######## mem_bist_ctrl ########
==> mem_bist_ctrl/gates.png <==
The bar under the picture is 20 um long.
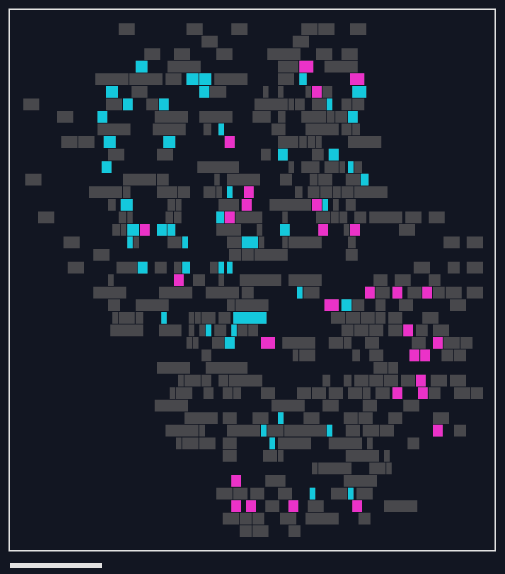
==> mem_bist_ctrl/port_trees.png <==
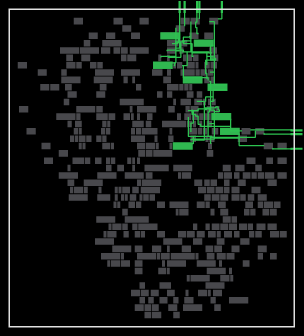
`src/rtl/mem_bist_pkg.sv`:
```
// Shared constants for the memory BIST controller: state encodings, pattern codes, LFSR taps.
// The inverted-pattern pass states are only used when BIST_INV_PASS_EN is defined.
package mem_bist_pkg;

  localparam logic [2:0] ST_IDLE      = 3'd0;
  localparam logic [2:0] ST_WRITE     = 3'd1;
  localparam logic [2:0] ST_READ      = 3'd2;
  localparam logic [2:0] ST_DONE      = 3'd3;
  localparam logic [2:0] ST_INV_WRITE = 3'd4;
  localparam logic [2:0] ST_INV_READ  = 3'd5;

  localparam logic [1:0] PAT_ADDR  = 2'b00;
  localparam logic [1:0] PAT_CHECK = 2'b01;
  localparam logic [1:0] PAT_ONES  = 2'b10;
  localparam logic [1:0] PAT_LFSR  = 2'b11;

  localparam logic [15:0] CHECK_EVEN = 16'h5555;
  localparam logic [15:0] CHECK_ODD  = 16'hAAAA;
  // Fibonacci x^16+x^14+x^13+x^11+1: feedback from bits 15,13,12,10
  localparam logic [15:0] LFSR_TAPS  = 16'hB400;

endpackage

```
`src/rtl/mem_bist_patgen.sv`:
```
// Pattern generator for the memory BIST: produces write/expected data for an address,
// including the 16-bit LFSR that steps once per completed transfer.
module mem_bist_patgen
  import mem_bist_pkg::*;
#(
  parameter int unsigned WIDTH      = 16,
  parameter int unsigned ADDR_WIDTH = 6,
  parameter logic [15:0] LFSR_SEED  = 16'hACE1
) (
  input  logic                  clk_i,
  input  logic                  rst_i,
  input  logic [1:0]            pat_i,
  input  logic [ADDR_WIDTH-1:0] addr_i,
  input  logic                  advance_i,
  input  logic                  reload_i,
  input  logic                  invert_i,
  output logic [WIDTH-1:0]      data_o
);

  logic [15:0]      lfsr_q;
  logic [WIDTH-1:0] raw;

  always_ff @(posedge clk_i) begin
    if (rst_i || reload_i) begin
      lfsr_q <= LFSR_SEED;
    end else if (advance_i) begin
      lfsr_q <= {lfsr_q[14:0], ^(lfsr_q & LFSR_TAPS)};
    end
  end

  always_comb begin
    raw = '0;
    case (pat_i)
      PAT_ADDR:  raw = WIDTH'(addr_i);
      PAT_CHECK: raw = addr_i[0] ? WIDTH'(CHECK_ODD) : WIDTH'(CHECK_EVEN);
      PAT_ONES:  raw = '1;
      default:   raw = WIDTH'(lfsr_q);
    endcase
    data_o = invert_i ? ~raw : raw;
  end

endmodule

```
`src/rtl/mem_bist_ctrl.sv`:
```
// Memory BIST master: writes a pattern to every location, reads it back and scores mismatches.
// Define BIST_INV_PASS_EN to add a second write/read pass using the inverted pattern.
module mem_bist_ctrl
  import mem_bist_pkg::*;
#(
  parameter int unsigned WIDTH      = 16,
  parameter int unsigned DEPTH      = 64,
  parameter int unsigned ADDR_WIDTH = $clog2(DEPTH),
  parameter logic [15:0] LFSR_SEED  = 16'hACE1
) (
  input  logic                  clk_i,
  input  logic                  rst_i,
  input  logic                  start_i,
  input  logic [1:0]            pattern_sel_i,
  output logic                  valid_o,
  output logic                  wr_rd_o,
  output logic [ADDR_WIDTH-1:0] addr_o,
  output logic [WIDTH-1:0]      wdata_o,
  input  logic [WIDTH-1:0]      rdata_i,
  input  logic                  ready_i,
  output logic                  busy_o,
  output logic                  done_o,
  output logic                  pass_o,
  output logic [ADDR_WIDTH-1:0] fail_addr_o,
  output logic [ADDR_WIDTH+1:0] err_count_o
);

  logic [2:0]            state_q, state_d;
  logic [ADDR_WIDTH-1:0] addr_q, addr_d;
  logic [1:0]            pat_q, pat_d;
  logic [ADDR_WIDTH+1:0] err_q, err_d;
  logic [ADDR_WIDTH-1:0] fail_addr_q, fail_addr_d;
  logic                  fail_seen_q, fail_seen_d;

  logic             is_write, is_read, invert, active, xfer, last, mismatch;
  logic             advance, reload;
  logic [WIDTH-1:0] pat_data;

  mem_bist_patgen #(
    .WIDTH      (WIDTH),
    .ADDR_WIDTH (ADDR_WIDTH),
    .LFSR_SEED  (LFSR_SEED)
  ) u_patgen (
    .clk_i     (clk_i),
    .rst_i     (rst_i),
    .pat_i     (pat_q),
    .addr_i    (addr_q),
    .advance_i (advance),
    .reload_i  (reload),
    .invert_i  (invert),
    .data_o    (pat_data)
  );

  always_comb begin
    is_write = (state_q == ST_WRITE);
    is_read  = (state_q == ST_READ);
    invert   = 1'b0;
`ifdef BIST_INV_PASS_EN
    is_write = is_write || (state_q == ST_INV_WRITE);
    is_read  = is_read  || (state_q == ST_INV_READ);
    invert   = (state_q == ST_INV_WRITE) || (state_q == ST_INV_READ);
`endif
    active   = is_write || is_read;
    xfer     = active && ready_i;
    last     = (addr_q == ADDR_WIDTH'(DEPTH - 1));
    mismatch = xfer && is_read && (rdata_i != pat_data);
  end

  always_comb begin
    state_d     = state_q;
    addr_d      = addr_q;
    pat_d       = pat_q;
    err_d       = err_q;
    fail_addr_d = fail_addr_q;
    fail_seen_d = fail_seen_q;
    advance     = 1'b0;
    reload      = 1'b0;

    if ((state_q == ST_IDLE || state_q == ST_DONE) && start_i) begin
      state_d     = ST_WRITE;
      pat_d       = pattern_sel_i;
      addr_d      = '0;
      err_d       = '0;
      fail_addr_d = '0;
      fail_seen_d = 1'b0;
      reload      = 1'b1;
    end

    // Last transfer of a pass rewinds the address and reseeds the LFSR for the next pass
    if (xfer) begin
      if (last) begin
        addr_d = '0;
        reload = 1'b1;
        case (state_q)
          ST_WRITE:     state_d = ST_READ;
`ifdef BIST_INV_PASS_EN
          ST_READ:      state_d = ST_INV_WRITE;
          ST_INV_WRITE: state_d = ST_INV_READ;
          ST_INV_READ:  state_d = ST_DONE;
`else
          ST_READ:      state_d = ST_DONE;
`endif
          default:      state_d = ST_IDLE;
        endcase
      end else begin
        addr_d  = addr_q + 1'b1;
        advance = 1'b1;
      end
    end

    if (mismatch) begin
      if (err_q != '1) begin
        err_d = err_q + 1'b1;
      end
      if (!fail_seen_q) begin
        fail_addr_d = addr_q;
        fail_seen_d = 1'b1;
      end
    end
  end

  always_ff @(posedge clk_i) begin
    if (rst_i) begin
      state_q     <= ST_IDLE;
      addr_q      <= '0;
      pat_q       <= '0;
      err_q       <= '0;
      fail_addr_q <= '0;
      fail_seen_q <= 1'b0;
    end else begin
      state_q     <= state_d;
      addr_q      <= addr_d;
      pat_q       <= pat_d;
      err_q       <= err_d;
      fail_addr_q <= fail_addr_d;
      fail_seen_q <= fail_seen_d;
    end
  end

  assign valid_o     = active;
  assign wr_rd_o     = is_write;
  assign addr_o      = addr_q;
  assign wdata_o     = is_write ? pat_data : '0;
  assign busy_o      = active;
  assign done_o      = (state_q == ST_DONE);
  assign pass_o      = done_o && (err_q == '0);
  assign fail_addr_o = fail_addr_q;
  assign err_count_o = err_q;

endmodule

```
`config.mk`:
```
export PLATFORM = sky130hd
export DESIGN_NAME = mem_bist_ctrl
export DESIGN_NICKNAME = d
export VERILOG_FILES = /design/src/rtl/mem_bist_pkg.sv /design/src/rtl/mem_bist_patgen.sv /design/src/rtl/mem_bist_ctrl.sv
export SDC_FILE = /design/constraint.sdc
export NUM_CORES = 1
export LEC_CHECK = 0
export CORE_AREA = 2 2 103 115
export DETAILED_ROUTE_END_ITERATION = 12
export DIE_AREA = 0 0 105 117
export PLACE_DENSITY = 0.46
export SLEW_MARGIN = 30
export SYNTH_ARGS = -nofsm -noshare
export SYNTH_HDL_FRONTEND = slang
export SYNTH_HIERARCHICAL = 1
export SYNTH_SLANG_ARGS = --single-unit
```
`constraint.sdc`:
```
create_clock -name clk_i -period 3.1 [get_ports clk_i]
set_input_delay 0.62 -clock clk_i [delete_from_list [all_inputs] [get_ports clk_i]]
set_output_delay 0.62 -clock clk_i [all_outputs]
set_load 0.03 [all_outputs]
```
==> results.json <==
{
  "outcome": "finished clean",
  "most_common_cell": "dfxtp_1",
  "largest_area_cell": "dfxtp_1",
  "crit_type": "flop to flop",
  "grt_use_met2_pct": 20.9,
  "wl_met3_um": 319,
  "edf_count": 0,
  "n_all_buffers": 75,
  "cp-end-kind": "flop",
  "synthTopCellsByArea": "dfxtp_1, mux2i_1, xnor2_1",
  "rsz0062_at_grt": "no",
  "cts_buffers": 5,
  "setup_violations": 0,
  "synth_nets": 341,
  "critPathLaunch": "addr_o[0]",
  "dr.pass1.iters": 4,
  "routed_wl_um": 7550,
  "crit_chain": "nand2_1, nand2b_1, o21ai_0, xnor2_1, xor2_1, nor4_1, buf_4, and4_1, buf_4, nor3_1, mux2_2",
  "lay_top_count": "clkdlybuf4s50_1",
  "async_flop_share_pct": 0,
  "sh_seq_area_pct": 23.4,
  "ff_count": 42,
  "switching_share_pct": 28.7,
  "period_used_pct": 90.1,
  "cp_max_fo": 8,
  "min_from": "fail_seen_q",
  "combGateArea_um2": 1730,
  "maxUsedRoutingLayer": "met4",
  "dominant_cells": "logic gates",
  "cp.arrival_ns": 2.96,
  "grt_pass1_vias": 2382,
  "internal_power_uw": 988,
  "r2r_cells": 11,
  "postPlaceCellArea_um2": 3450,
  "hold_path_depth": 2,
  "post_drt_wl_per_cell_um": 14.3,
  "place.gp.congestion": 0.805,
  "r2r-start": "addr_o[0]",
  "numSynthFlops": 42,
  "ys_types": 54,
  "core_um2": 11200,
  "ys_seq_share_pct": 31.0,
  "cp_slowest_cell": "dfxtp_1",
  "critical_path_depth": 11,
  "worstSetupStartpointType": "flop",
  "min_period_ns": 2.79,
  "postRouteAntennaNets": 0,
  "fmax_mhz": 358,
  "post-cts-setup-buffer-count": 0,
  "first_iter_violations": 144,
  "yosys-stat-area_um2": 2710,
  "overflow": 0,
  "reg2reg_slack_ns": 0.31
}
Notes on mem_bist_ctrl/gates.png above:
Cyan marks nand cells, cells 48, most used nand2_1. Magenta marks and/or cells, cells 30, most used and2_1.

Notes on mem_bist_ctrl/port_trees.png above:
Green marks err_count_o, bits 8, direction output, edge 5 top, 3 right, end cells 8, buffers 8, wire 447 um.
# IOs: 63
Port Buffers: 62

==> stage by stage <==
stage | hold slack (ns) | util, % | worst slack (ns) | cells
after CTS | 0.455 | 32.0 | 0.191 | 528
after detailed placement | 0.447 | 30.8 | 0.191 | 521
after global routing | 0.480 | 32.1 | 0.0443 | 528
after floorplan | 0.432 | - | 0.590 | 316
after global placement | 0.443 | 30.8 | 0.243 | 521
final | 0.454 | 32.1 | 0.306 | 528
==> cells by family (layout without fill, tap and decap cells) <==
logic type / count (synthesis) / in the layout / synth area share (%)
and+or+nand+nor: 124 / 124 / 26.0
AOI/OAI and AO/OA: 58 / 58 / 14.4
DFF: 42 / 42 / 31.0
xor gates and xnor gates: 40 / 40 / 13.2
buffers and inverters: 25 / 87 / 5.40
muxes: 23 / 23 / 8.54
adders and majority gates: 3 / 3 / 1.38
other: 1 / 1 / 0.138
==> flip-flops by register name, summed over array words and instances, names as in the netlist <==
| register | flops |
|---|---|
| addr_o | 6 |
| err_count_o | 8 |
| fail_addr_o | 6 |
| fail_seen_q | 1 |
| pat_q | 2 |
| state_q | 3 |
| u_patgen/lfsr_q | 16 |

######## serial_divider ########
==> serial_divider/m3.png <==
The bar under the picture is 20 um long.
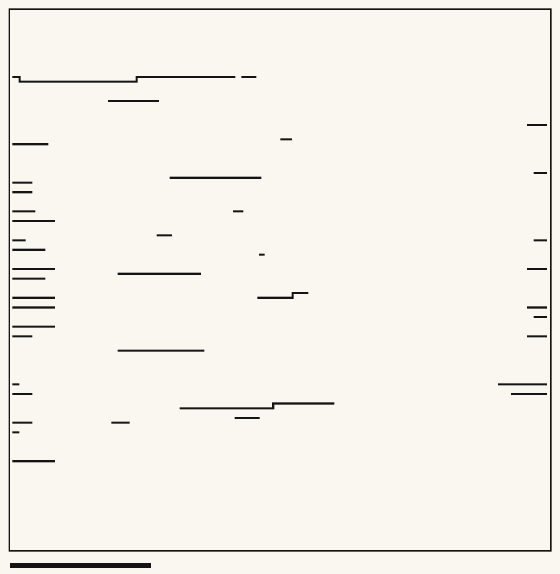
==> serial_divider/port_trees.png <==
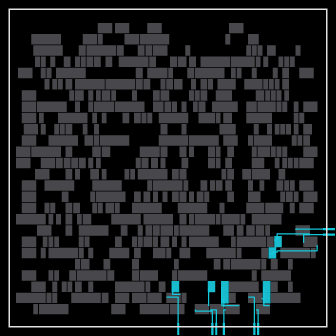
`config.mk`:
```
export PLATFORM = sky130hd
export DESIGN_NAME = serial_divider
export DESIGN_NICKNAME = d
export VERILOG_FILES = /design/src/rtl/serial_divider.sv
export SDC_FILE = /design/constraint.sdc
export NUM_CORES = 1
export LEC_CHECK = 0
export ABC_AREA = 1
export ABC_CLOCK_PERIOD_IN_PS = 5100
export CAP_MARGIN = 20
export CORE_UTILIZATION = 45
export CTS_BUF_LIST = sky130_fd_sc_hd__clkbuf_8
export DETAILED_ROUTE_END_ITERATION = 7
export HOLD_SLACK_MARGIN = 0.05
export PLACE_DENSITY = 0.67
export SLEW_MARGIN = 20
export SYNTH_ARGS = -nofsm -noshare
export SYNTH_HDL_FRONTEND = slang
export SYNTH_SLANG_ARGS = --single-unit
```
`constraint.sdc`:
```
create_clock -name clk -period 5.1 [get_ports clk]
set_input_delay 1.02 -clock clk [delete_from_list [all_inputs] [get_ports clk]]
set_output_delay 1.02 -clock clk [all_outputs]
set_load 0.01 [all_outputs]
```
`src/rtl/serial_divider.sv`:
```
// Sequential unsigned restoring divider: N-bit / N-bit, one quotient bit per clock,
// start/ready handshake shared with the serial multiplier. Results hold until the next completion.
module serial_divider #(
    parameter int unsigned N     = 8,
    parameter int unsigned CNT_W = 4
) (
    input  logic           clk,
    input  logic           rst,
    input  logic           start,
    input  logic [N-1:0]   A,
    input  logic [N-1:0]   B,
    output logic [N-1:0]   Quotient,
    output logic [N-1:0]   Remainder,
    output logic           ready,
    output logic           div_by_zero,
    output logic [N:0]     sub_output
);

    localparam int unsigned TW = N + 1;

    typedef enum logic [0:0] {
        IDLE = 1'b0,
        RUN  = 1'b1
    } state_t;

    state_t             state;
    state_t             state_nxt;

    logic [N-1:0]       q_reg;
    logic [N-1:0]       d_reg;
    logic [N-1:0]       r_reg;
    logic [CNT_W-1:0]   cnt;

    logic [TW-1:0]      trial;
    logic [N-1:0]       next_q;
    logic [N-1:0]       next_r;
    logic               last_iter;
    logic               d_zero;

    // Trial subtraction of the divisor from the partial remainder shifted left by one
    always_comb begin
        trial  = {r_reg, q_reg[N-1]} - {1'b0, d_reg};
        next_q = {q_reg[N-2:0], 1'b0};
        next_r = {r_reg[N-2:0], q_reg[N-1]};
        if (!trial[N]) begin
            next_q = {q_reg[N-2:0], 1'b1};
            next_r = trial[N-1:0];
        end
    end

    assign sub_output = trial;
    assign last_iter  = (cnt == CNT_W'(N - 1));
    assign d_zero     = (d_reg == '0);

    // Next-state logic: a zero divisor or the final iteration returns to idle
    always_comb begin
        state_nxt = state;
        case (state)
            IDLE:    if (start) state_nxt = RUN;
            RUN:     if (d_zero || last_iter) state_nxt = IDLE;
            default: state_nxt = IDLE;
        endcase
    end

    // State register
    always_ff @(posedge clk) begin
        if (rst) state <= IDLE;
        else     state <= state_nxt;
    end

    // Operand capture, iteration datapath and held result registers
    always_ff @(posedge clk) begin
        if (rst) begin
            q_reg       <= '0;
            d_reg       <= '0;
            r_reg       <= '0;
            cnt         <= '0;
            Quotient    <= '0;
            Remainder   <= '0;
            ready       <= 1'b1;
            div_by_zero <= 1'b0;
        end else begin
            case (state)
                IDLE: begin
                    if (start) begin
                        q_reg       <= A;
                        d_reg       <= B;
                        r_reg       <= '0;
                        cnt         <= '0;
                        ready       <= 1'b0;
                        div_by_zero <= 1'b0;
                    end
                end
                RUN: begin
                    if (d_zero) begin
                        // Divide by zero: report all-ones quotient and pass the dividend through
                        Quotient    <= '1;
                        Remainder   <= q_reg;
                        div_by_zero <= 1'b1;
                        ready       <= 1'b1;
                    end else begin
                        q_reg <= next_q;
                        r_reg <= next_r;
                        cnt   <= cnt + CNT_W'(1);
                        if (last_iter) begin
                            Quotient  <= next_q;
                            Remainder <= next_r;
                            ready     <= 1'b1;
                        end
                    end
                end
                default: ;
            endcase
        end
    end

endmodule
```
==> results.json <==
{
  "io_buffers": 45,
  "postRouteAntennaNets": 0,
  "irDropWorstVdd_v": 0.000149,
  "grt.busiest_layer": "met2",
  "most_common_cell": "nand2_1",
  "wl_met3_um": 210,
  "post-cts-setup-buffer-count": 0,
  "synthFlopType": "dfxtp_1",
  "die_h_um": 76.5,
  "cts_buffers": 5,
  "worst_pin_slew_ns": 0.860,
  "reg2reg_slack_ns": 2.34,
  "htree_levels": 2,
  "place.gp.congestion": 0.789,
  "clock_skew_ns": 0.00943,
  "critPathLaunch": "q_reg[7]",
  "core_um2": 5240,
  "grt_use_met2_pct": 37.5,
  "grtUsageTotal_pct": 21.8,
  "cp-end-kind": "primary output",
  "dr_wl_met2_um": 2760,
  "hold_end": "ready",
  "post_route_cells_drive_above_1_share_pct": 6.75,
  "ys_types": 29,
  "cp_slowest_cell": "clkdlybuf4s50_1",
  "hold_viol": 0,
  "crit_chain": "inv_1, ha_1, inv_1, fa_1, nand2_1, nand2_2, nand3_4, nand2_4, nand2_4, nand2_4, inv_1, clkdlybuf4s50_1",
  "ys_cells": 360,
  "setup_violations": 0,
  "first_iter_violations": 84,
  "routed_wl_um": 5900,
  "outcome": "finished clean",
  "top_area_share_pct": 37.7,
  "final-max-slew-violation-count": 0,
  "mappedNetlistArea_um2": 2490,
  "fmax_mhz": 284,
  "syn_inst": 360,
  "period_used_pct": 69.0,
  "use_met1_pct": 27.6,
  "overflow": 0,
  "ys_warn_count": 0,
  "crit_end": "sub_output[8]",
  "numSynthFlops": 47,
  "crit_type": "flop to primary output",
  "largest_area_cell": "dfxtp_1",
  "grt_max_degree": 26,
  "hpwl_um": 4330,
  "final_core_util_pct": 58.5,
  "ioPinCount": 46,
  "synth_nets": 389,
  "grt_pass1_vias": 2177,
  "power_density_nw_per_um2": 308,
  "rsz0062_at_grt": "no",
  "cts_tree": "yes",
  "synthTopCellsByArea": "dfxtp_1, nand2_1, a21oi_1",
  "clk_pin_slew_ns": 0.09,
  "lay_top_count": "nand2_1",
  "leakage_uw": 0.00136,
  "nets": 428,
  "ys_top_cells_by_count": "nand2_1, dfxtp_1, inv_1, a21oi_1, nand3_1",
  "die_w_um": 76.5,
  "antenna_found_initial": 0,
  "worstSetupStartpointType": "flop",
  "edf_count": 0,
  "post_drt_wl_per_cell_um": 12.6,
  "syn_to_final_growth_pct": 22.8,
  "rows": 26,
  "async_flop_share_pct": 0,
  "lay_top_cells": "nand2_1, dfxtp_1, clkdlybuf4s50_1, inv_1, a21oi_1",
  "drcViolationCount": 0
}
## Picture notes: serial_divider/m3.png
The longest straight run is 16.6 um. The wires run mostly horizontal. 38 nets have wire on it. The layer holds 3.6% of the routed length.

## Picture notes: serial_divider/port_trees.png
Cyan marks B, bits 8, direction input, edge 6 bottom, 2 right, end cells 8, buffers 8, wire 101 um.

logic make-up (layout without fill, tap and decap cells):
kind of cell / Yosys count / in the layout / share of synthesized area [%]
DFF: 47 / 47 / 37.7
buffers and inverters: 59 / 99 / 9.38
xor gates and xnor gates: 3 / 3 / 1.05
adders and majority gates: 10 / 10 / 5.32
AOI/OAI and AO/OA: 76 / 76 / 16.3
and+or+nand+nor: 165 / 165 / 30.2
area by class of cell:
cell class	count	area [um2]
flip-flops and latches	47	941
clock inverters	3	16.3
well taps	70	87.6
inverters	45	169
clock buffers	5	68.8
repair buffers	46	458
multi-input cells	254	1320
fillers	519	2170
metrics by stage:
stage	instances	worst slack, ns	area [um2]	total power, uW	hold slack (ns)
global placement	462	1.39	2980	725	0.458
finish	470	1.58	3060	943	0.486
floorplan	360	2.55	2490	616	0.450
detailed placement	462	1.71	2980	728	0.464
global route	470	1.44	3060	1010	0.509
CTS	470	1.57	3060	946	0.484
worst max-delay path, delay by kind of cell (launching register included):
family        cells  cell delay (ns)
buf+inv           4             0.72
fa+ha+maj         2             0.53
flops             1             0.36
simple gates      6             0.58
report_power, final:
group,total [uW],switching (uW),internal (uW)
registers,407,18.3,389
clock network,224,130,94.1
logic,312,184,128
total,943,332,611

######## rv32i_hazard_unit ########
==> rv32i_hazard_unit/gates.png <==
The bar under the picture is 20 um long.
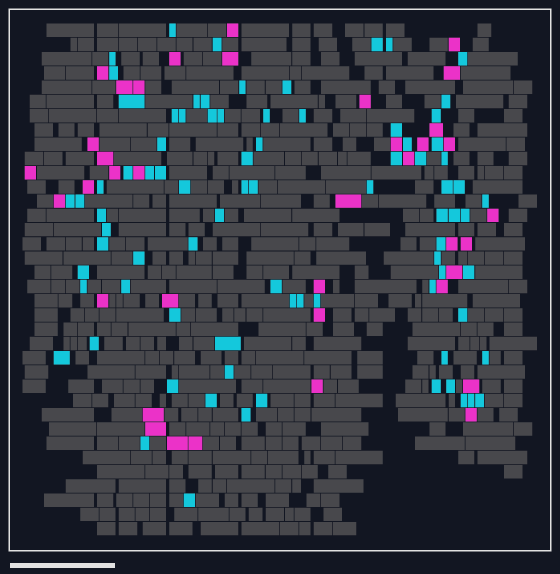
==> rv32i_hazard_unit/port_trees.png <==
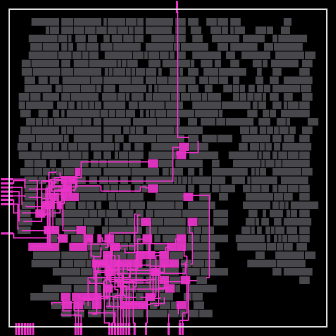
==> src/rtl/rv32i_hazard_unit.sv <==
// RV32I hazard, forwarding and flush controller: a shift-register scoreboard of in-flight
// destination tags from EXEC to WB drives stalls, flushes, forwarding selects and perf counters.
module rv32i_hazard_unit #(
    parameter int NB_STAGES = 3,
    parameter bit FWD_EN    = 1'b1,
    parameter int CNT_W     = 32,
    parameter int SEL_W     = $clog2(NB_STAGES + 1)
) (
    input  logic             clk_i,
    input  logic             resetn_i,
    input  logic             imem_valid_i,
    input  logic [31:0]      dec_instr_i,
    input  logic             dec_valid_i,
    input  logic             alu_zero_i,
    input  logic             alu_lt_i,
    output logic             stall_o,
    output logic             flush_o,
    output logic             branch_taken_o,
    output logic [SEL_W-1:0] fwd_rs1_sel_o,
    output logic [SEL_W-1:0] fwd_rs2_sel_o,
    output logic [4:0]       wb_rd_o,
    output logic             wb_we_o,
    output logic [CNT_W-1:0] stall_cnt_o,
    output logic [CNT_W-1:0] flush_cnt_o
);

    localparam logic [6:0] OP_R      = 7'b0110011;
    localparam logic [6:0] OP_IMM    = 7'b0010011;
    localparam logic [6:0] OP_LOAD   = 7'b0000011;
    localparam logic [6:0] OP_STORE  = 7'b0100011;
    localparam logic [6:0] OP_BRANCH = 7'b1100011;
    localparam logic [6:0] OP_JAL    = 7'b1101111;
    localparam logic [6:0] OP_JALR   = 7'b1100111;
    localparam logic [6:0] OP_LUI    = 7'b0110111;
    localparam logic [6:0] OP_AUIPC  = 7'b0010111;

    typedef struct packed {
        logic       valid;
        logic       wr;
        logic       is_load;
        logic [4:0] rd;
        logic [6:0] opcode;
        logic [2:0] funct3;
    } sb_entry_t;

    sb_entry_t sb_q [NB_STAGES:1];
    sb_entry_t sb_d [NB_STAGES:1];
    sb_entry_t dec_rec;

    logic [CNT_W-1:0] stall_cnt_q, stall_cnt_d;
    logic [CNT_W-1:0] flush_cnt_q, flush_cnt_d;

    logic [6:0] dec_opcode;
    logic [4:0] dec_rs1, dec_rs2;
    logic       uses_rs1, uses_rs2, writes_rd, is_load;
    logic [NB_STAGES:1] hit_rs1, hit_rs2;
    logic [SEL_W-1:0]   sel_rs1, sel_rs2;
    logic       raw_any, load_use, branch_taken, flush, stall;
    logic       unused_funct7;

    assign dec_opcode    = dec_instr_i[6:0];
    assign dec_rs1       = dec_instr_i[19:15];
    assign dec_rs2       = dec_instr_i[24:20];
    assign unused_funct7 = ^dec_instr_i[31:25];

    always_comb begin
        uses_rs1  = 1'b0;
        uses_rs2  = 1'b0;
        writes_rd = 1'b0;
        is_load   = 1'b0;
        case (dec_opcode)
            OP_R:             begin uses_rs1 = 1'b1; uses_rs2 = 1'b1; writes_rd = 1'b1; end
            OP_IMM, OP_JALR:  begin uses_rs1 = 1'b1; writes_rd = 1'b1; end
            OP_LOAD:          begin uses_rs1 = 1'b1; writes_rd = 1'b1; is_load = 1'b1; end
            OP_STORE, OP_BRANCH: begin uses_rs1 = 1'b1; uses_rs2 = 1'b1; end
            OP_LUI, OP_AUIPC, OP_JAL: writes_rd = 1'b1;
            default: ;
        endcase
        if (!dec_valid_i) begin
            uses_rs1  = 1'b0;
            uses_rs2  = 1'b0;
            writes_rd = 1'b0;
            is_load   = 1'b0;
        end
    end

    always_comb begin
        hit_rs1 = '0;
        hit_rs2 = '0;
        for (int k = 1; k <= NB_STAGES; k++) begin
            hit_rs1[k] = uses_rs1 && (dec_rs1 != 5'd0) && sb_q[k].valid && sb_q[k].wr
                         && (sb_q[k].rd == dec_rs1);
            hit_rs2[k] = uses_rs2 && (dec_rs2 != 5'd0) && sb_q[k].valid && sb_q[k].wr
                         && (sb_q[k].rd == dec_rs2);
        end
    end

    // Scan oldest to youngest so the youngest producer overwrites the select last.
    always_comb begin
        sel_rs1 = '0;
        sel_rs2 = '0;
        for (int k = NB_STAGES; k >= 1; k--) begin
            if (hit_rs1[k]) sel_rs1 = SEL_W'(k);
            if (hit_rs2[k]) sel_rs2 = SEL_W'(k);
        end
    end

    always_comb begin
        branch_taken = 1'b0;
        if (sb_q[1].valid && (sb_q[1].opcode == OP_BRANCH)) begin
            case (sb_q[1].funct3)
                3'b000:         branch_taken = alu_zero_i;
                3'b001:         branch_taken = !alu_zero_i;
                3'b100, 3'b110: branch_taken = alu_lt_i;
                3'b101, 3'b111: branch_taken = !alu_lt_i;
                default:        branch_taken = 1'b0;
            endcase
        end
    end

    assign raw_any  = (|hit_rs1) | (|hit_rs2);
    assign load_use = (hit_rs1[1] | hit_rs2[1]) & sb_q[1].is_load;
    assign flush    = branch_taken | (sb_q[1].valid &
                      ((sb_q[1].opcode == OP_JAL) | (sb_q[1].opcode == OP_JALR)));
    // A flush discards the DECODE instruction, so any hazard it carries is moot.
    assign stall    = (FWD_EN ? load_use : raw_any) & ~flush;

    always_comb begin
        dec_rec = '0;
        if (dec_valid_i) begin
            dec_rec.valid   = 1'b1;
            dec_rec.wr      = writes_rd;
            dec_rec.is_load = is_load;
            dec_rec.rd      = dec_instr_i[11:7];
            dec_rec.opcode  = dec_opcode;
            dec_rec.funct3  = dec_instr_i[14:12];
        end
    end

    always_comb begin
        sb_d = sb_q;
        if (imem_valid_i) begin
            for (int k = NB_STAGES; k >= 2; k--) begin
                sb_d[k] = sb_q[k-1];
            end
            sb_d[1] = (stall || flush) ? '0 : dec_rec;
        end
    end

    always_comb begin
        stall_cnt_d = stall_cnt_q;
        flush_cnt_d = flush_cnt_q;
        if (imem_valid_i && stall && (stall_cnt_q != {CNT_W{1'b1}}))
            stall_cnt_d = stall_cnt_q + CNT_W'(1);
        if (imem_valid_i && flush && (flush_cnt_q != {CNT_W{1'b1}}))
            flush_cnt_d = flush_cnt_q + CNT_W'(1);
    end

    always_ff @(posedge clk_i or negedge resetn_i) begin
        if (!resetn_i) begin
            for (int k = 1; k <= NB_STAGES; k++) begin
                sb_q[k] <= '0;
            end
            stall_cnt_q <= '0;
            flush_cnt_q <= '0;
        end else begin
            sb_q        <= sb_d;
            stall_cnt_q <= stall_cnt_d;
            flush_cnt_q <= flush_cnt_d;
        end
    end

    assign stall_o        = stall;
    assign flush_o        = flush;
    assign branch_taken_o = branch_taken;
    assign fwd_rs1_sel_o  = FWD_EN ? sel_rs1 : '0;
    assign fwd_rs2_sel_o  = FWD_EN ? sel_rs2 : '0;
    assign wb_rd_o        = sb_q[NB_STAGES].rd;
    assign wb_we_o        = sb_q[NB_STAGES].valid & sb_q[NB_STAGES].wr & (sb_q[NB_STAGES].rd != 5'd0);
    assign stall_cnt_o    = stall_cnt_q;
    assign flush_cnt_o    = flush_cnt_q;

endmodule

==> config.mk <==
export PLATFORM = sky130hd
export DESIGN_NAME = rv32i_hazard_unit
export DESIGN_NICKNAME = d
export VERILOG_FILES = /design/src/rtl/rv32i_hazard_unit.sv
export SDC_FILE = /design/constraint.sdc
export NUM_CORES = 1
export LEC_CHECK = 0
export CAP_MARGIN = 10
export CORE_MARGIN = 2
export CORE_UTILIZATION = 50
export DETAILED_ROUTE_END_ITERATION = 8
export PLACE_DENSITY = 0.92
export SKIP_CTS_REPAIR_TIMING = 1
export SYNTH_ARGS = -nofsm -noshare
export SYNTH_HDL_FRONTEND = slang
export SYNTH_SLANG_ARGS = --single-unit
==> constraint.sdc <==
create_clock -name clk_i -period 2.35 [get_ports clk_i]
set_input_delay 0.47 -clock clk_i [delete_from_list [all_inputs] [get_ports clk_i]]
set_output_delay 0.47 -clock clk_i [all_outputs]
set_load 0.05 [all_outputs]
==> results.json <==
{
  "outcome": "complete, but fails checks",
  "violations": "hold timing, setup timing",
  "power.total_uw": 3470,
  "dominant_cells": "logic gates",
  "edf_count": 0,
  "wl_met1_um": 6010,
  "adder_share_pct": 0.509,
  "first_iter_violations": 230,
  "regArea_um2": 2430,
  "tns_ns": -2.57,
  "routed_wl_um": 15000,
  "ys_types": 48,
  "htree_levels": 3,
  "setup_violations": 23,
  "dieArea_um2": 10600,
  "period_used_pct": 115,
  "antenna_found_initial": 0,
  "ys_top_logic_family": "simple AND/OR/NAND/NOR gates",
  "post-place-ws_ns": -0.695,
  "grt_use_met2_pct": 40.0,
  "dr_total_vias": 4417,
  "grt_use_met3_pct": 2.92,
  "warnings": 34,
  "die_w_um": 103,
  "dr_wl_met2_um": 7720,
  "r2r-start": "sb_q[2]",
  "timing.rr.end": "stall_cnt_o[19]",
  "nFillCells": 564,
  "r2r_cells": 9,
  "clkCellAreaFrac_pct": 3.05,
  "worst_skew_pair.late_latency_ns": 0.36,
  "post_route_cells_drive_above_1_share_pct": 31.6,
  "clock_buffers": 10,
  "switching_share_pct": 26.3,
  "avgSynthCellArea_um2": 10.9,
  "grt_pass1_vias": 4191,
  "hold_path.class": "input port to asynchronous set/reset pin",
  "cts_tree": "yes",
  "initial_core_util_pct": 51.0,
  "leakage_uw": 0.00358,
  "grtUsageTotal_pct": 23.8,
  "ys_seq_share_pct": 48.9,
  "reg2reg_slack_ns": -0.15,
  "whs_ns": -0.00110,
  "crit_chain": "xor2_1, nor4_1, nand4_1, a41oi_2, nor2_2, buf_12",
  "die_h_um": 103,
  "setup_slack_ns": -0.362,
  "cp.arrival_ns": 2.24,
  "cts_buffers": 9,
  "dr.pass1.iters": 4,
  "syn_inst": 450,
  "fmax_mhz": 369,
  "drt-vias-per-instance": 5.81,
  "hold_viol": 4,
  "clock_skew_ns": 0.0137,
  "syn_to_final_growth_pct": 52.5,
  "aoi_share_pct": 5.75,
  "well_tap_count": 133,
  "crit_end": "fwd_rs1_sel_o[0]",
  "worstSetupStartpointType": "flop",
  "crit_type": "flop to primary output"
}
Notes on rv32i_hazard_unit/gates.png above:
Magenta marks and/or cells, cells 38, most used and3_1, where widely spread. Cyan marks nand cells, cells 82, most used nand3_1.

Notes on rv32i_hazard_unit/port_trees.png above:
Magenta marks dec_instr_i, bits 32, direction input, edge 23 bottom, 8 left, 1 top, end cells 61, buffers 42, wire 1450 um.
# IOs: 115
Port Buffers: 107

worst max-delay path, delay by kind of cell (launching register included):
| family | cells | cell delay [ns] |
|---|---|---|
| AND-OR/OR-AND | 1 | 0.31 |
| AND/OR/NAND/NOR | 3 | 0.79 |
| flip-flops | 1 | 0.44 |
| buffers and inverters | 1 | 0.16 |
| XOR/XNOR | 1 | 0.18 |
sequential cells by signal (all words and copies together) (netlist names):
| signal | count |
|---|---|
| stall_cnt_o | 32 |
| wb_rd_o | 5 |
| sb_q | 27 |
| flush_cnt_o | 32 |
power groups by stage:
stage | clock, uW | sequential, uW | combinational, uW
6_report | 1230 | 1780 | 457
4_1_cts | 1240 | 1770 | 396
3_3_place_gp | 0 | 1800 | 381
5_1_grt | 1330 | 1780 | 488
2_1_floorplan | 0 | 1780 | 220
3_5_place_dp | 0 | 1800 | 392
stage by stage:
| stage | instance area [um2] | instances | util (%) |
|---|---|---|---|
| 2_1_floorplan | 4970 | 450 | - |
| 3_3_place_gp | 6590 | 728 | 68.4 |
| 3_5_place_dp | 6590 | 728 | 68.4 |
| 4_1_cts | 6820 | 744 | 70.7 |
| 5_1_grt | 7500 | 760 | 77.8 |
| 6_report | 7500 | 760 | 77.8 |

######## fp_result_queue_flat ########
<file path="config.mk">
export PLATFORM = sky130hd
export DESIGN_NAME = fp_result_queue_flat
export DESIGN_NICKNAME = d
export VERILOG_FILES = /design/src/rtl/fp_result_queue_if.sv /design/src/rtl/fp_result_queue.sv /design/src/flat_wrapper.sv
export SDC_FILE = /design/constraint.sdc
export NUM_CORES = 1
export LEC_CHECK = 0
export ABC_AREA = 0
export CAP_MARGIN = 20
export CORE_ASPECT_RATIO = 1.4
export CORE_UTILIZATION = 49
export CTS_BUF_LIST = sky130_fd_sc_hd__clkbuf_16
export DETAILED_ROUTE_END_ITERATION = 7
export PLACE_DENSITY = 0.76
export SLEW_MARGIN = 25
export SYNTH_ARGS = -nofsm -noshare
export SYNTH_HDL_FRONTEND = slang
export SYNTH_SLANG_ARGS = --single-unit
</file>
<file path="constraint.sdc">
create_clock -name clk -period 6.2 [get_ports clk]
set_input_delay 1.24 -clock clk [delete_from_list [all_inputs] [get_ports clk]]
set_output_delay 1.24 -clock clk [all_outputs]
set_load 0.1 [all_outputs]
</file>
<file path="src/rtl/fp_result_queue_if.sv">
// fp_result_queue_if: ALU-side push, writeback-side pop and sticky-flag signals of the result queue
interface fp_result_queue_if #(parameter int N = 32, parameter int DEPTH = 4);
    localparam int AW = $clog2(DEPTH);
    logic         alu_valid;
    logic [N-1:0] alu_result;
    logic [4:0]   alu_flags;
    logic         alu_ready;
    logic         out_valid;
    logic         out_ready;
    logic [N-1:0] out_result;
    logic [4:0]   out_flags;
    logic         clear_flags;
    logic [4:0]   fflags;
    logic [AW:0]  count;
    modport slave (
        input  alu_valid, alu_result, alu_flags, out_ready, clear_flags,
        output alu_ready, out_valid, out_result, out_flags, fflags, count
    );
    modport master (
        output alu_valid, alu_result, alu_flags, out_ready, clear_flags,
        input  alu_ready, out_valid, out_result, out_flags, fflags, count
    );
endinterface

</file>
<file path="src/rtl/fp_result_queue.sv">
// fp_result_queue: buffers float_alu results in a FIFO and accumulates sticky exception flags
module fp_result_queue #(
    parameter int N     = 32,
    parameter int DEPTH = 4,
    parameter int AW    = $clog2(DEPTH)
) (
    input logic              clk,
    input logic              rst,
    fp_result_queue_if.slave q
);
    logic [N+4:0]  mem [DEPTH];
    logic [AW-1:0] wr_ptr, rd_ptr;
    logic [AW:0]   cnt;
    logic [4:0]    flags_r;
    logic          push, pop;

    assign q.alu_ready  = cnt != (AW+1)'(DEPTH);
    assign q.out_valid  = cnt != '0;
    assign push         = q.alu_valid && q.alu_ready;
    assign pop          = q.out_valid && q.out_ready;
    assign q.out_result = q.out_valid ? mem[rd_ptr][N+4:5] : '0;
    assign q.out_flags  = q.out_valid ? mem[rd_ptr][4:0] : '0;
    assign q.count      = cnt;
    assign q.fflags     = flags_r;

    // storage is not reset; only entries below count are ever observed
    always_ff @(posedge clk)
        if (push) mem[wr_ptr] <= {q.alu_result, q.alu_flags};

    // pointers, occupancy and sticky flags; a clear drops old flags but keeps a same-cycle push
    always_ff @(posedge clk) begin
        if (rst) begin
            wr_ptr  <= '0;
            rd_ptr  <= '0;
            cnt     <= '0;
            flags_r <= '0;
        end else begin
            wr_ptr  <= wr_ptr + AW'(push);
            rd_ptr  <= rd_ptr + AW'(pop);
            cnt     <= cnt + (AW+1)'(push) - (AW+1)'(pop);
            flags_r <= (flags_r & {5{~q.clear_flags}}) | (q.alu_flags & {5{push}});
        end
    end
endmodule

</file>
<file path="src/flat_wrapper.sv">
// flat-port wrapper written by rule: the top's interface ports become plain ports
module fp_result_queue_flat 
#(
    parameter int N     = 32,
    parameter int DEPTH = 4,
    parameter int AW    = $clog2(DEPTH)
)
  (clk, rst, q_alu_valid, q_alu_result, q_alu_flags, q_out_ready, q_clear_flags, q_alu_ready, q_out_valid, q_out_result, q_out_flags, q_fflags, q_count);
  fp_result_queue_if #(.N(N), .DEPTH(DEPTH)) q_i ();
  input logic clk;
  input logic rst;
  input wire logic [$bits(q_i.alu_valid)-1:0] q_alu_valid;
  input wire logic [$bits(q_i.alu_result)-1:0] q_alu_result;
  input wire logic [$bits(q_i.alu_flags)-1:0] q_alu_flags;
  input wire logic [$bits(q_i.out_ready)-1:0] q_out_ready;
  input wire logic [$bits(q_i.clear_flags)-1:0] q_clear_flags;
  output wire logic [$bits(q_i.alu_ready)-1:0] q_alu_ready;
  output wire logic [$bits(q_i.out_valid)-1:0] q_out_valid;
  output wire logic [$bits(q_i.out_result)-1:0] q_out_result;
  output wire logic [$bits(q_i.out_flags)-1:0] q_out_flags;
  output wire logic [$bits(q_i.fflags)-1:0] q_fflags;
  output wire logic [$bits(q_i.count)-1:0] q_count;
  assign q_i.alu_valid = q_alu_valid;
  assign q_i.alu_result = q_alu_result;
  assign q_i.alu_flags = q_alu_flags;
  assign q_i.out_ready = q_out_ready;
  assign q_i.clear_flags = q_clear_flags;
  assign q_alu_ready = q_i.alu_ready;
  assign q_out_valid = q_i.out_valid;
  assign q_out_result = q_i.out_result;
  assign q_out_flags = q_i.out_flags;
  assign q_fflags = q_i.fflags;
  assign q_count = q_i.count;
  fp_result_queue #(.N(N), .DEPTH(DEPTH), .AW(AW)) u_core (.clk(clk), .rst(rst), .q(q_i));
endmodule
</file>
==> fp_result_queue_flat/port_trees.png <==
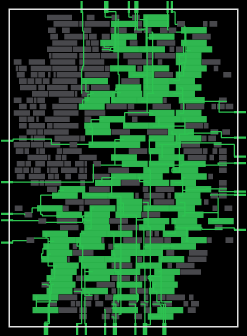
Green marks q_alu_result, bits 32, direction input, edge 12 bottom, 8 top, 7 right, 5 left, end cells 128, buffers 32, wire 1630 um.

==> results.json <==
{
  "worst_pin_slew_ns": 1.00,
  "ioPinCount": 89,
  "numSynthFlops": 160,
  "lay_top_cells": "edfxtp_1, clkdlybuf4s50_1, mux4_2, and2_1, clkbuf_16",
  "rows": 48,
  "cts_buffers": 17,
  "edf_count": 148,
  "max_cap_viol_count": 0,
  "grtUsageTotal_pct": 17.4,
  "ys_top_cells_by_count": "edfxtp_1, and2_1, mux4_2, dfxtp_1, inv_1",
  "dr_total_vias": 3046,
  "drcViolationCount": 0,
  "syn_inst": 294,
  "cts_hold_buffers": 0,
  "setup_slack_ns": 1.76,
  "post-place-ws_ns": 2.10,
  "cp.arrival_ns": 3.20,
  "slew_headroom_pct": 33.0,
  "ys_top_logic_family": "multiplexers",
  "antenna_found_initial": 0,
  "avgSynthCellArea_um2": 21.1,
  "tns_ns": 0,
  "final-max-slew-violation-count": 0,
  "ys_seq_share_pct": 75.5,
  "post_drt_wl_per_cell_um": 19.1,
  "whs_ns": 0.590,
  "finalInstanceArea_um2": 7850,
  "post_route_cells_drive_above_1_share_pct": 21.9,
  "post-cts-setup-buffer-count": 0,
  "initial_core_util_pct": 50.4,
  "crit_type": "flop to primary output",
  "worstSetupStartpointType": "flop",
  "warnings": 26,
  "lay_top_count": "edfxtp_1",
  "simple_gate_area_share_pct": 6.11,
  "hold_path.class": "flop to flop",
  "die_w_um": 97.1,
  "synth_nets": 339,
  "cts-root-buf": "clkbuf_16",
  "worst_skew_pair.late_latency_ns": 0.41,
  "async_flop_share_pct": 0,
  "grt_pass1_wl_um": 16700,
  "outcome": "finished clean",
  "cts_buffer_depth": 2,
  "ys_cells": 294,
  "setup_violations": 0,
  "io_buffers": 88,
  "largest_area_cell": "edfxtp_1",
  "core_um2": 12300,
  "place.gp.congestion": 0.731,
  "cp-end-kind": "primary output",
  "routed_wl_um": 10600,
  "num_antenna_cells": 0,
  "muxShareOfSynthArea_pct": 14.0,
  "clk_pin_slew_ns": 0.06,
  "overflow": 0,
  "required_ns": 4.96,
  "ys_warn_count": 0,
  "dieArea_um2": 13100,
  "top_area_share_pct": 71.6,
  "die_h_um": 135,
  "clock-sinks": 160
}
## path summary, 6_finish.rpt
kind	startpoint	endpoint	slack, ns	cells past startpoint
hold reg to reg	u_core.q.fflags[0]	u_core.q.fflags[0]	0.59	2
hold / removal	u_core.q.fflags[0]	u_core.q.fflags[0]	0.59	2
setup reg to reg	u_core.q.count[0]	u_core.q.count[2]	4.16	6
setup / recovery	u_core.rd_ptr[0]	q_out_result[1]	1.76	4
## routing by layer
layer  up-vias  track usage (%)  wire (um)
met2        75             30.2       5770
met5         -                0          0
met1      1573             20.1       4290
li1       1387                -          -
met4         0             7.96        166
met3        11             4.80        392
## state kept, by name, indices dropped and copies added (netlist names)
register and flops:
u_core.rd_ptr 2, u_core.q.fflags 5, u_core.q.count 3, u_core.wr_ptr 2, u_core.mem 148
## layout make-up
class / count / area [um2]
tap: 150 / 188
fill: 840 / 4470
clock inverter: 15 / 168
sequential: 160 / 4690
inverter: 8 / 30.0
timing repair buffer: 96 / 941
clock buffer: 17 / 425
multi-input combinational: 111 / 1410
## worst max-delay path, cell delays in order, from the launching register on
cell and delay, ns:
dfxtp_2 0.71, buf_4 0.37, mux4_2 0.53, and2_1 0.18, clkdlybuf4s50_1 0.98

######## tdm_mux ########
==> tdm_mux/util_map.png <==
9 x 9 tiles, from black (low) to pale yellow (high), 0 to 100% covered.
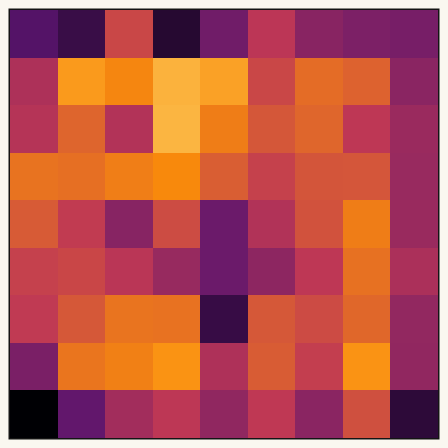
==> tdm_mux/port_trees.png <==
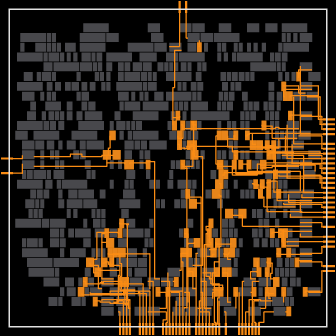
**config.mk**
```make
export PLATFORM = sky130hd
export DESIGN_NAME = tdm_mux
export DESIGN_NICKNAME = d
export VERILOG_FILES = /design/src/rtl/tdm_mux.sv
export SDC_FILE = /design/constraint.sdc
export NUM_CORES = 1
export LEC_CHECK = 0
export ABC_AREA = 1
export CAP_MARGIN = 20
export CORE_UTILIZATION = 40
export DETAILED_ROUTE_END_ITERATION = 6
export GPL_TIMING_DRIVEN = 1
export MAX_ROUTING_LAYER = met4
export PLACE_DENSITY = 0.68
export SYNTH_ARGS = -nofsm -noshare
export SYNTH_HDL_FRONTEND = slang
export SYNTH_SLANG_ARGS = --single-unit
export TNS_END_PERCENT = 20
```
**constraint.sdc**
```tcl
create_clock -name clk -period 2.15 [get_ports clk]
set_input_delay 0.215 -clock clk [delete_from_list [all_inputs] [get_ports clk]]
set_output_delay 0.215 -clock clk [all_outputs]
set_load 0.01 [all_outputs]
```
**src/rtl/tdm_mux.sv**
```systemverilog
// Registered N:1 data multiplexer with manual channel select and round-robin scan.
// Scan mode holds each channel for DWELL enabled cycles and marks the first sample of channel 0.
module tdm_mux #(
  parameter int WIDTH    = 8,
  parameter int CHANNELS = 8,
  parameter int SEL_W    = 3,
  parameter int DWELL    = 4
) (
  input  logic                      clk,
  input  logic                      rst,
  input  logic [CHANNELS*WIDTH-1:0] in_data,
  input  logic [SEL_W-1:0]          sel,
  input  logic                      mode,
  input  logic                      en,
  output logic [WIDTH-1:0]          out_data,
  output logic [SEL_W-1:0]          out_ch,
  output logic                      out_valid,
  output logic                      frame_start
);

  localparam logic [15:0]      DWELL_LAST = 16'(DWELL - 1);
  localparam logic [SEL_W-1:0] CH_LAST    = SEL_W'(CHANNELS - 1);

  logic [SEL_W-1:0] scan_ch_r;
  logic [15:0]      dwell_cnt_r;
  logic [WIDTH-1:0] sel_data_s;
  logic [WIDTH-1:0] scan_data_s;
  logic             sel_legal_s;

  // Channel data lookup for the manual select and the scan position; out-of-range indexes yield zero.
  always_comb begin
    sel_data_s  = '0;
    scan_data_s = '0;
    for (int k = 0; k < CHANNELS; k++) begin
      sel_data_s  = (32'(sel) == 32'(k))       ? in_data[k*WIDTH +: WIDTH] : sel_data_s;
      scan_data_s = (32'(scan_ch_r) == 32'(k)) ? in_data[k*WIDTH +: WIDTH] : scan_data_s;
    end
    sel_legal_s = (32'(sel) < 32'(CHANNELS));
  end

  // Output registers and scan position; reset wins over everything, en=0 freezes position.
  always_ff @(posedge clk) begin
    if (rst) begin
      out_data    <= '0;
      out_ch      <= '0;
      out_valid   <= 1'b0;
      frame_start <= 1'b0;
      scan_ch_r   <= '0;
      dwell_cnt_r <= 16'd0;
    end else if (!en) begin
      out_valid   <= 1'b0;
      frame_start <= 1'b0;
    end else if (!mode) begin
      // Manual mode parks the scan state so the next scan entry starts a fresh frame.
      scan_ch_r   <= '0;
      dwell_cnt_r <= 16'd0;
      frame_start <= 1'b0;
      if (sel_legal_s) begin
        out_data  <= sel_data_s;
        out_ch    <= sel;
        out_valid <= 1'b1;
      end else begin
        out_valid <= 1'b0;
      end
    end else begin
      out_data    <= scan_data_s;
      out_ch      <= scan_ch_r;
      out_valid   <= 1'b1;
      frame_start <= (scan_ch_r == '0) && (dwell_cnt_r == 16'd0);
      if (dwell_cnt_r == DWELL_LAST) begin
        dwell_cnt_r <= 16'd0;
        if (scan_ch_r == CH_LAST) begin
          scan_ch_r <= '0;
        end else begin
          scan_ch_r <= scan_ch_r + SEL_W'(1);
        end
      end else begin
        dwell_cnt_r <= dwell_cnt_r + 16'd1;
      end
    end
  end

endmodule

```
==> results.json <==
{
  "sh_seq_area_pct": 15.8,
  "clock-sinks": 32,
  "mappedNetlistArea_um2": 2950,
  "ys_sh_xor_pct": 1.19,
  "max_cap_viol_count": 0,
  "inverters": 84,
  "grt_pass1_wl_um": 16000,
  "hold_viol": 0,
  "p_sw_uw": 589,
  "dieArea_um2": 7720,
  "regArea_um2": 641,
  "adder_share_pct": 3.39,
  "clkPwrFrac_pct": 31.2,
  "post_route_cells_drive_above_1_share_pct": 8.03,
  "num_antenna_cells": 0,
  "rsz0062_at_grt": "no",
  "internal_power_uw": 1260,
  "r2r_cells": 13,
  "seq_power_share_pct": 34.4,
  "htree_levels": 2,
  "wl_met3_um": 464,
  "clock_skew_ns": 0.0100,
  "cts_hold_buffers": 0,
  "die_w_um": 87.9,
  "timing.rr.end": "out_data[4]",
  "setup_slack_ns": 0.286,
  "power.total_uw": 1850,
  "ioPinCount": 84,
  "pwr-share-comb_pct": 34.4,
  "ys_warn_count": 0,
  "nFillCells": 695,
  "dr_wl_met2_um": 4900,
  "sh_comb_area_pct": 46.6,
  "min_period_ns": 1.86,
  "postRouteAntennaNets": 0,
  "cp-end-kind": "flop",
  "grt_max_degree": 16,
  "top_area_share_pct": 21.7,
  "clock_buffers": 5,
  "min_from": "dwell_cnt_r[0]",
  "path_common_cell": "nand2_1",
  "outcome": "finished clean",
  "post-cts-setup-buffer-count": 0,
  "async_flop_share_pct": 0,
  "worst_pin_slew_ns": 0.454,
  "edf_count": 0,
  "critical_path_depth": 13,
  "yosys-stat-area_um2": 2950,
  "ys_types": 36,
  "switching_share_pct": 31.9,
  "fmax_mhz": 536,
  "postPlaceCellArea_um2": 3950,
  "drcViolationCount": 0,
  "post_drt_wl_per_cell_um": 13.8,
  "cp_slowest_cell": "dfxtp_1",
  "cts_tree": "yes",
  "post-place-ws_ns": 0.0790,
  "ys_cells": 530,
  "grt_pass1_vias": 3506,
  "reg2reg_slack_ns": 0.29,
  "ys_top_logic_family": "simple AND/OR/NAND/NOR gates",
  "cts_buffer_depth": 2,
  "place.gp.congestion": 0.940,
  "critPathLaunch": "scan_ch_r[0]",
  "well_tap_count": 96
}
Notes on tdm_mux/util_map.png above:
7.4% of the tiles are over 75% full. The fullest tile reaches 84%. The mean over all tiles is 51%. 1.2% of the tiles are nearly empty.
core footprint: 6940 um2
floorplan utilization: 42.5%
post-layout util: 58.6%

Notes on tdm_mux/port_trees.png above:
Orange marks in_data, bits 64, direction input, edge 34 bottom, 26 right, 2 left, 2 top, end cells 111, buffers 64, wire 1900 um.

==> placed cells by master, fill, tap and decap left out, types with 2 or more instances in the layout <==
cell             count
inv_2                5
nor3b_1              2
nor3_4               3
nor2_1              71
clkdlybuf4s50_1     83
ha_1                 8
a21oi_1             31
nand2_1            160
buf_4               20
a211oi_1             3
inv_1               78
o22ai_1              3
nor3_2               4
or2_2                4
nand4_1             12
nor4_1               2
nor3_1              10
dfxtp_1             32
o21ai_0             23
clkbuf_8             5
nand2_2              3
xor2_1               3
nand3_1             44
==> flip-flops by register name, indices dropped and copies added (netlist names) <==
signal / cells
scan_ch_r: 3
dwell_cnt_r: 16
frame_start: 1
out_valid: 1
out_ch: 3
out_data: 8
==> power by group through the flow <==
stage	Combinational [uW]	Clock (uW)	Sequential, uW
2_1_floorplan	320	0	655
3_3_place_gp	627	0	649
3_5_place_dp	628	0	650
4_1_cts	632	588	636
5_1_grt	711	617	638
6_report	635	577	636
==> worst min-delay path: stages (launching register included) <==
cell     delay [ns]
dfxtp_1        0.34
nand2_1        0.07
a21oi_1        0.06

######## tlu_trigger_emulator ########
==> tlu_trigger_emulator/util_map.png <==
9 x 9 tiles, from black (low) to pale yellow (high), 0 to 100% covered.
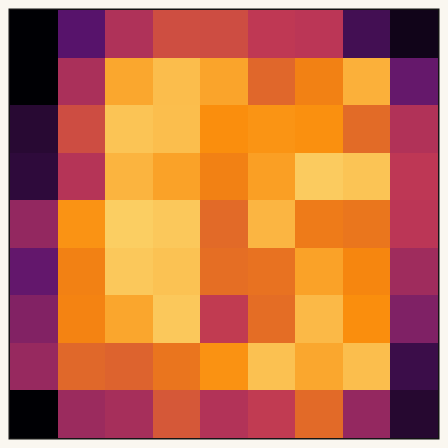
==> tlu_trigger_emulator/gates.png <==
The bar under the picture is 20 um long.
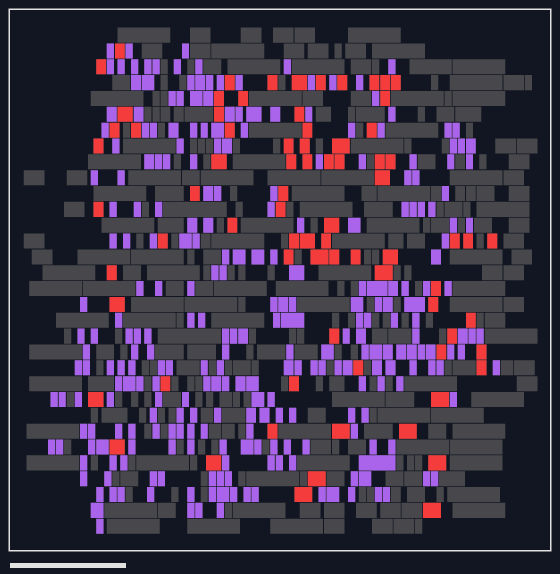
[config.mk]
export PLATFORM = sky130hd
export DESIGN_NAME = tlu_trigger_emulator
export DESIGN_NICKNAME = d
export VERILOG_FILES = /design/src/rtl/tlu_trigger_emulator.sv
export SDC_FILE = /design/constraint.sdc
export NUM_CORES = 1
export LEC_CHECK = 0
export ABC_AREA = 1
export CAP_MARGIN = 10
export CORE_MARGIN = 2
export CORE_UTILIZATION = 58
export CTS_CLUSTER_SIZE = 28
export DETAILED_ROUTE_END_ITERATION = 7
export PLACE_DENSITY = 0.83
export SYNTH_ARGS = -nofsm -noshare
export SYNTH_HDL_FRONTEND = slang
export SYNTH_SLANG_ARGS = --single-unit
[constraint.sdc]
create_clock -name CLK -period 3.3 [get_ports CLK]
set_input_delay 0.495 -clock CLK [delete_from_list [all_inputs] [get_ports CLK]]
set_output_delay 0.495 -clock CLK [all_outputs]
set_load 0.01 [all_outputs]
[src/rtl/tlu_trigger_emulator.sv]
// EUDET TLU trigger-side emulator: issues triggers, follows the DUT BUSY handshake,
// serializes the trigger number on DUT-supplied TLU_CLOCK and issues TLU_RESET pulses.
`timescale 1ns/1ps
module tlu_trigger_emulator #(
  parameter int DATA_WIDTH        = 15,
  parameter int TRIGGER_PULSE_LEN = 4,
  parameter int RESET_PULSE_LEN   = 8,
  parameter int BUSY_TIMEOUT      = 65535
) (
  input  logic                  CLK,
  input  logic                  RESET,
  input  logic [1:0]            MODE,
  input  logic                  TRIGGER_REQ,
  input  logic                  RESET_REQ,
  input  logic                  TLU_BUSY,
  input  logic                  TLU_CLOCK,
  output logic                  TLU_TRIGGER,
  output logic                  TLU_RESET,
  output logic                  READY,
  output logic [DATA_WIDTH-1:0] TRIGGER_NUMBER,
  output logic [7:0]            TIMEOUT_COUNT,
  output logic [7:0]            SKIPPED_COUNT
);

  localparam int MAXP = (TRIGGER_PULSE_LEN > RESET_PULSE_LEN) ? TRIGGER_PULSE_LEN : RESET_PULSE_LEN;
  localparam int MAXC = (MAXP > BUSY_TIMEOUT) ? MAXP : BUSY_TIMEOUT;
  localparam int CW   = $clog2(MAXC + 1);
  localparam logic [CW-1:0] TP_LAST = CW'(TRIGGER_PULSE_LEN - 1);
  localparam logic [CW-1:0] RP_LAST = CW'(RESET_PULSE_LEN - 1);
  localparam logic [CW-1:0] BT_LAST = CW'(BUSY_TIMEOUT - 1);

  typedef enum logic [2:0] {
    S_IDLE, S_PULSE, S_WAIT_BUSY, S_SHIFT, S_WAIT_IDLE, S_RST_PULSE
  } state_t;

  state_t                r_state;
  logic [1:0]            r_mode;
  logic [CW-1:0]         r_cnt;
  logic [DATA_WIDTH-1:0] r_shift;
  logic [DATA_WIDTH-1:0] r_number;
  logic [7:0]            r_timeouts;
  logic [7:0]            r_skipped;
  logic                  r_trig;
  logic                  r_tlu_reset;
  logic                  r_ready;
  logic                  r_rst_pend;
  logic [1:0]            r_busy_sync;
  logic [1:0]            r_clk_sync;
  logic                  r_clk_q;

  logic w_busy;
  logic w_clk_rise;
  logic w_pend_nxt;
  logic w_trig_skip;

  // BUSY and TLU_CLOCK come from the DUT's clock domain
  always_ff @(posedge CLK or posedge RESET) begin
    if (RESET) begin
      r_busy_sync <= '0;
      r_clk_sync  <= '0;
      r_clk_q     <= 1'b0;
    end else begin
      r_busy_sync <= {r_busy_sync[0], TLU_BUSY};
      r_clk_sync  <= {r_clk_sync[0], TLU_CLOCK};
      r_clk_q     <= r_clk_sync[1];
    end
  end

  assign w_busy      = r_busy_sync[1];
  assign w_clk_rise  = r_clk_sync[1] & ~r_clk_q;
  assign w_pend_nxt  = r_rst_pend | RESET_REQ;
  assign w_trig_skip = TRIGGER_REQ & ((r_state != S_IDLE) | w_pend_nxt);

  always_ff @(posedge CLK or posedge RESET) begin
    if (RESET) begin
      r_state     <= S_IDLE;
      r_mode      <= 2'b00;
      r_cnt       <= '0;
      r_shift     <= '0;
      r_number    <= '0;
      r_timeouts  <= '0;
      r_skipped   <= '0;
      r_trig      <= 1'b0;
      r_tlu_reset <= 1'b0;
      r_ready     <= 1'b0;
      r_rst_pend  <= 1'b0;
    end else begin
      r_ready <= 1'b0;
      if (RESET_REQ) r_rst_pend <= 1'b1;
      if (w_trig_skip && r_skipped != 8'hFF) r_skipped <= r_skipped + 8'd1;

      case (r_state)
        S_IDLE: begin
          // a pending reset wins over a same-cycle trigger request
          if (w_pend_nxt) begin
            r_state     <= S_RST_PULSE;
            r_tlu_reset <= 1'b1;
            r_number    <= '0;
            r_cnt       <= '0;
            r_rst_pend  <= 1'b0;
          end else if (TRIGGER_REQ && MODE != 2'b00) begin
            r_mode  <= MODE;
            r_shift <= r_number;
            r_trig  <= 1'b1;
            r_cnt   <= '0;
            r_state <= (MODE == 2'b01) ? S_PULSE : S_WAIT_BUSY;
          end else begin
            r_ready <= 1'b1;
          end
        end

        S_PULSE: begin
          if (r_cnt == TP_LAST) begin
            r_trig   <= 1'b0;
            r_number <= r_number + DATA_WIDTH'(1);
            r_state  <= S_IDLE;
            r_ready  <= ~w_pend_nxt;
          end else begin
            r_cnt <= r_cnt + CW'(1);
          end
        end

        S_WAIT_BUSY: begin
          if (w_busy) begin
            r_trig  <= 1'b0;
            r_state <= (r_mode == 2'b11) ? S_SHIFT : S_WAIT_IDLE;
          end else if (r_cnt == BT_LAST) begin
            r_trig  <= 1'b0;
            if (r_timeouts != 8'hFF) r_timeouts <= r_timeouts + 8'd1;
            r_state <= S_IDLE;
            r_ready <= ~w_pend_nxt;
          end else begin
            r_cnt <= r_cnt + CW'(1);
          end
        end

        S_SHIFT: begin
          // DUT may stop clocking early; BUSY release always ends the transfer
          if (!w_busy) begin
            r_trig   <= 1'b0;
            r_number <= r_number + DATA_WIDTH'(1);
            r_state  <= S_IDLE;
            r_ready  <= ~w_pend_nxt;
          end else if (w_clk_rise) begin
            r_trig  <= r_shift[0];
            r_shift <= r_shift >> 1;
          end
        end

        S_WAIT_IDLE: begin
          if (!w_busy) begin
            r_number <= r_number + DATA_WIDTH'(1);
            r_state  <= S_IDLE;
            r_ready  <= ~w_pend_nxt;
          end
        end

        S_RST_PULSE: begin
          if (r_cnt == RP_LAST) begin
            r_tlu_reset <= 1'b0;
            r_state     <= S_IDLE;
            r_ready     <= ~w_pend_nxt;
          end else begin
            r_cnt <= r_cnt + CW'(1);
          end
        end

        default: r_state <= S_IDLE;
      endcase
    end
  end

  assign TLU_TRIGGER    = r_trig;
  assign TLU_RESET      = r_tlu_reset;
  assign READY          = r_ready;
  assign TRIGGER_NUMBER = r_number;
  assign TIMEOUT_COUNT  = r_timeouts;
  assign SKIPPED_COUNT  = r_skipped;

endmodule

==> results.json <==
{
  "place.gp.congestion": 0.884,
  "rsz0062_at_grt": "no",
  "grt_use_met3_pct": 5.13,
  "dr_wl_met2_um": 4780,
  "powerClk_uw": 788,
  "ys_seq_share_pct": 41.7,
  "worstSetupStartpointType": "flop",
  "grt_max_degree": 49,
  "hpwl_um": 7160,
  "reg2reg_slack_ns": 1.02,
  "worst_skew_pair.late_latency_ns": 0.35,
  "syn_inst": 625,
  "slew_headroom_pct": 56.9,
  "dr_total_vias": 4152,
  "leakage_uw": 0.00232,
  "aoi_share_pct": 10.1,
  "cp.arrival_ns": 2.49,
  "synth_nets": 638,
  "core_um2": 7690,
  "avgSynthCellArea_um2": 7.30,
  "simple_gate_area_share_pct": 33.9,
  "power.total_uw": 3250,
  "required_ns": 3.51,
  "wl_met3_um": 710,
  "critPathLaunch": "r_state[2]",
  "outcome": "finished clean",
  "wl_met1_um": 4520
}
## Picture notes: tlu_trigger_emulator/util_map.png
The densest ninth of the die: centre. The emptiest ninth of the die: upper left. The mean over all tiles is 59%.

## Picture notes: tlu_trigger_emulator/gates.png
Red marks aoi and oai cells, cells 76, most used o21ai_0. Purple marks nand cells, cells 271, most used nand2_1.
fraction of area in multi-input gates: 44.2%
most instantiated logic cell after routing: nand2_1
non-filler instance count after layout: 769

cell usage after synthesis, types with 2 or more instances:
library cell,instances
nor2_4,4
nand2_2,6
nand4_1,13
nand2_1,213
xnor2_1,6
nand3_2,2
nor3_1,7
o21ai_2,9
dfrtp_1,76
nor2_1,77
nand3b_1,2
nand3_1,33
buf_4,4
o21ai_1,8
ha_1,5
nor2_2,5
o21bai_1,6
xor2_1,19
a21oi_1,13
buf_6,5
o21a_1,2
o211ai_1,5
inv_2,5
o21ai_0,34
inv_1,54
buf_2,6
how the worst min path moves through the flow:
stage,from,endpoint,slack [ns],cells after the start
floorplan,r_busy_sync[0],r_busy_sync[1],0.33,0
global placement,r_busy_sync[0],r_busy_sync[1],0.33,0
detailed placement,r_busy_sync[0],r_busy_sync[1],0.34,0
CTS,r_busy_sync[0],r_busy_sync[1],0.35,0
global route,r_busy_sync[0],r_busy_sync[1],0.37,0
finish,r_busy_sync[0],r_busy_sync[1],0.36,0
layout make-up:
type                            instances  area share [%]
Clock buffer                           10            2.45
Clock inverter                          6            1.71
Inverter                               59            4.25
Multi-Input combinational cell        473            44.2
Sequential cell                        76            36.5
Tap cell                              102            2.45
Timing Repair Buffer                   43            8.41

######## part_err_sched_flat ########
==> part_err_sched_flat/m3.png <==
The bar under the picture is 20 um long.
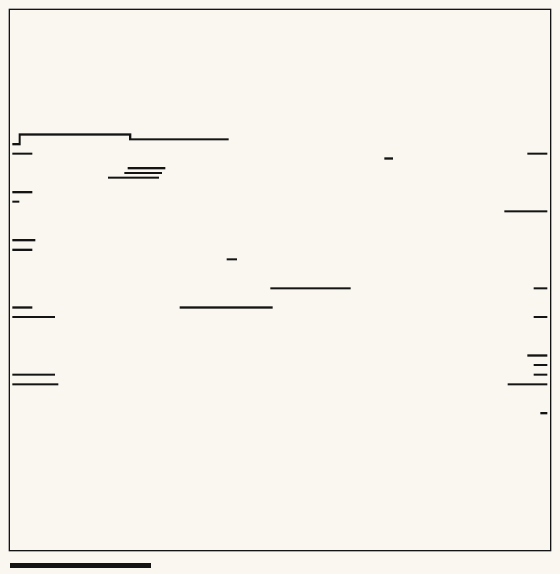
==> part_err_sched_flat/placed.png <==
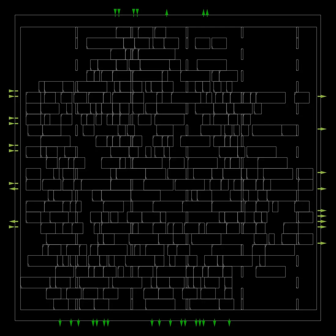
==> part_err_sched_flat/gates.png <==
The bar under the picture is 20 um long.
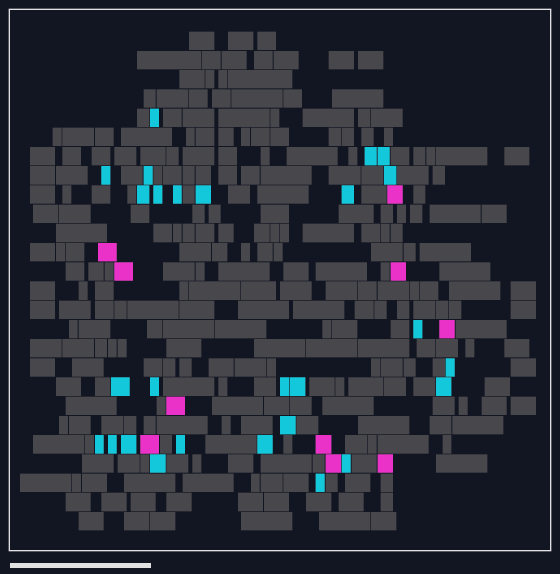
### config.mk
export PLATFORM = sky130hd
export DESIGN_NAME = part_err_sched_flat
export DESIGN_NICKNAME = d
export VERILOG_FILES = /design/src/rtl/part_err_sched_if.sv /design/src/rtl/part_err_sched.sv /design/src/flat_wrapper.sv
export SDC_FILE = /design/constraint.sdc
export NUM_CORES = 1
export LEC_CHECK = 0
export CAP_MARGIN = 25
export CORE_UTILIZATION = 40
export DETAILED_ROUTE_END_ITERATION = 8
export HOLD_SLACK_MARGIN = 0.06
export MAX_ROUTING_LAYER = met4
export PLACE_DENSITY = 0.73
export SLEW_MARGIN = 15
export SYNTH_ARGS = -nofsm -noshare
export SYNTH_HDL_FRONTEND = slang
export SYNTH_SLANG_ARGS = --single-unit
### constraint.sdc
create_clock -name clk -period 2.7 [get_ports clk]
set_clock_uncertainty 0.05 [all_clocks]
set_input_delay 0.81 -clock clk [delete_from_list [all_inputs] [get_ports clk]]
set_output_delay 0.81 -clock clk [all_outputs]
set_load 0.02 [all_outputs]
### src/rtl/part_err_sched_if.sv
// Handshake and result bundle between the error scheduler and the exact/approximate partitions.
// The master side drives start/abort and the partition responses; the slave is the scheduler.
interface part_err_sched_if #(
  parameter int unsigned NIN  = 7,
  parameter int unsigned NOUT = 4
) ();
  localparam int unsigned HamW = NIN + $clog2(NOUT) + 1;

  logic            start;
  logic            abort;
  logic [NIN-1:0]  vec_out;
  logic [NOUT-1:0] exact_in;
  logic [NOUT-1:0] approx_in;
  logic            busy;
  logic            done;
  logic [NIN:0]    mism_cnt;
  logic [HamW-1:0] ham_sum;
  logic [NOUT-1:0] max_err;

  modport master (
    output start, abort, exact_in, approx_in,
    input  vec_out, busy, done, mism_cnt, ham_sum, max_err
  );

  modport slave (
    input  start, abort, exact_in, approx_in,
    output vec_out, busy, done, mism_cnt, ham_sum, max_err
  );
endinterface

### src/rtl/part_err_sched.sv
// Exhaustive-sweep error scheduler: walks every input vector of a partition and accumulates
// mismatch count, Hamming sum and max absolute error of the approximate versus exact response.
module part_err_sched #(
  parameter int unsigned NIN  = 7,
  parameter int unsigned NOUT = 4
) (
  input logic              clk,
  input logic              rst,
  part_err_sched_if.slave  bus
);
  localparam int unsigned HamW = NIN + $clog2(NOUT) + 1;
  localparam int unsigned PcW  = $clog2(NOUT + 1);

  typedef enum logic [1:0] {StIdle, StSweep, StDrain, StDone} state_e;

  state_e          state_q, state_d;
  logic [NIN-1:0]  vec_q, vec_d;
  logic            s1_valid_q, s1_valid_d;
  logic            s1_mism_q, s1_mism_d;
  logic [PcW-1:0]  s1_pop_q, s1_pop_d;
  logic [NOUT-1:0] s1_abs_q, s1_abs_d;
  logic [NIN:0]    mism_q, mism_d;
  logic [HamW-1:0] ham_q, ham_d;
  logic [NOUT-1:0] max_q, max_d;
  logic [NOUT-1:0] diff;
  logic            launch, sweeping;

  always_ff @(posedge clk) begin
    if (rst) state_q <= StIdle;
    else     state_q <= state_d;
  end

  always_comb begin
    state_d = state_q;
    unique case (state_q)
      StIdle:  if (bus.start) state_d = StSweep;
      StSweep: begin
        if (bus.abort)       state_d = StIdle;
        else if (&vec_q)     state_d = StDrain;
      end
      StDrain: state_d = bus.abort ? StIdle : StDone;
      StDone:  state_d = StIdle;
      default: state_d = StIdle;
    endcase
  end

  always_comb begin
    bus.busy = (state_q == StSweep) || (state_q == StDrain);
    bus.done = (state_q == StDone);
  end

  // Stage 1 captures per-vector error terms; stage 2 folds them into the accumulators.
  always_comb begin
    launch   = (state_q == StIdle) && bus.start;
    sweeping = (state_q == StSweep) && !bus.abort;
    diff     = bus.exact_in ^ bus.approx_in;

    s1_valid_d = sweeping;
    s1_mism_d  = |diff;
    s1_pop_d   = '0;
    for (int i = 0; i < int'(NOUT); i++) begin
      s1_pop_d = s1_pop_d + PcW'(diff[i]);
    end
    s1_abs_d = (bus.exact_in >= bus.approx_in) ? (bus.exact_in - bus.approx_in)
                                               : (bus.approx_in - bus.exact_in);

    vec_d = vec_q;
    if (launch)        vec_d = '0;
    else if (sweeping) vec_d = vec_q + NIN'(1);

    mism_d = mism_q;
    ham_d  = ham_q;
    max_d  = max_q;
    if (launch) begin
      mism_d = '0;
      ham_d  = '0;
      max_d  = '0;
    end else if (s1_valid_q) begin
      mism_d = mism_q + (NIN + 1)'(s1_mism_q);
      ham_d  = ham_q + HamW'(s1_pop_q);
      max_d  = (s1_abs_q > max_q) ? s1_abs_q : max_q;
    end
  end

  always_ff @(posedge clk) begin
    if (rst) begin
      vec_q      <= '0;
      s1_valid_q <= 1'b0;
      s1_mism_q  <= 1'b0;
      s1_pop_q   <= '0;
      s1_abs_q   <= '0;
      mism_q     <= '0;
      ham_q      <= '0;
      max_q      <= '0;
    end else begin
      vec_q      <= vec_d;
      s1_valid_q <= s1_valid_d;
      s1_mism_q  <= s1_mism_d;
      s1_pop_q   <= s1_pop_d;
      s1_abs_q   <= s1_abs_d;
      mism_q     <= mism_d;
      ham_q      <= ham_d;
      max_q      <= max_d;
    end
  end

  assign bus.vec_out  = vec_q;
  assign bus.mism_cnt = mism_q;
  assign bus.ham_sum  = ham_q;
  assign bus.max_err  = max_q;
endmodule

### src/flat_wrapper.sv
// flat-port wrapper written by rule: the top's interface ports become plain ports
module part_err_sched_flat 
#(
  parameter int unsigned NIN  = 7,
  parameter int unsigned NOUT = 4
)
  (clk, rst, bus_start, bus_abort, bus_exact_in, bus_approx_in, bus_vec_out, bus_busy, bus_done, bus_mism_cnt, bus_ham_sum, bus_max_err);
  part_err_sched_if #(.NIN(NIN), .NOUT(NOUT)) bus_i ();
  input logic clk;
  input logic rst;
  input wire logic [$bits(bus_i.start)-1:0] bus_start;
  input wire logic [$bits(bus_i.abort)-1:0] bus_abort;
  input wire logic [$bits(bus_i.exact_in)-1:0] bus_exact_in;
  input wire logic [$bits(bus_i.approx_in)-1:0] bus_approx_in;
  output wire logic [$bits(bus_i.vec_out)-1:0] bus_vec_out;
  output wire logic [$bits(bus_i.busy)-1:0] bus_busy;
  output wire logic [$bits(bus_i.done)-1:0] bus_done;
  output wire logic [$bits(bus_i.mism_cnt)-1:0] bus_mism_cnt;
  output wire logic [$bits(bus_i.ham_sum)-1:0] bus_ham_sum;
  output wire logic [$bits(bus_i.max_err)-1:0] bus_max_err;
  assign bus_i.start = bus_start;
  assign bus_i.abort = bus_abort;
  assign bus_i.exact_in = bus_exact_in;
  assign bus_i.approx_in = bus_approx_in;
  assign bus_vec_out = bus_i.vec_out;
  assign bus_busy = bus_i.busy;
  assign bus_done = bus_i.done;
  assign bus_mism_cnt = bus_i.mism_cnt;
  assign bus_ham_sum = bus_i.ham_sum;
  assign bus_max_err = bus_i.max_err;
  part_err_sched #(.NIN(NIN), .NOUT(NOUT)) u_core (.clk(clk), .rst(rst), .bus(bus_i));
endmodule
==> results.json <==
{
  "dr.pass1.iters": 4,
  "worstSetupStartpointType": "input port",
  "htree_levels": 2,
  "max_cap_viol_count": 0,
  "ys_cells": 250,
  "dieArea_um2": 5840,
  "lay_top_cells": "clkdlybuf4s50_1, dfxtp_1, nor2_1, ha_1, inv_1",
  "place.gp.congestion": 0.844,
  "ys_top_cells_by_count": "dfxtp_1, ha_1, nor2_1, inv_1, a21oi_1",
  "hold_viol": 0,
  "outcome": "finished clean",
  "overflow": 0,
  "post_drt_wl_per_cell_um": 11.0,
  "seq_power_share_pct": 49.4,
  "rows": 26
}
Notes on part_err_sched_flat/m3.png above:
The layer holds 3.1% of the routed length. The longest straight run is 15.6 um.

Notes on part_err_sched_flat/placed.png above:
core footprint: 5240 um2
layout filler cell count: 479
Tap Count: 70
registers: 40
fraction of area in registers: 27.5%

Notes on part_err_sched_flat/gates.png above:
Cyan marks nand cells, cells 27, most used nand2_1. Magenta marks and/or cells, cells 10, most used or3_1.
non-filler instance count after layout: 377
fraction of area in multi-input gates: 45.2%

logic make-up after synthesis:
group	after synthesis	synth area share [%]
AOI/OAI and AO/OA	52	14.1
xor gates and xnor gates	14	5.53
adders and majority gates	29	17.7
buffers and inverters	31	5.64
DFF	40	36.1
muxes	7	3.22
and+or+nand+nor	77	17.7
flip-flops by register name (all words and copies together) (netlist names):
signal / cells
u_core.bus.mism_cnt: 8
u_core.bus.max_err: 4
u_core.s1_mism_q: 1
u_core.bus.ham_sum: 10
u_core.bus.vec_out: 7
u_core.state_q: 2
u_core.s1_valid_q: 1
u_core.s1_pop_q: 3
u_core.s1_abs_q: 4
layer usage:
layer  share of wire, %  GRT usage, %  up-vias
met5                  0             -        -
met4               0.41          3.65        0
met3                3.1          2.87        2
met2                 49          25.9       31
met1                 47          18.8      867
li1                   -             -      972
area by class of cell:
class | instances | area (um2)
Clock buffer | 6 | 72.6
Clock inverter | 1 | 5.00
Fill cell | 479 | 2320
Inverter | 22 | 82.6
Multi-Input combinational cell | 179 | 1320
Sequential cell | 40 | 801
Tap cell | 70 | 87.6
Timing Repair Buffer | 59 | 548

######## muldiv_engine ########
`src/rtl/muldiv_engine.sv`:
```
// muldiv_engine
//   Iterative signed multiply / divide unit between the A/B operand registers
//   and the Hi/Lo registers of the multicycle MIPS datapath.
//   MULT: radix-2 Booth, one bit per cycle, 64-bit signed product.
//   DIV : restoring division on magnitudes, then a sign-fix cycle.
//
// Ports
//   clk       system clock, rising edge
//   reset     asynchronous, active-low; clears all state and outputs
//   start     request pulse, accepted only in IDLE or DONE
//   op        0 = MULT, 1 = DIV (sampled with start)
//   a, b      operands (sampled with start)
//   busy      high in MULT, DIV, FIX
//   done      one-cycle completion pulse
//   div_zero  DIV requested with b == 0; holds until next accepted start
//   high      MULT: product upper half, DIV: remainder
//   low       MULT: product lower half, DIV: quotient
//
// state | meaning
// IDLE  | waiting for start
// MULT  | Booth iterations
// DIV   | restoring-division iterations
// FIX   | apply quotient / remainder signs, write outputs
// DONE  | done pulse; start here begins the next op with no gap
module muldiv_engine #(
  parameter int WIDTH = 32
) (
  input  logic             clk,
  input  logic             reset,
  input  logic             start,
  input  logic             op,
  input  logic [WIDTH-1:0] a,
  input  logic [WIDTH-1:0] b,
  output logic             busy,
  output logic             done,
  output logic             div_zero,
  output logic [WIDTH-1:0] high,
  output logic [WIDTH-1:0] low
);

  localparam int CW = $clog2(WIDTH + 1);
  localparam logic [CW-1:0] CNT_LOAD = CW'(WIDTH);
  localparam logic [CW-1:0] CNT_LAST = CW'(1);

  localparam logic [2:0] S_IDLE = 3'd0;
  localparam logic [2:0] S_MULT = 3'd1;
  localparam logic [2:0] S_DIV  = 3'd2;
  localparam logic [2:0] S_FIX  = 3'd3;
  localparam logic [2:0] S_DONE = 3'd4;

  logic [2:0]       state;
  logic [CW-1:0]    cnt;
  // ph is one bit wider than the operand so that subtracting the most
  // negative multiplicand cannot overflow the partial product.
  // In DIV, ph[WIDTH-1:0] holds the partial remainder and pl the quotient.
  logic [WIDTH:0]   ph;
  logic [WIDTH-1:0] pl;
  logic             qm1;
  logic [WIDTH-1:0] m_reg;
  logic             sign_q;
  logic             sign_r;

  logic [WIDTH:0]   m_ext;
  logic [WIDTH:0]   booth_sum;
  logic [WIDTH:0]   mult_ph_nx;
  logic [WIDTH-1:0] mult_pl_nx;
  logic [WIDTH:0]   div_shift;
  logic [WIDTH:0]   div_trial;
  logic [WIDTH-1:0] div_r_nx;
  logic [WIDTH-1:0] div_q_nx;
  logic [WIDTH-1:0] abs_a;
  logic [WIDTH-1:0] abs_b;

  assign busy = (state == S_MULT) || (state == S_DIV) || (state == S_FIX);
  assign done = (state == S_DONE);

  // abs of the most negative value stays 2^(WIDTH-1) as an unsigned magnitude
  assign abs_a = a[WIDTH-1] ? -a : a;
  assign abs_b = b[WIDTH-1] ? -b : b;

  always_comb begin
    m_ext = {m_reg[WIDTH-1], m_reg};
    case ({pl[0], qm1})
      2'b10:   booth_sum = ph - m_ext;
      2'b01:   booth_sum = ph + m_ext;
      default: booth_sum = ph;
    endcase
    mult_ph_nx = {booth_sum[WIDTH], booth_sum[WIDTH:1]};
    mult_pl_nx = {booth_sum[0], pl[WIDTH-1:1]};
  end

  // Partial remainder is always below the divisor magnitude, so the shifted
  // value fits in WIDTH bits; the extra bit only carries the trial sign.
  always_comb begin
    div_shift = {ph[WIDTH-1:0], pl[WIDTH-1]};
    div_trial = div_shift - {1'b0, m_reg};
    if (!div_trial[WIDTH]) begin
      div_r_nx = div_trial[WIDTH-1:0];
      div_q_nx = {pl[WIDTH-2:0], 1'b1};
    end else begin
      div_r_nx = div_shift[WIDTH-1:0];
      div_q_nx = {pl[WIDTH-2:0], 1'b0};
    end
  end

  always_ff @(posedge clk or negedge reset) begin
    if (!reset) begin
      state    <= S_IDLE;
      cnt      <= '0;
      ph       <= '0;
      pl       <= '0;
      qm1      <= 1'b0;
      m_reg    <= '0;
      sign_q   <= 1'b0;
      sign_r   <= 1'b0;
      div_zero <= 1'b0;
      high     <= '0;
      low      <= '0;
    end else begin
      case (state)
        S_IDLE, S_DONE: begin
          if (start) begin
            div_zero <= 1'b0;
            cnt      <= CNT_LOAD;
            if (!op) begin
              m_reg <= a;
              ph    <= '0;
              pl    <= b;
              qm1   <= 1'b0;
              state <= S_MULT;
            end else if (b == '0) begin
              div_zero <= 1'b1;
              state    <= S_DONE;
            end else begin
              m_reg  <= abs_b;
              ph     <= '0;
              pl     <= abs_a;
              qm1    <= 1'b0;
              sign_q <= a[WIDTH-1] ^ b[WIDTH-1];
              sign_r <= a[WIDTH-1];
              state  <= S_DIV;
            end
          end else begin
            state <= S_IDLE;
          end
        end
        S_MULT: begin
          ph  <= mult_ph_nx;
          pl  <= mult_pl_nx;
          qm1 <= pl[0];
          cnt <= cnt - CNT_LAST;
          if (cnt == CNT_LAST) begin
            high  <= mult_ph_nx[WIDTH-1:0];
            low   <= mult_pl_nx;
            state <= S_DONE;
          end
        end
        S_DIV: begin
          ph  <= {1'b0, div_r_nx};
          pl  <= div_q_nx;
          cnt <= cnt - CNT_LAST;
          if (cnt == CNT_LAST) begin
            state <= S_FIX;
          end
        end
        S_FIX: begin
          low   <= sign_q ? -pl : pl;
          high  <= sign_r ? -ph[WIDTH-1:0] : ph[WIDTH-1:0];
          state <= S_DONE;
        end
        default: state <= S_IDLE;
      endcase
    end
  end

endmodule
```
`config.mk`:
```
export PLATFORM = sky130hd
export DESIGN_NAME = muldiv_engine
export DESIGN_NICKNAME = d
export VERILOG_FILES = /design/src/rtl/muldiv_engine.sv
export SDC_FILE = /design/constraint.sdc
export NUM_CORES = 1
export LEC_CHECK = 0
export CORE_AREA = 2 2 182 255
export DETAILED_ROUTE_END_ITERATION = 10
export DIE_AREA = 0 0 184 257
export DONT_BUFFER_PORTS = 1
export GPL_TIMING_DRIVEN = 1
export HOLD_SLACK_MARGIN = 0.05
export PLACE_DENSITY = 0.56
export SLEW_MARGIN = 20
export SYNTH_ARGS = -nofsm -noshare
export SYNTH_HDL_FRONTEND = slang
export SYNTH_SLANG_ARGS = --single-unit
export TNS_END_PERCENT = 20
```
`constraint.sdc`:
```
create_clock -name clk -period 10.8 [get_ports clk]
set_input_delay 1.62 -clock clk [delete_from_list [all_inputs] [get_ports clk]]
set_output_delay 1.62 -clock clk [all_outputs]
set_load 0.01 [all_outputs]
```
==> results.json <==
{
  "warnings": 30,
  "cts_repair_resize_count": 0,
  "cts_hold_buffers": 0,
  "period_used_pct": 50.1,
  "min_period_ns": 5.41,
  "cp_slowest_cell": "a2111oi_0",
  "grt_pass1_vias": 14900,
  "numSynthFlops": 174,
  "syn_to_final_growth_pct": 6.01,
  "setup_violations": 0,
  "pwr-share-comb_pct": 68.4,
  "routed_wl_um": 59600,
  "dr_wl_met2_um": 31300,
  "critPathMaxStageDelay_ns": 0.78,
  "drcViolationCount": 0,
  "whs_ns": 0.485,
  "use_met1_pct": 27.6,
  "edf_count": 0,
  "powerClk_uw": 666,
  "io_buffers": 0,
  "grtUsageTotal_pct": 25.5,
  "hold_path.class": "flop to flop",
  "post-cts-setup-buffer-count": 0,
  "largest_area_cell": "dfrtp_1",
  "slew_headroom_pct": 29.0,
  "worstSetupStartpointType": "flop",
  "synth_nets": 2153,
  "ys_types": 76,
  "internal_power_uw": 3110,
  "htree_levels": 4,
  "place.gp.congestion": 0.972,
  "async_flop_share_pct": 100,
  "grt_use_met2_pct": 46.4,
  "required_ns": 11.16,
  "wl_met3_um": 2220,
  "outcome": "finished clean",
  "p_sw_uw": 3830,
  "ys_top_cells_by_count": "nand2_1, nor2_1, dfrtp_1, o21ai_0, a21oi_1",
  "drt-vias-per-instance": 6.04
}
[critical path, delay by kind of cell (launching register included)]
| kind | cells | cell delay, ns |
|---|---|---|
| adder cells (fa/ha/maj) | 1 | 0.40 |
| AND-OR/OR-AND | 6 | 1.66 |
| AND/OR/NAND/NOR | 7 | 2.46 |
| XOR/XNOR | 2 | 0.41 |
| flip-flops | 1 | 0.39 |
[cell families (layout without fill, tap and decap cells)]
family          count (synthesis)  count (layout)  synth area share [%]
buf+inv                       207             120                  5.26
mux                            47              47                  3.05
flops                         174             174                  27.9
xor+xnor                      208             208                  11.7
fa+ha+maj                      75              75                  6.10
simple gates                  626             626                  18.4
compound gates                673             673                  27.6
[cell type report]
class	instances	area share, %
multi-input combinational	1629	63.3
tap	564	4.26
timing repair buffer	21	0.952
inverter	67	1.52
clock buffer	18	2.65
clock inverter	14	1.04
sequential	174	26.3
[path summary, 6_finish.rpt]
check | startpoint | end | slack, ns
worst min-delay path | m_reg[29] | m_reg[29] | 0.49
max in group asynchronous | reset | high[12] | 9.33
worst min register to register | m_reg[29] | m_reg[29] | 0.49
worst max-delay path | m_reg[5] | ph[27] | 5.39
min in group asynchronous | reset | m_reg[14] | 0.87
worst max register to register | m_reg[5] | ph[27] | 5.39
==> muldiv_engine/util_map.png <==
18 x 26 tiles, from black (low) to pale yellow (high), 0 to 100% covered.
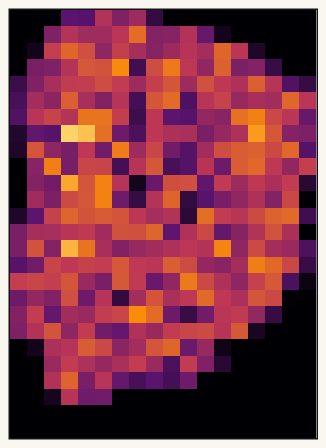
1.1% of the tiles are over 75% full. 24% of the tiles are nearly empty. The fullest tile reaches 90%.
post-layout util: 36.9%
floorplan utilization: 34.8%
core footprint: 44900 um2

==> muldiv_engine/placed.png <==
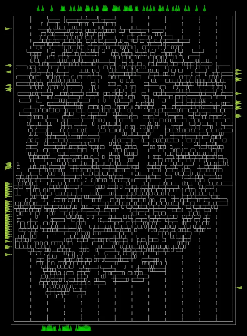
non-filler instance count after layout: 2487
layout filler cell count: 4759
Tap Count: 564


######## uart_recv_flat ########
### src/rtl/uart_recv_if.sv
//==============================================================================
// Module      : uart_recv_if
// Description : Serial-in / byte-out signal bundle of the 8N1 UART receiver.
// Revision    : 1.0  initial release
//==============================================================================
`default_nettype none

interface uart_recv_if;
    logic       RXD;
    logic [7:0] DATA;
    logic       DATA_READY;
    logic       FRAME_ERR;
    logic       IDLE;

    // Line/consumer side: drives the pin and takes the received bytes.
    modport master (
        output RXD,
        input  DATA,
        input  DATA_READY,
        input  FRAME_ERR,
        input  IDLE
    );

    // Receiver side.
    modport slave (
        input  RXD,
        output DATA,
        output DATA_READY,
        output FRAME_ERR,
        output IDLE
    );
endinterface

`default_nettype wire

### src/rtl/uart_recv.sv
//==============================================================================
// Module      : uart_recv
// Description : 8N1 UART receiver with 3-sample mid-bit majority vote,
//               one-cycle DATA_READY / FRAME_ERR strobes.
// Revision    : 1.0  initial release
//==============================================================================
`default_nettype none

module uart_recv #(
    parameter int CLKS_PER_BIT = 26
) (
    input  logic        CLK,
    input  logic        RST,
    uart_recv_if.slave  bus
);

    localparam int HALF = CLKS_PER_BIT / 2;
    localparam int c_CW = $clog2(CLKS_PER_BIT);

    localparam logic [c_CW-1:0] c_CNT_LAST = c_CW'(CLKS_PER_BIT - 1);
    localparam logic [c_CW-1:0] c_VOTE0    = c_CW'(HALF - 1);
    localparam logic [c_CW-1:0] c_VOTE1    = c_CW'(HALF);
    localparam logic [c_CW-1:0] c_VOTE2    = c_CW'(HALF + 1);

    typedef enum logic [2:0] {
        S_IDLE  = 3'd0,
        S_START = 3'd1,
        S_DATA  = 3'd2,
        S_STOP  = 3'd3,
        S_BRK   = 3'd4
    } state_t;

    state_t            r_state;
    state_t            w_state_nxt;
    logic              r_sync1;
    logic              r_sync2;
    logic              r_rx_p;
    logic [1:0]        r_flush;
    logic              r_armed;
    logic              r_v0;
    logic              r_v1;
    logic [c_CW-1:0]   r_cnt;
    logic [c_CW-1:0]   w_cnt_nxt;
    logic [2:0]        r_idx;
    logic [2:0]        w_idx_nxt;
    logic [7:0]        r_shift;
    logic [7:0]        w_shift_nxt;
    logic [7:0]        r_data;
    logic [7:0]        w_data_nxt;
    logic              r_ready;
    logic              w_ready_nxt;
    logic              r_ferr;
    logic              w_ferr_nxt;

    logic              w_fall;
    logic              w_vote;
    logic              w_bit;
    logic              w_wrap;

    // Synchroniser, edge flop and vote captures.
    // r_armed only rises once rx_s carries a real sampled high, so a line
    // that is already low when reset releases never looks like a 1->0 edge.
    always_ff @(posedge CLK or posedge RST) begin
        if (RST) begin
            r_sync1 <= 1'b1;
            r_sync2 <= 1'b1;
            r_rx_p  <= 1'b1;
            r_flush <= 2'b00;
            r_armed <= 1'b0;
            r_v0    <= 1'b1;
            r_v1    <= 1'b1;
        end else begin
            r_sync1 <= bus.RXD;
            r_sync2 <= r_sync1;
            r_rx_p  <= r_sync2;
            r_flush <= {r_flush[0], 1'b1};
            if (r_flush[1] && r_sync2)
                r_armed <= 1'b1;
            if (r_cnt == c_VOTE0)
                r_v0 <= r_sync2;
            if (r_cnt == c_VOTE1)
                r_v1 <= r_sync2;
        end
    end

    assign w_fall = r_armed & r_rx_p & ~r_sync2;
    assign w_vote = (r_cnt == c_VOTE2);
    assign w_wrap = (r_cnt == c_CNT_LAST);
    assign w_bit  = (r_v0 & r_v1) | (r_v0 & r_sync2) | (r_v1 & r_sync2);

    always_ff @(posedge CLK or posedge RST) begin
        if (RST) begin
            r_state <= S_IDLE;
            r_cnt   <= '0;
            r_idx   <= 3'd0;
            r_shift <= 8'h00;
            r_data  <= 8'h00;
            r_ready <= 1'b0;
            r_ferr  <= 1'b0;
        end else begin
            r_state <= w_state_nxt;
            r_cnt   <= w_cnt_nxt;
            r_idx   <= w_idx_nxt;
            r_shift <= w_shift_nxt;
            r_data  <= w_data_nxt;
            r_ready <= w_ready_nxt;
            r_ferr  <= w_ferr_nxt;
        end
    end

    always_comb begin
        w_state_nxt = r_state;
        w_cnt_nxt   = w_wrap ? '0 : r_cnt + 1'b1;
        w_idx_nxt   = r_idx;
        w_shift_nxt = r_shift;
        w_data_nxt  = r_data;
        w_ready_nxt = 1'b0;
        w_ferr_nxt  = 1'b0;

        case (r_state)
            S_IDLE: begin
                w_cnt_nxt = '0;
                if (w_fall)
                    w_state_nxt = S_START;
            end
            S_START: begin
                if (w_vote && w_bit) begin
                    w_state_nxt = S_IDLE;
                end else if (w_wrap) begin
                    w_state_nxt = S_DATA;
                    w_idx_nxt   = 3'd0;
                end
            end
            S_DATA: begin
                if (w_vote)
                    w_shift_nxt = {w_bit, r_shift[7:1]};
                if (w_wrap) begin
                    if (r_idx == 3'd7)
                        w_state_nxt = S_STOP;
                    else
                        w_idx_nxt = r_idx + 3'd1;
                end
            end
            S_STOP: begin
                // Leave at mid-stop so a start edge right after a 1-bit stop is seen.
                if (w_vote) begin
                    if (w_bit) begin
                        w_data_nxt  = r_shift;
                        w_ready_nxt = 1'b1;
                        w_state_nxt = S_IDLE;
                    end else begin
                        w_ferr_nxt  = 1'b1;
                        w_state_nxt = S_BRK;
                    end
                end
            end
            S_BRK: begin
                w_cnt_nxt = '0;
                if (r_sync2)
                    w_state_nxt = S_IDLE;
            end
            default: begin
                w_cnt_nxt   = '0;
                w_state_nxt = S_IDLE;
            end
        endcase
    end

    assign bus.DATA       = r_data;
    assign bus.DATA_READY = r_ready;
    assign bus.FRAME_ERR  = r_ferr;
    assign bus.IDLE       = (r_state == S_IDLE);

endmodule

`default_nettype wire

### src/flat_wrapper.sv
// flat-port wrapper written by rule: the top's interface ports become plain ports
module uart_recv_flat 
#(
    parameter int CLKS_PER_BIT = 26
)
  (CLK, RST, bus_RXD, bus_DATA, bus_DATA_READY, bus_FRAME_ERR, bus_IDLE);
  uart_recv_if bus_i ();
  input  logic CLK;
  input  logic RST;
  input wire logic [$bits(bus_i.RXD)-1:0] bus_RXD;
  output wire logic [$bits(bus_i.DATA)-1:0] bus_DATA;
  output wire logic [$bits(bus_i.DATA_READY)-1:0] bus_DATA_READY;
  output wire logic [$bits(bus_i.FRAME_ERR)-1:0] bus_FRAME_ERR;
  output wire logic [$bits(bus_i.IDLE)-1:0] bus_IDLE;
  assign bus_i.RXD = bus_RXD;
  assign bus_DATA = bus_i.DATA;
  assign bus_DATA_READY = bus_i.DATA_READY;
  assign bus_FRAME_ERR = bus_i.FRAME_ERR;
  assign bus_IDLE = bus_i.IDLE;
  uart_recv #(.CLKS_PER_BIT(CLKS_PER_BIT)) u_core (.CLK(CLK), .RST(RST), .bus(bus_i));
endmodule
### config.mk
export PLATFORM = sky130hd
export DESIGN_NAME = uart_recv_flat
export DESIGN_NICKNAME = d
export VERILOG_FILES = /design/src/rtl/uart_recv_if.sv /design/src/rtl/uart_recv.sv /design/src/flat_wrapper.sv
export SDC_FILE = /design/constraint.sdc
export NUM_CORES = 1
export LEC_CHECK = 0
export CORE_MARGIN = 2
export CORE_UTILIZATION = 44
export CTS_CLUSTER_SIZE = 24
export DETAILED_ROUTE_END_ITERATION = 7
export PLACE_DENSITY_LB_ADDON = 0.3
export SYNTH_ARGS = -nofsm -noshare
export SYNTH_HDL_FRONTEND = slang
export SYNTH_SLANG_ARGS = --single-unit
### constraint.sdc
create_clock -name CLK -period 1.57 [get_ports CLK]
set_clock_uncertainty 0.15 [all_clocks]
set_input_delay 0.471 -clock CLK [delete_from_list [all_inputs] [get_ports CLK]]
set_output_delay 0.471 -clock CLK [all_outputs]
set_load 0.02 [all_outputs]
==> uart_recv_flat/placed.png <==
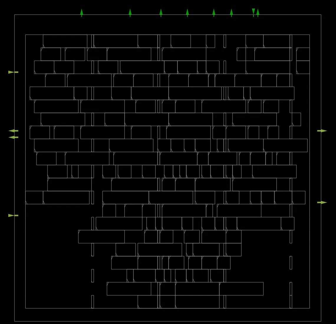
fraction of area in registers: 42.5%
Tap Count: 46
non-filler instance count after layout: 211
layout filler cell count: 253

==> uart_recv_flat/port_trees.png <==
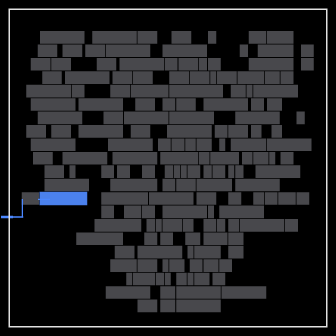
Blue marks bus_RXD, bits 1, direction input, edge left, end cells 1, buffers 1, wire 7.90 um.

==> results.json <==
{
  "comb_cells": 74,
  "cp_num_buf_inv": 1,
  "wl_met3_um": 119,
  "cts_tree": "yes",
  "rsz0062_at_grt": "yes",
  "required_ns": 1.66,
  "combGateArea_um2": 739,
  "regArea_um2": 932,
  "hold_viol": 0,
  "clkPwrFrac_pct": 21.6,
  "post_drt_wl_per_cell_um": 15.5,
  "outcome": "complete, but fails checks",
  "whs_ns": 0.215,
  "clk_pin_slew_ns": 0.12,
  "warnings": 32,
  "die_h_um": 64.0,
  "post_route_cells_drive_above_1_share_pct": 55.2,
  "post-cts-setup-buffer-count": 4,
  "muxShareOfSynthArea_pct": 13.5,
  "ys_sh_xor_pct": 1.66,
  "synth_nets": 129,
  "dr.pass1.iters": 5,
  "r2r_cells": 6,
  "maxUsedRoutingLayer": "met4",
  "most_common_cell": "dfrtp_1",
  "setup_slack_ns": -0.196,
  "min_from": "u_core.r_sync1",
  "worst_skew_pair.late_latency_ns": 0.34,
  "power.group.top": "combinational logic",
  "hold_path_depth": 0,
  "numSynthFlops": 37,
  "grt_pass1_vias": 1146,
  "grt_pass1_wl_um": 5420,
  "drcViolationCount": 0,
  "power.total_uw": 3090,
  "p_sw_uw": 1090,
  "power_density_nw_per_um2": 1410,
  "ys_top_logic_family": "multiplexers",
  "ys_types": 35,
  "grtUsageTotal_pct": 17.8,
  "cts_buffers": 5,
  "setup_violations": 24,
  "first_iter_violations": 36,
  "syn_inst": 120,
  "fmax_mhz": 566,
  "dr_wl_met2_um": 1770,
  "grt_use_met3_pct": 5.28,
  "violations": "setup timing",
  "die_w_um": 64.0
}
==> uart_recv_flat/util_map.png <==
6 x 6 tiles, from black (low) to pale yellow (high), 0 to 100% covered.
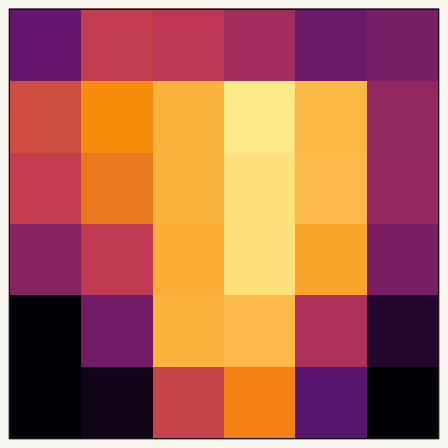
The densest ninth of the die: centre. 8.3% of the tiles are nearly empty. The fullest tile reaches 95%.

flip-flops by register name (all words and copies together) (netlist names):
register               count
u_core.r_sync1             1
u_core.r_flush             2
u_core.bus.FRAME_ERR       1
u_core.r_armed             1
u_core.r_sync2             1
u_core.r_v1                1
u_core.r_v0                1
u_core.r_shift             8
u_core.bus.DATA            8
u_core.r_idx               3
u_core.r_cnt               5
u_core.r_rx_p              1
u_core.r_state             3
u_core.bus.DATA_READY      1
metrics by stage:
stage / area [um2] / utilization [%]
2_1_floorplan: 1610 / -
3_3_place_gp: 1930 / 56.9
3_5_place_dp: 1930 / 56.9
4_1_cts: 2060 / 60.8
5_1_grt: 2190 / 64.6
6_report: 2190 / 64.6
worst max-delay path by stage:
stage                 startpoint                 end  slack (ns)  cells past startpoint
2_1_floorplan    u_core.r_cnt[0]  u_core.bus.DATA[0]       -0.07                      6
3_3_place_gp   u_core.r_state[0]            bus_IDLE       -0.19                      2
3_5_place_dp   u_core.r_state[0]            bus_IDLE       -0.19                      2
4_1_cts          u_core.r_cnt[1]   u_core.r_state[0]       -0.15                      6
5_1_grt          u_core.r_cnt[0]   u_core.r_state[0]       -0.27                      7
6_report         u_core.r_cnt[1]   u_core.r_state[0]       -0.20                      6

######## alu_op_sequencer ########
==> alu_op_sequencer/util_map.png <==
13 x 13 tiles, from black (low) to pale yellow (high), 0 to 100% covered.
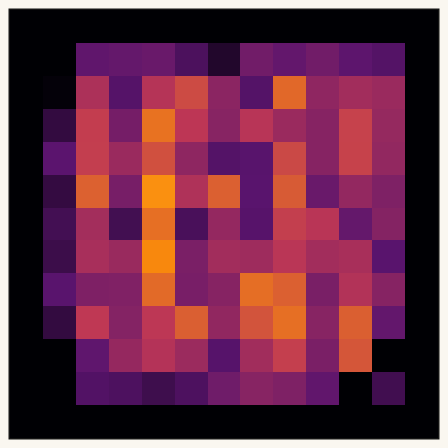
==> alu_op_sequencer/port_trees.png <==
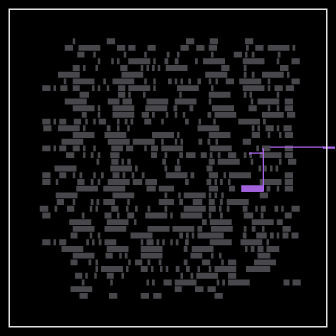
### src/rtl/alu_op_sequencer.sv
// alu_op_sequencer: queues ALU requests, drives the datapath load/opcode inputs and returns captured results.
// Optional OP_COUNT_EN adds a response-handshake counter (op_count) with a clear input (count_clr).
module alu_op_sequencer #(
    parameter int DATA_W    = 8,
    parameter int REQ_DEPTH = 2
) (
    input  logic              clk,
    input  logic              rst_n,
    input  logic              req_valid,
    output logic              req_ready,
    input  logic [DATA_W-1:0] req_a,
    input  logic [DATA_W-1:0] req_b,
    input  logic [1:0]        req_op,
    output logic [DATA_W-1:0] dp_data_a,
    output logic [DATA_W-1:0] dp_data_b,
    output logic              dp_load_a,
    output logic              dp_load_b,
    output logic [1:0]        dp_alu_op,
    input  logic [DATA_W-1:0] dp_result,
    input  logic              dp_zero,
    input  logic              dp_carry,
    output logic              rsp_valid,
    input  logic              rsp_ready,
    output logic [DATA_W-1:0] rsp_result,
    output logic              rsp_zero,
    output logic              rsp_carry,
    output logic              busy
`ifdef OP_COUNT_EN
    ,
    input  logic              count_clr,
    output logic [15:0]       op_count
`endif
);
    localparam int PW = $clog2(REQ_DEPTH);
    localparam int EW = 2 * DATA_W + 2;

    typedef enum logic [1:0] {IDLE, LOAD, EVAL, RESP} state_t;

    state_t            state, next;
    logic [EW-1:0]     mem [REQ_DEPTH];
    logic [PW-1:0]     wr_ptr, rd_ptr;
    logic [PW:0]       count;
    logic              full, empty, push, pop, hs;
    logic [DATA_W-1:0] work_a, work_b;
    logic [1:0]        work_op;

    assign full      = count == (PW+1)'(REQ_DEPTH);
    assign empty     = count == '0;
    assign req_ready = !full;
    assign push      = req_valid && !full;
    assign hs        = rsp_valid && rsp_ready;
    assign busy      = !empty || state != IDLE;
    assign dp_data_a = work_a;
    assign dp_data_b = work_b;
    assign dp_alu_op = work_op;

    always_comb begin
        next      = state;
        pop       = 1'b0;
        dp_load_a = 1'b0;
        dp_load_b = 1'b0;
        case (state)
            IDLE: begin
                pop  = !empty;
                next = empty ? IDLE : LOAD;
            end
            LOAD: begin
                dp_load_a = 1'b1;
                dp_load_b = 1'b1;
                next      = EVAL;
            end
            EVAL: next = RESP;
            RESP: if (hs) begin
                pop  = !empty;
                next = empty ? IDLE : LOAD;
            end
            default: next = IDLE;
        endcase
    end

    always_ff @(posedge clk or negedge rst_n) begin
        if (!rst_n) state <= IDLE;
        else        state <= next;
    end

    // A full queue never accepts, so push and pop never collide on the same slot.
    always_ff @(posedge clk or negedge rst_n) begin
        if (!rst_n) begin
            wr_ptr <= '0;
            rd_ptr <= '0;
            count  <= '0;
            for (int i = 0; i < REQ_DEPTH; i++) mem[i] <= '0;
        end else begin
            if (push) begin
                mem[wr_ptr] <= {req_a, req_b, req_op};
                wr_ptr      <= wr_ptr + PW'(1);
            end
            if (pop) rd_ptr <= rd_ptr + PW'(1);
            count <= count + (PW+1)'(push) - (PW+1)'(pop);
        end
    end

    always_ff @(posedge clk or negedge rst_n) begin
        if (!rst_n) begin
            work_a  <= '0;
            work_b  <= '0;
            work_op <= '0;
        end else if (pop) begin
            {work_a, work_b, work_op} <= mem[rd_ptr];
        end
    end

    always_ff @(posedge clk or negedge rst_n) begin
        if (!rst_n) begin
            rsp_valid  <= 1'b0;
            rsp_result <= '0;
            rsp_zero   <= 1'b0;
            rsp_carry  <= 1'b0;
        end else if (state == EVAL) begin
            rsp_valid  <= 1'b1;
            rsp_result <= dp_result;
            rsp_zero   <= dp_zero;
            rsp_carry  <= dp_carry;
        end else if (hs) begin
            rsp_valid <= 1'b0;
        end
    end

`ifdef OP_COUNT_EN
    always_ff @(posedge clk or negedge rst_n) begin
        if (!rst_n) op_count <= '0;
        else        op_count <= count_clr ? 16'd0 : hs ? op_count + 16'd1 : op_count;
    end
`endif

endmodule
### config.mk
export PLATFORM = sky130hd
export DESIGN_NAME = alu_op_sequencer
export DESIGN_NICKNAME = d
export VERILOG_FILES = /design/src/rtl/alu_op_sequencer.sv
export SDC_FILE = /design/constraint.sdc
export NUM_CORES = 1
export LEC_CHECK = 0
export ABC_AREA = 1
export ABC_CLOCK_PERIOD_IN_PS = 1900
export CAP_MARGIN = 20
export CELL_PAD_IN_SITES_DETAIL_PLACEMENT = 1
export CELL_PAD_IN_SITES_GLOBAL_PLACEMENT = 2
export CORE_MARGIN = 10
export CORE_UTILIZATION = 28
export CTS_CLUSTER_DIAMETER = 100
export DETAILED_ROUTE_END_ITERATION = 6
export GPL_TIMING_DRIVEN = 0
export HOLD_SLACK_MARGIN = 0.08
export PLACE_DENSITY_LB_ADDON = 0.1
export SYNTH_ARGS = -nofsm -noshare
export SYNTH_HDL_FRONTEND = slang
export SYNTH_SLANG_ARGS = --single-unit
### constraint.sdc
create_clock -name clk -period 1.9 [get_ports clk]
set_clock_uncertainty 0.1 [all_clocks]
set_input_delay 0.38 -clock clk [delete_from_list [all_inputs] [get_ports clk]]
set_output_delay 0.38 -clock clk [all_outputs]
set_load 0.01 [all_outputs]
==> results.json <==
{
  "outcome": "finished clean",
  "ys_top_logic_family": "simple AND/OR/NAND/NOR gates",
  "clock_buffers": 14,
  "ys_cells": 363,
  "post_route_cells_drive_above_1_share_pct": 20.5,
  "drcViolationCount": 0,
  "mappedNetlistArea_um2": 3280,
  "grt_use_met3_pct": 3.14,
  "num_antenna_cells": 0,
  "place.gp.congestion": 0.685,
  "well_tap_count": 143,
  "dr_total_vias": 2552,
  "postPlaceCellArea_um2": 4130,
  "worstSetupStartpointType": "flop",
  "die_h_um": 128,
  "grt_pass1_wl_um": 14200,
  "ys_seq_share_pct": 54.1,
  "path_common_cell": "ha_4",
  "sh_seq_area_pct": 39.1,
  "hold_path.class": "flop to flop",
  "dieArea_um2": 16500,
  "postRouteAntennaNets": 0,
  "ys_sh_xor_pct": 0.267
}
## Picture notes: alu_op_sequencer/util_map.png
The fullest tile reaches 76%. 0.60% of the tiles are over 75% full. The densest ninth of the die: centre. The mean over all tiles is 27%.

## Picture notes: alu_op_sequencer/port_trees.png
Purple marks rsp_zero, bits 1, direction output, edge right, end cells 1, buffers 1, wire 46.1 um.

[layer usage]
metal	vias to the layer above	part of all wire (%)
met5	-	0
met4	0	0.93
met3	5	4.5
met2	44	46
met1	1215	49
li1	1288	-
[synthesized netlist by cell type (2+ instances only)]
cell | instances | area [um2]
dfrtp_1 | 71 | 1780
buf_6 | 8 | 90.1
ha_1 | 6 | 75.1
buf_4 | 6 | 45.0
nand3_1 | 23 | 115
inv_1 | 29 | 109
o21ai_0 | 2 | 10.0
clkbuf_1 | 2 | 7.51
o21ai_2 | 35 | 307
nand3_4 | 2 | 35.0
nand2_2 | 2 | 12.5
nand2_1 | 169 | 634
[flip-flops by register name, indices dropped and copies added, names as in the netlist]
| signal | count |
|---|---|
| wr_ptr | 1 |
| rsp_carry | 1 |
| count | 2 |
| rsp_result | 8 |
| mem | 36 |
| dp_alu_op | 2 |
| rsp_zero | 1 |
| dp_data_a | 8 |
| rd_ptr | 1 |
| dp_data_b | 8 |
| rsp_valid | 1 |
| state | 2 |
[power by group through the flow]
stage               clock [uW]  sequential [uW]  combinational (uW)
finish                    1810             2630                3780
global route              1930             2730                4290
CTS                       1860             2630                3730
detailed placement           0             2640                3700
global placement             0             2620                3630
floorplan                    0             2690                2210

######## mem_port_arbiter ########
## config.mk

```make
export PLATFORM = sky130hd
export DESIGN_NAME = mem_port_arbiter
export DESIGN_NICKNAME = d
export VERILOG_FILES = /design/src/rtl/mem_port_arbiter_pkg.sv /design/src/rtl/mem_port_arbiter_rr_pick2.sv /design/src/rtl/mem_port_arbiter.sv
export SDC_FILE = /design/constraint.sdc
export NUM_CORES = 1
export LEC_CHECK = 0
export CAP_MARGIN = 15
export CORE_ASPECT_RATIO = 0.9
export CORE_MARGIN = 3
export CORE_UTILIZATION = 40
export DETAILED_ROUTE_END_ITERATION = 6
export PLACE_DENSITY = 0.77
export SYNTH_ARGS = -nofsm -noshare
export SYNTH_HDL_FRONTEND = slang
export SYNTH_SLANG_ARGS = --single-unit
```

## constraint.sdc

```tcl
create_clock -name clk -period 2.55 [get_ports clk]
set_clock_uncertainty 0.2 [all_clocks]
set_input_delay 0.51 -clock clk [delete_from_list [all_inputs] [get_ports clk]]
set_output_delay 0.51 -clock clk [all_outputs]
set_load 0.02 [all_outputs]
```

## src/rtl/mem_port_arbiter_pkg.sv

```systemverilog
// Shared types for the fetch/data memory port arbiter: size, state and owner
// encodings plus the store-length decode.
package mem_port_arbiter_pkg;

  typedef enum logic [1:0] {
    MEM_SZ_BYTE = 2'b00,
    MEM_SZ_HALF = 2'b01,
    MEM_SZ_WORD = 2'b10
  } mem_size_t;

  typedef enum logic [1:0] {
    ARB_IDLE  = 2'b00,
    ARB_READ  = 2'b01,
    ARB_WRITE = 2'b10
  } arb_state_t;

  typedef enum logic {
    ARB_OWN_IF = 1'b0,
    ARB_OWN_D  = 1'b1
  } arb_owner_t;

  // Index of the final byte of a store; size 2'b11 behaves as a word.
  function automatic logic [1:0] store_last_byte(input logic [1:0] size);
    case (size)
      MEM_SZ_BYTE: store_last_byte = 2'd0;
      MEM_SZ_HALF: store_last_byte = 2'd1;
      default:     store_last_byte = 2'd3;
    endcase
  endfunction

endpackage

```

## src/rtl/mem_port_arbiter_rr_pick2.sv

```systemverilog
// Two-way round-robin picker: a lone requester wins, a tie goes to the port
// that was not granted last. Purely combinational; one-hot outputs.
module rr_pick2
  import mem_port_arbiter_pkg::*;
(
  input  logic       if_req,
  input  logic       d_req,
  input  arb_owner_t last,
  output logic       if_pick,
  output logic       d_pick
);

  always_comb begin
    if_pick = if_req & (~d_req | (last == ARB_OWN_D));
    d_pick  = d_req  & (~if_req | (last == ARB_OWN_IF));
  end

endmodule

```

## src/rtl/mem_port_arbiter.sv

```systemverilog
// Arbitrates the single-ported byte-write memory between instruction fetch and
// the load/store port; reads take one cycle, stores are split into byte writes.
module mem_port_arbiter
  import mem_port_arbiter_pkg::*;
#(
  parameter int unsigned ADDR_W = 32
) (
  input  logic              clk,
  input  logic              rst,
  input  logic              if_req,
  input  logic [ADDR_W-1:0] if_addr,
  output logic              if_gnt,
  output logic              if_valid,
  output logic [31:0]       if_rdata,
  input  logic              d_req,
  input  logic              d_we,
  input  logic [1:0]        d_size,
  input  logic [ADDR_W-1:0] d_addr,
  input  logic [31:0]       d_wdata,
  output logic              d_gnt,
  output logic              d_valid,
  output logic [31:0]       d_rdata,
  output logic [ADDR_W-1:0] mem_addr,
  output logic [31:0]       mem_wdata,
  output logic              mem_op,
  input  logic [31:0]       mem_rdata,
  output logic              busy
);

  arb_state_t        state, state_next;
  arb_owner_t        last, owner;
  logic [ADDR_W-1:0] addr_q;
  logic [31:0]       wdata_q;
  logic [1:0]        k, k_last;
  logic              if_pick, d_pick;
  logic              grant_ok;

  rr_pick2 u_pick (
    .if_req  (if_req),
    .d_req   (d_req),
    .last    (last),
    .if_pick (if_pick),
    .d_pick  (d_pick)
  );

  // Grants are suppressed while rst is high so every output reads 0 in reset.
  assign grant_ok = (state == ARB_IDLE) & ~rst;
  assign if_gnt   = grant_ok & if_pick;
  assign d_gnt    = grant_ok & d_pick;

  always_ff @(posedge clk) begin
    if (rst) state <= ARB_IDLE;
    else     state <= state_next;
  end

  always_comb begin
    state_next = state;
    case (state)
      ARB_IDLE: begin
        if (d_gnt)       state_next = d_we ? ARB_WRITE : ARB_READ;
        else if (if_gnt) state_next = ARB_READ;
      end
      ARB_READ:  state_next = ARB_IDLE;
      ARB_WRITE: if (k == k_last) state_next = ARB_IDLE;
      default:   state_next = ARB_IDLE;
    endcase
  end

  always_comb begin
    mem_addr  = '0;
    mem_op    = 1'b0;
    mem_wdata = '0;
    busy      = (state != ARB_IDLE);
    case (state)
      ARB_READ: mem_addr = addr_q;
      ARB_WRITE: begin
        mem_addr  = addr_q + ADDR_W'(k);
        mem_op    = 1'b1;
        mem_wdata = {24'b0, wdata_q[{k, 3'b000} +: 8]};
      end
      default: ;
    endcase
  end

  always_ff @(posedge clk) begin
    if (rst) begin
      last     <= ARB_OWN_IF;
      owner    <= ARB_OWN_IF;
      addr_q   <= '0;
      wdata_q  <= '0;
      k        <= '0;
      k_last   <= '0;
      if_valid <= 1'b0;
      d_valid  <= 1'b0;
      if_rdata <= '0;
      d_rdata  <= '0;
    end else begin
      if_valid <= 1'b0;
      d_valid  <= 1'b0;
      case (state)
        ARB_IDLE: begin
          if (d_gnt) begin
            owner   <= ARB_OWN_D;
            last    <= ARB_OWN_D;
            addr_q  <= d_addr;
            wdata_q <= d_wdata;
            k       <= '0;
            k_last  <= store_last_byte(d_size);
          end else if (if_gnt) begin
            owner  <= ARB_OWN_IF;
            last   <= ARB_OWN_IF;
            addr_q <= if_addr;
            k      <= '0;
          end
        end
        ARB_READ: begin
          if (owner == ARB_OWN_IF) begin
            if_rdata <= mem_rdata;
            if_valid <= 1'b1;
          end else begin
            d_rdata <= mem_rdata;
            d_valid <= 1'b1;
          end
        end
        ARB_WRITE: begin
          k <= k + 2'd1;
          if (k == k_last) begin
            k       <= '0;
            d_rdata <= '0;
            d_valid <= 1'b1;
          end
        end
        default: ;
      endcase
    end
  end

endmodule
```

==> mem_port_arbiter/m3.png <==
The bar under the picture is 50 um long.
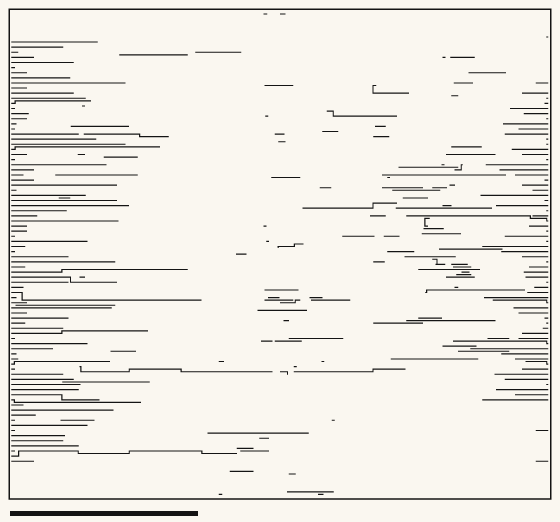
The wires run mostly horizontal. The layer carries 2570 um of wire. The longest straight run is 47.6 um. The layer holds 10% of the routed length. 216 nets have wire on it.
via count: 7776
met3 Resource Use GR: 9.53%
Post-Route WL: 25400 um

==> results.json <==
{
  "outcome": "complete, but fails checks",
  "violations": "setup timing",
  "rsz0062_at_grt": "yes",
  "edf_count": 0,
  "required_ns": 1.84,
  "warnings": 31,
  "postPlaceCellArea_um2": 10100,
  "num_antenna_cells": 0,
  "clock-sinks": 137,
  "numSynthFlops": 137,
  "cp_slowest_cell": "or4b_4",
  "hold_path.class": "flop to flop",
  "final_core_util_pct": 68.4,
  "largest_area_cell": "dfxtp_1",
  "post-cts-setup-buffer-count": 11,
  "critPathLaunch": "addr_q[0]",
  "grt_max_degree": 82,
  "async_flop_share_pct": 0,
  "min_from": "if_rdata[24]",
  "reg2reg_slack_ns": 0.22,
  "synthTopCellsByArea": "dfxtp_1, nand2_1, a21oi_1",
  "antenna_found_initial": 1,
  "post_route_cells_drive_above_1_share_pct": 23.6,
  "postRouteAntennaNets": 0,
  "whs_ns": 0.253,
  "crit_end": "mem_addr[22]",
  "grtUsageTotal_pct": 25.7,
  "first_iter_violations": 480,
  "avgSynthCellArea_um2": 7.50,
  "setup_violations": 34,
  "power.total_uw": 8960,
  "ys_warn_count": 0,
  "cts_tree": "yes",
  "io_buffers": 244,
  "critical_path_depth": 7,
  "regArea_um2": 2760,
  "hold_viol": 0,
  "r2r-start": "state[1]",
  "fmax_mhz": 327,
  "ys_top_cells_by_count": "nand2_1, dfxtp_1, a21oi_1, clkbuf_1, nor2_1",
  "setup_slack_ns": -0.512,
  "adder_share_pct": 1.21,
  "simple_gate_area_share_pct": 25.4,
  "combGateArea_um2": 4180
}
[routing by layer]
| layer | up-vias | wire, um | global-route usage (%) |
|---|---|---|---|
| met3 | 40 | 2570 | 9.53 |
| li1 | 3733 | - | - |
| met1 | 3663 | 9960 | 31.2 |
| met2 | 340 | 12400 | 42.7 |
| met5 | - | 0 | 0 |
| met4 | 0 | 556 | 7.97 |
[registers in the layout, indices dropped and copies added (netlist names)]
| signal | flops |
|---|---|
| addr_q | 32 |
| d_rdata | 32 |
| if_rdata | 32 |
| wdata_q | 32 |
| k | 2 |
| k_last | 2 |
| state | 2 |
| d_valid | 1 |
| if_valid | 1 |
| owner | 1 |
[area by class of cell]
| type | count | share of cell area [%] |
|---|---|---|
| Tap cell | 207 | 2.31 |
| Inverter | 15 | 0.535 |
| Clock buffer | 19 | 3.94 |
| Sequential cell | 137 | 24.6 |
| Timing Repair Buffer | 360 | 30.5 |
| Clock inverter | 13 | 0.969 |
| Multi-Input combinational cell | 680 | 37.2 |
[power by group through the flow]
stage	Sequential, uW	Combinational, uW	Clock [uW]
finish	2820	3830	2300
global route	2880	4140	2430
CTS	2820	3730	2340
detailed placement	2860	3610	0
global placement	2830	3580	0
floorplan	3190	1560	0

######## tv_player ########
==> tv_player/m3.png <==
The bar under the picture is 20 um long.
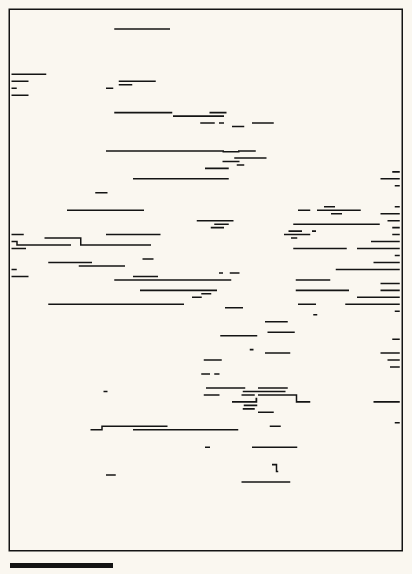
## src/rtl/tv_player.sv

```systemverilog
// tv_player: replays stored {a,b,c,yexp} vectors into a DUT and checks its response y
// after DUT_LAT cycles, counting mismatches and recording the first failing index.
module tv_player #(
    parameter int DEPTH   = 16,
    parameter int AW      = 4,
    parameter int DUT_LAT = 1
) (
    input  logic          clk,
    input  logic          reset,
    input  logic          wr_en,
    input  logic [AW-1:0] wr_addr,
    input  logic [3:0]    wr_data,
    input  logic [AW:0]   num_vec,
    input  logic          start,
    output logic          a,
    output logic          b,
    output logic          c,
    input  logic          y,
    output logic          busy,
    output logic          done,
    output logic          pass,
    output logic          err_pulse,
    output logic [7:0]    err_count,
    output logic [AW:0]   vec_count,
    output logic [AW-1:0] first_err_addr
);
    typedef enum logic [2:0] {IDLE, APPLY, WAIT, CHECK, DONE} state_t;
    localparam logic [AW:0] DMAX = (AW+1)'(DEPTH);
    localparam int WL = (DUT_LAT > 0) ? DUT_LAT - 1 : 0;
    localparam logic [1:0] WEND = WL[1:0];
    state_t        r_state, w_next;
    logic [3:0]    r_mem [DEPTH];
    logic [AW:0]   r_lim;
    logic [AW-1:0] r_idx;
    logic [1:0]    r_wcnt;
    logic          r_yexp;
    logic          w_open, w_go, w_last, w_miss;
    logic [AW:0]   w_lim;
    assign w_open = (r_state == IDLE) || (r_state == DONE);
    assign w_go   = w_open && start;
    assign w_lim  = (num_vec > DMAX) ? DMAX : num_vec;
    assign w_last = ({1'b0, r_idx} + 1'b1) == r_lim;
    assign w_miss = (r_state == CHECK) && (y != r_yexp);
    assign busy   = (r_state == APPLY) || (r_state == WAIT) || (r_state == CHECK);
    assign done   = r_state == DONE;
    assign pass   = done && (err_count == 8'd0);
    always_ff @(posedge clk or posedge reset) begin
        if (reset) r_state <= IDLE;
        else       r_state <= w_next;
    end
    always_comb begin
        w_next = r_state;
        case (r_state)
            IDLE, DONE: if (start) w_next = (w_lim == '0) ? DONE : APPLY;
            APPLY:      w_next = (DUT_LAT == 0) ? CHECK : WAIT;
            WAIT:       if (r_wcnt == WEND) w_next = CHECK;
            CHECK:      w_next = w_last ? DONE : APPLY;
            default:    w_next = IDLE;
        endcase
    end
    // Vector memory is deliberately outside the reset domain so contents survive reset.
    always_ff @(posedge clk) begin
        if (wr_en && w_open) r_mem[wr_addr] <= wr_data;
    end
    always_ff @(posedge clk or posedge reset) begin
        if (reset) begin
            {a, b, c}      <= 3'b000;
            r_yexp         <= 1'b0;
            err_pulse      <= 1'b0;
            err_count      <= 8'd0;
            vec_count      <= '0;
            first_err_addr <= '0;
            r_lim          <= '0;
            r_idx          <= '0;
            r_wcnt         <= 2'd0;
        end else begin
            err_pulse <= w_miss;
            if (w_go) begin
                err_count      <= 8'd0;
                vec_count      <= '0;
                first_err_addr <= '0;
                r_lim          <= w_lim;
                r_idx          <= '0;
            end
            if (r_state == APPLY) begin
                {a, b, c} <= r_mem[r_idx][3:1];
                r_yexp    <= r_mem[r_idx][0];
                r_wcnt    <= 2'd0;
            end
            if (r_state == WAIT) r_wcnt <= r_wcnt + 2'd1;
            if (r_state == CHECK) begin
                if (w_miss) begin
                    if (err_count != 8'hFF) err_count <= err_count + 8'd1;
                    if (err_count == 8'd0) first_err_addr <= r_idx;
                end
                vec_count <= vec_count + 1'b1;
                r_idx     <= r_idx + 1'b1;
            end
        end
    end
endmodule

```

## config.mk

```make
export PLATFORM = sky130hd
export DESIGN_NAME = tv_player
export DESIGN_NICKNAME = d
export VERILOG_FILES = /design/src/rtl/tv_player.sv
export SDC_FILE = /design/constraint.sdc
export NUM_CORES = 1
export LEC_CHECK = 0
export ABC_AREA = 1
export CAP_MARGIN = 15
export CORE_ASPECT_RATIO = 1.4
export CORE_MARGIN = 2
export CORE_UTILIZATION = 61
export CTS_CLUSTER_DIAMETER = 200
export DETAILED_ROUTE_END_ITERATION = 16
export GPL_TIMING_DRIVEN = 1
export PLACE_DENSITY = 0.95
export SLEW_MARGIN = 20
export SYNTH_ARGS = -nofsm -noshare
export SYNTH_HDL_FRONTEND = slang
export SYNTH_SLANG_ARGS = --single-unit
```

## constraint.sdc

```tcl
create_clock -name clk -period 3.7 [get_ports clk]
set_input_delay 0.555 -clock clk [delete_from_list [all_inputs] [get_ports clk]]
set_output_delay 0.555 -clock clk [all_outputs]
set_load 0.03 [all_outputs]
```

==> results.json <==
{
  "ys_cells": 473,
  "grt_pass1_vias": 3360,
  "avgSynthCellArea_um2": 9.46,
  "well_tap_count": 97,
  "leakage_uw": 0.00211,
  "cts_buffers": 9,
  "mappedNetlistArea_um2": 4480,
  "num_antenna_cells": 0,
  "inverters": 41,
  "sh_comb_area_pct": 27.6,
  "post_route_cells_drive_above_1_share_pct": 4.26,
  "rows": 37,
  "timing.rr.end": "r_mem[14][1]",
  "setup_violations": 0,
  "rsz0062_at_grt": "no",
  "async_flop_share_pct": 36.0,
  "overflow": 0,
  "outcome": "finished clean",
  "edf_count": 64,
  "lay_top_count": "nand2_1",
  "nets": 535,
  "hold_path_depth": 2,
  "clock-sinks": 100,
  "grtUsageTotal_pct": 25.9,
  "tns_ns": 0,
  "cts-root-buf": "clkbuf_8",
  "core_um2": 7220,
  "ys_types": 23,
  "yosys-stat-area_um2": 4480
}
## Picture notes: tv_player/m3.png
The longest straight run is 26.2 um. The layer holds 6.1% of the routed length.
Post-Route WL: 9720 um
met3 Resource Use GR: 4.28%

==> sequential cells by signal, indices dropped and copies added, names as in the netlist <==
register / cells
a: 1
b: 1
c: 1
err_count: 8
err_pulse: 1
first_err_addr: 4
r_idx: 4
r_lim: 5
r_mem: 64
r_state: 3
r_wcnt: 2
r_yexp: 1
vec_count: 5
==> power by group <==
part	internal, uW	total (uW)	leakage (uW)	switching [uW]
clock	331	754	0.000109	423
combinational	456	1380	0.000953	927
sequential	1340	1490	0.00105	151
total	2130	3630	0.00211	1500
==> kinds of logic after synthesis <==
logic type / synth area share, %
buf+inv: 5.17
flops: 63.1
xor+xnor: 0.196
fa+ha+maj: 1.40
compound gates: 4.22
simple gates: 26.0
==> per-layer routing <==
metal	vias up	routed length (um)	track usage, %
met2	164	5060	45.1
met5	-	0	0
li1	1651	-	-
met3	33	594	4.28
met1	1612	3630	30.3
met4	0	439	14.9
==> worst max-delay path, stage by stage, from the launching register on <==
cell and delay (ns):
dfrtp_1 0.42, nor2_1 0.27, inv_1 0.14, nor4_1 0.29, clkdlybuf4s50_1 0.72


==> gallery <==
Nets reached from selected ports.
(a)
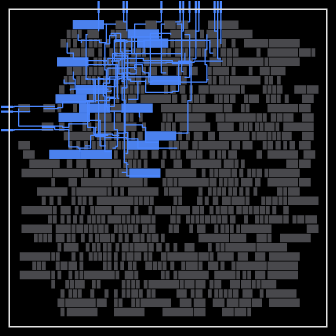
(b)
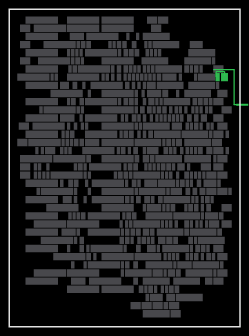
(c)
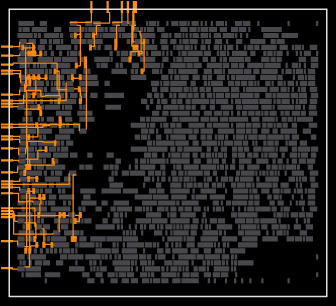
(d)
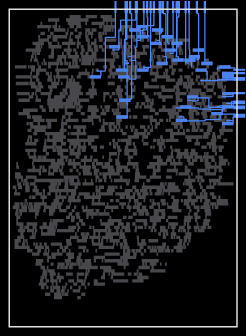
(e)
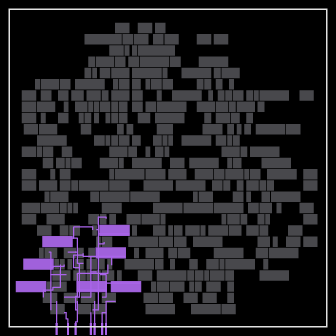
The one with the most cells is (d).
muldiv_engine: (d)
part_err_sched_flat: (e)
tv_player: (b)
mem_port_arbiter: (c)
tlu_trigger_emulator: (a)


==> screenshots <==
Placement density heat map.
panel A
8 x 8 tiles, from black (low) to pale yellow (high), 0 to 100% covered.
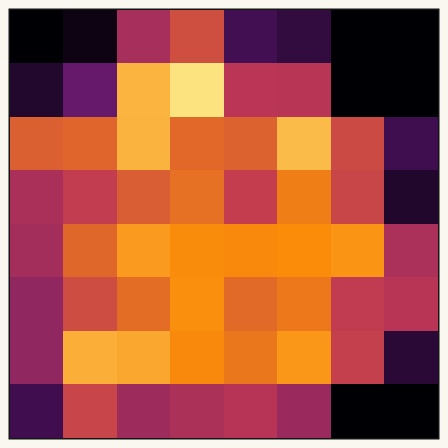
panel B
10 x 10 tiles, from black (low) to pale yellow (high), 0 to 100% covered.
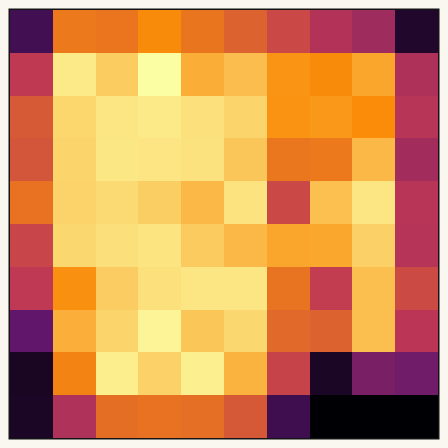
panel C
14 x 13 tiles, from black (low) to pale yellow (high), 0 to 100% covered.
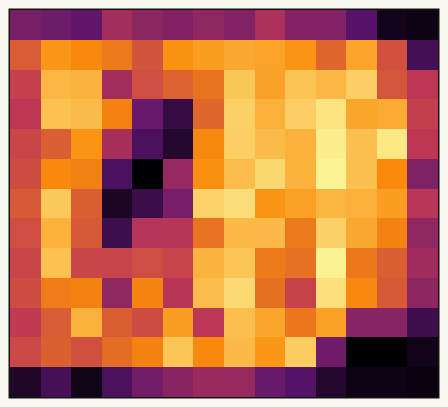
panel D
10 x 12 tiles, from black (low) to pale yellow (high), 0 to 100% covered.
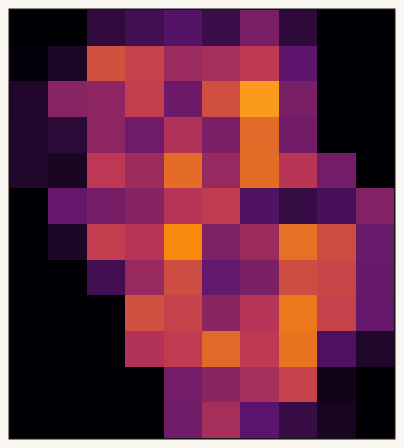
panel E
10 x 14 tiles, from black (low) to pale yellow (high), 0 to 100% covered.
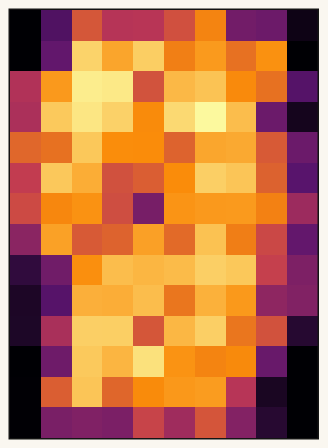
panel F
8 x 11 tiles, from black (low) to pale yellow (high), 0 to 100% covered.
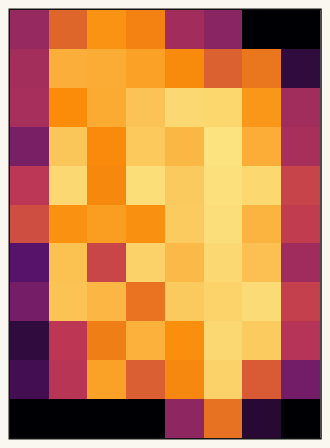
| from | picture |
|---|---|
| mem_bist_ctrl | panel D |
| fp_result_queue_flat | panel E |
| tv_player | panel F |
| part_err_sched_flat | panel A |
| mem_port_arbiter | panel C |
| rv32i_hazard_unit | panel B |
- lowest utilization: panel D

No activity file was given, so power comes from the tool's default toggle rates.
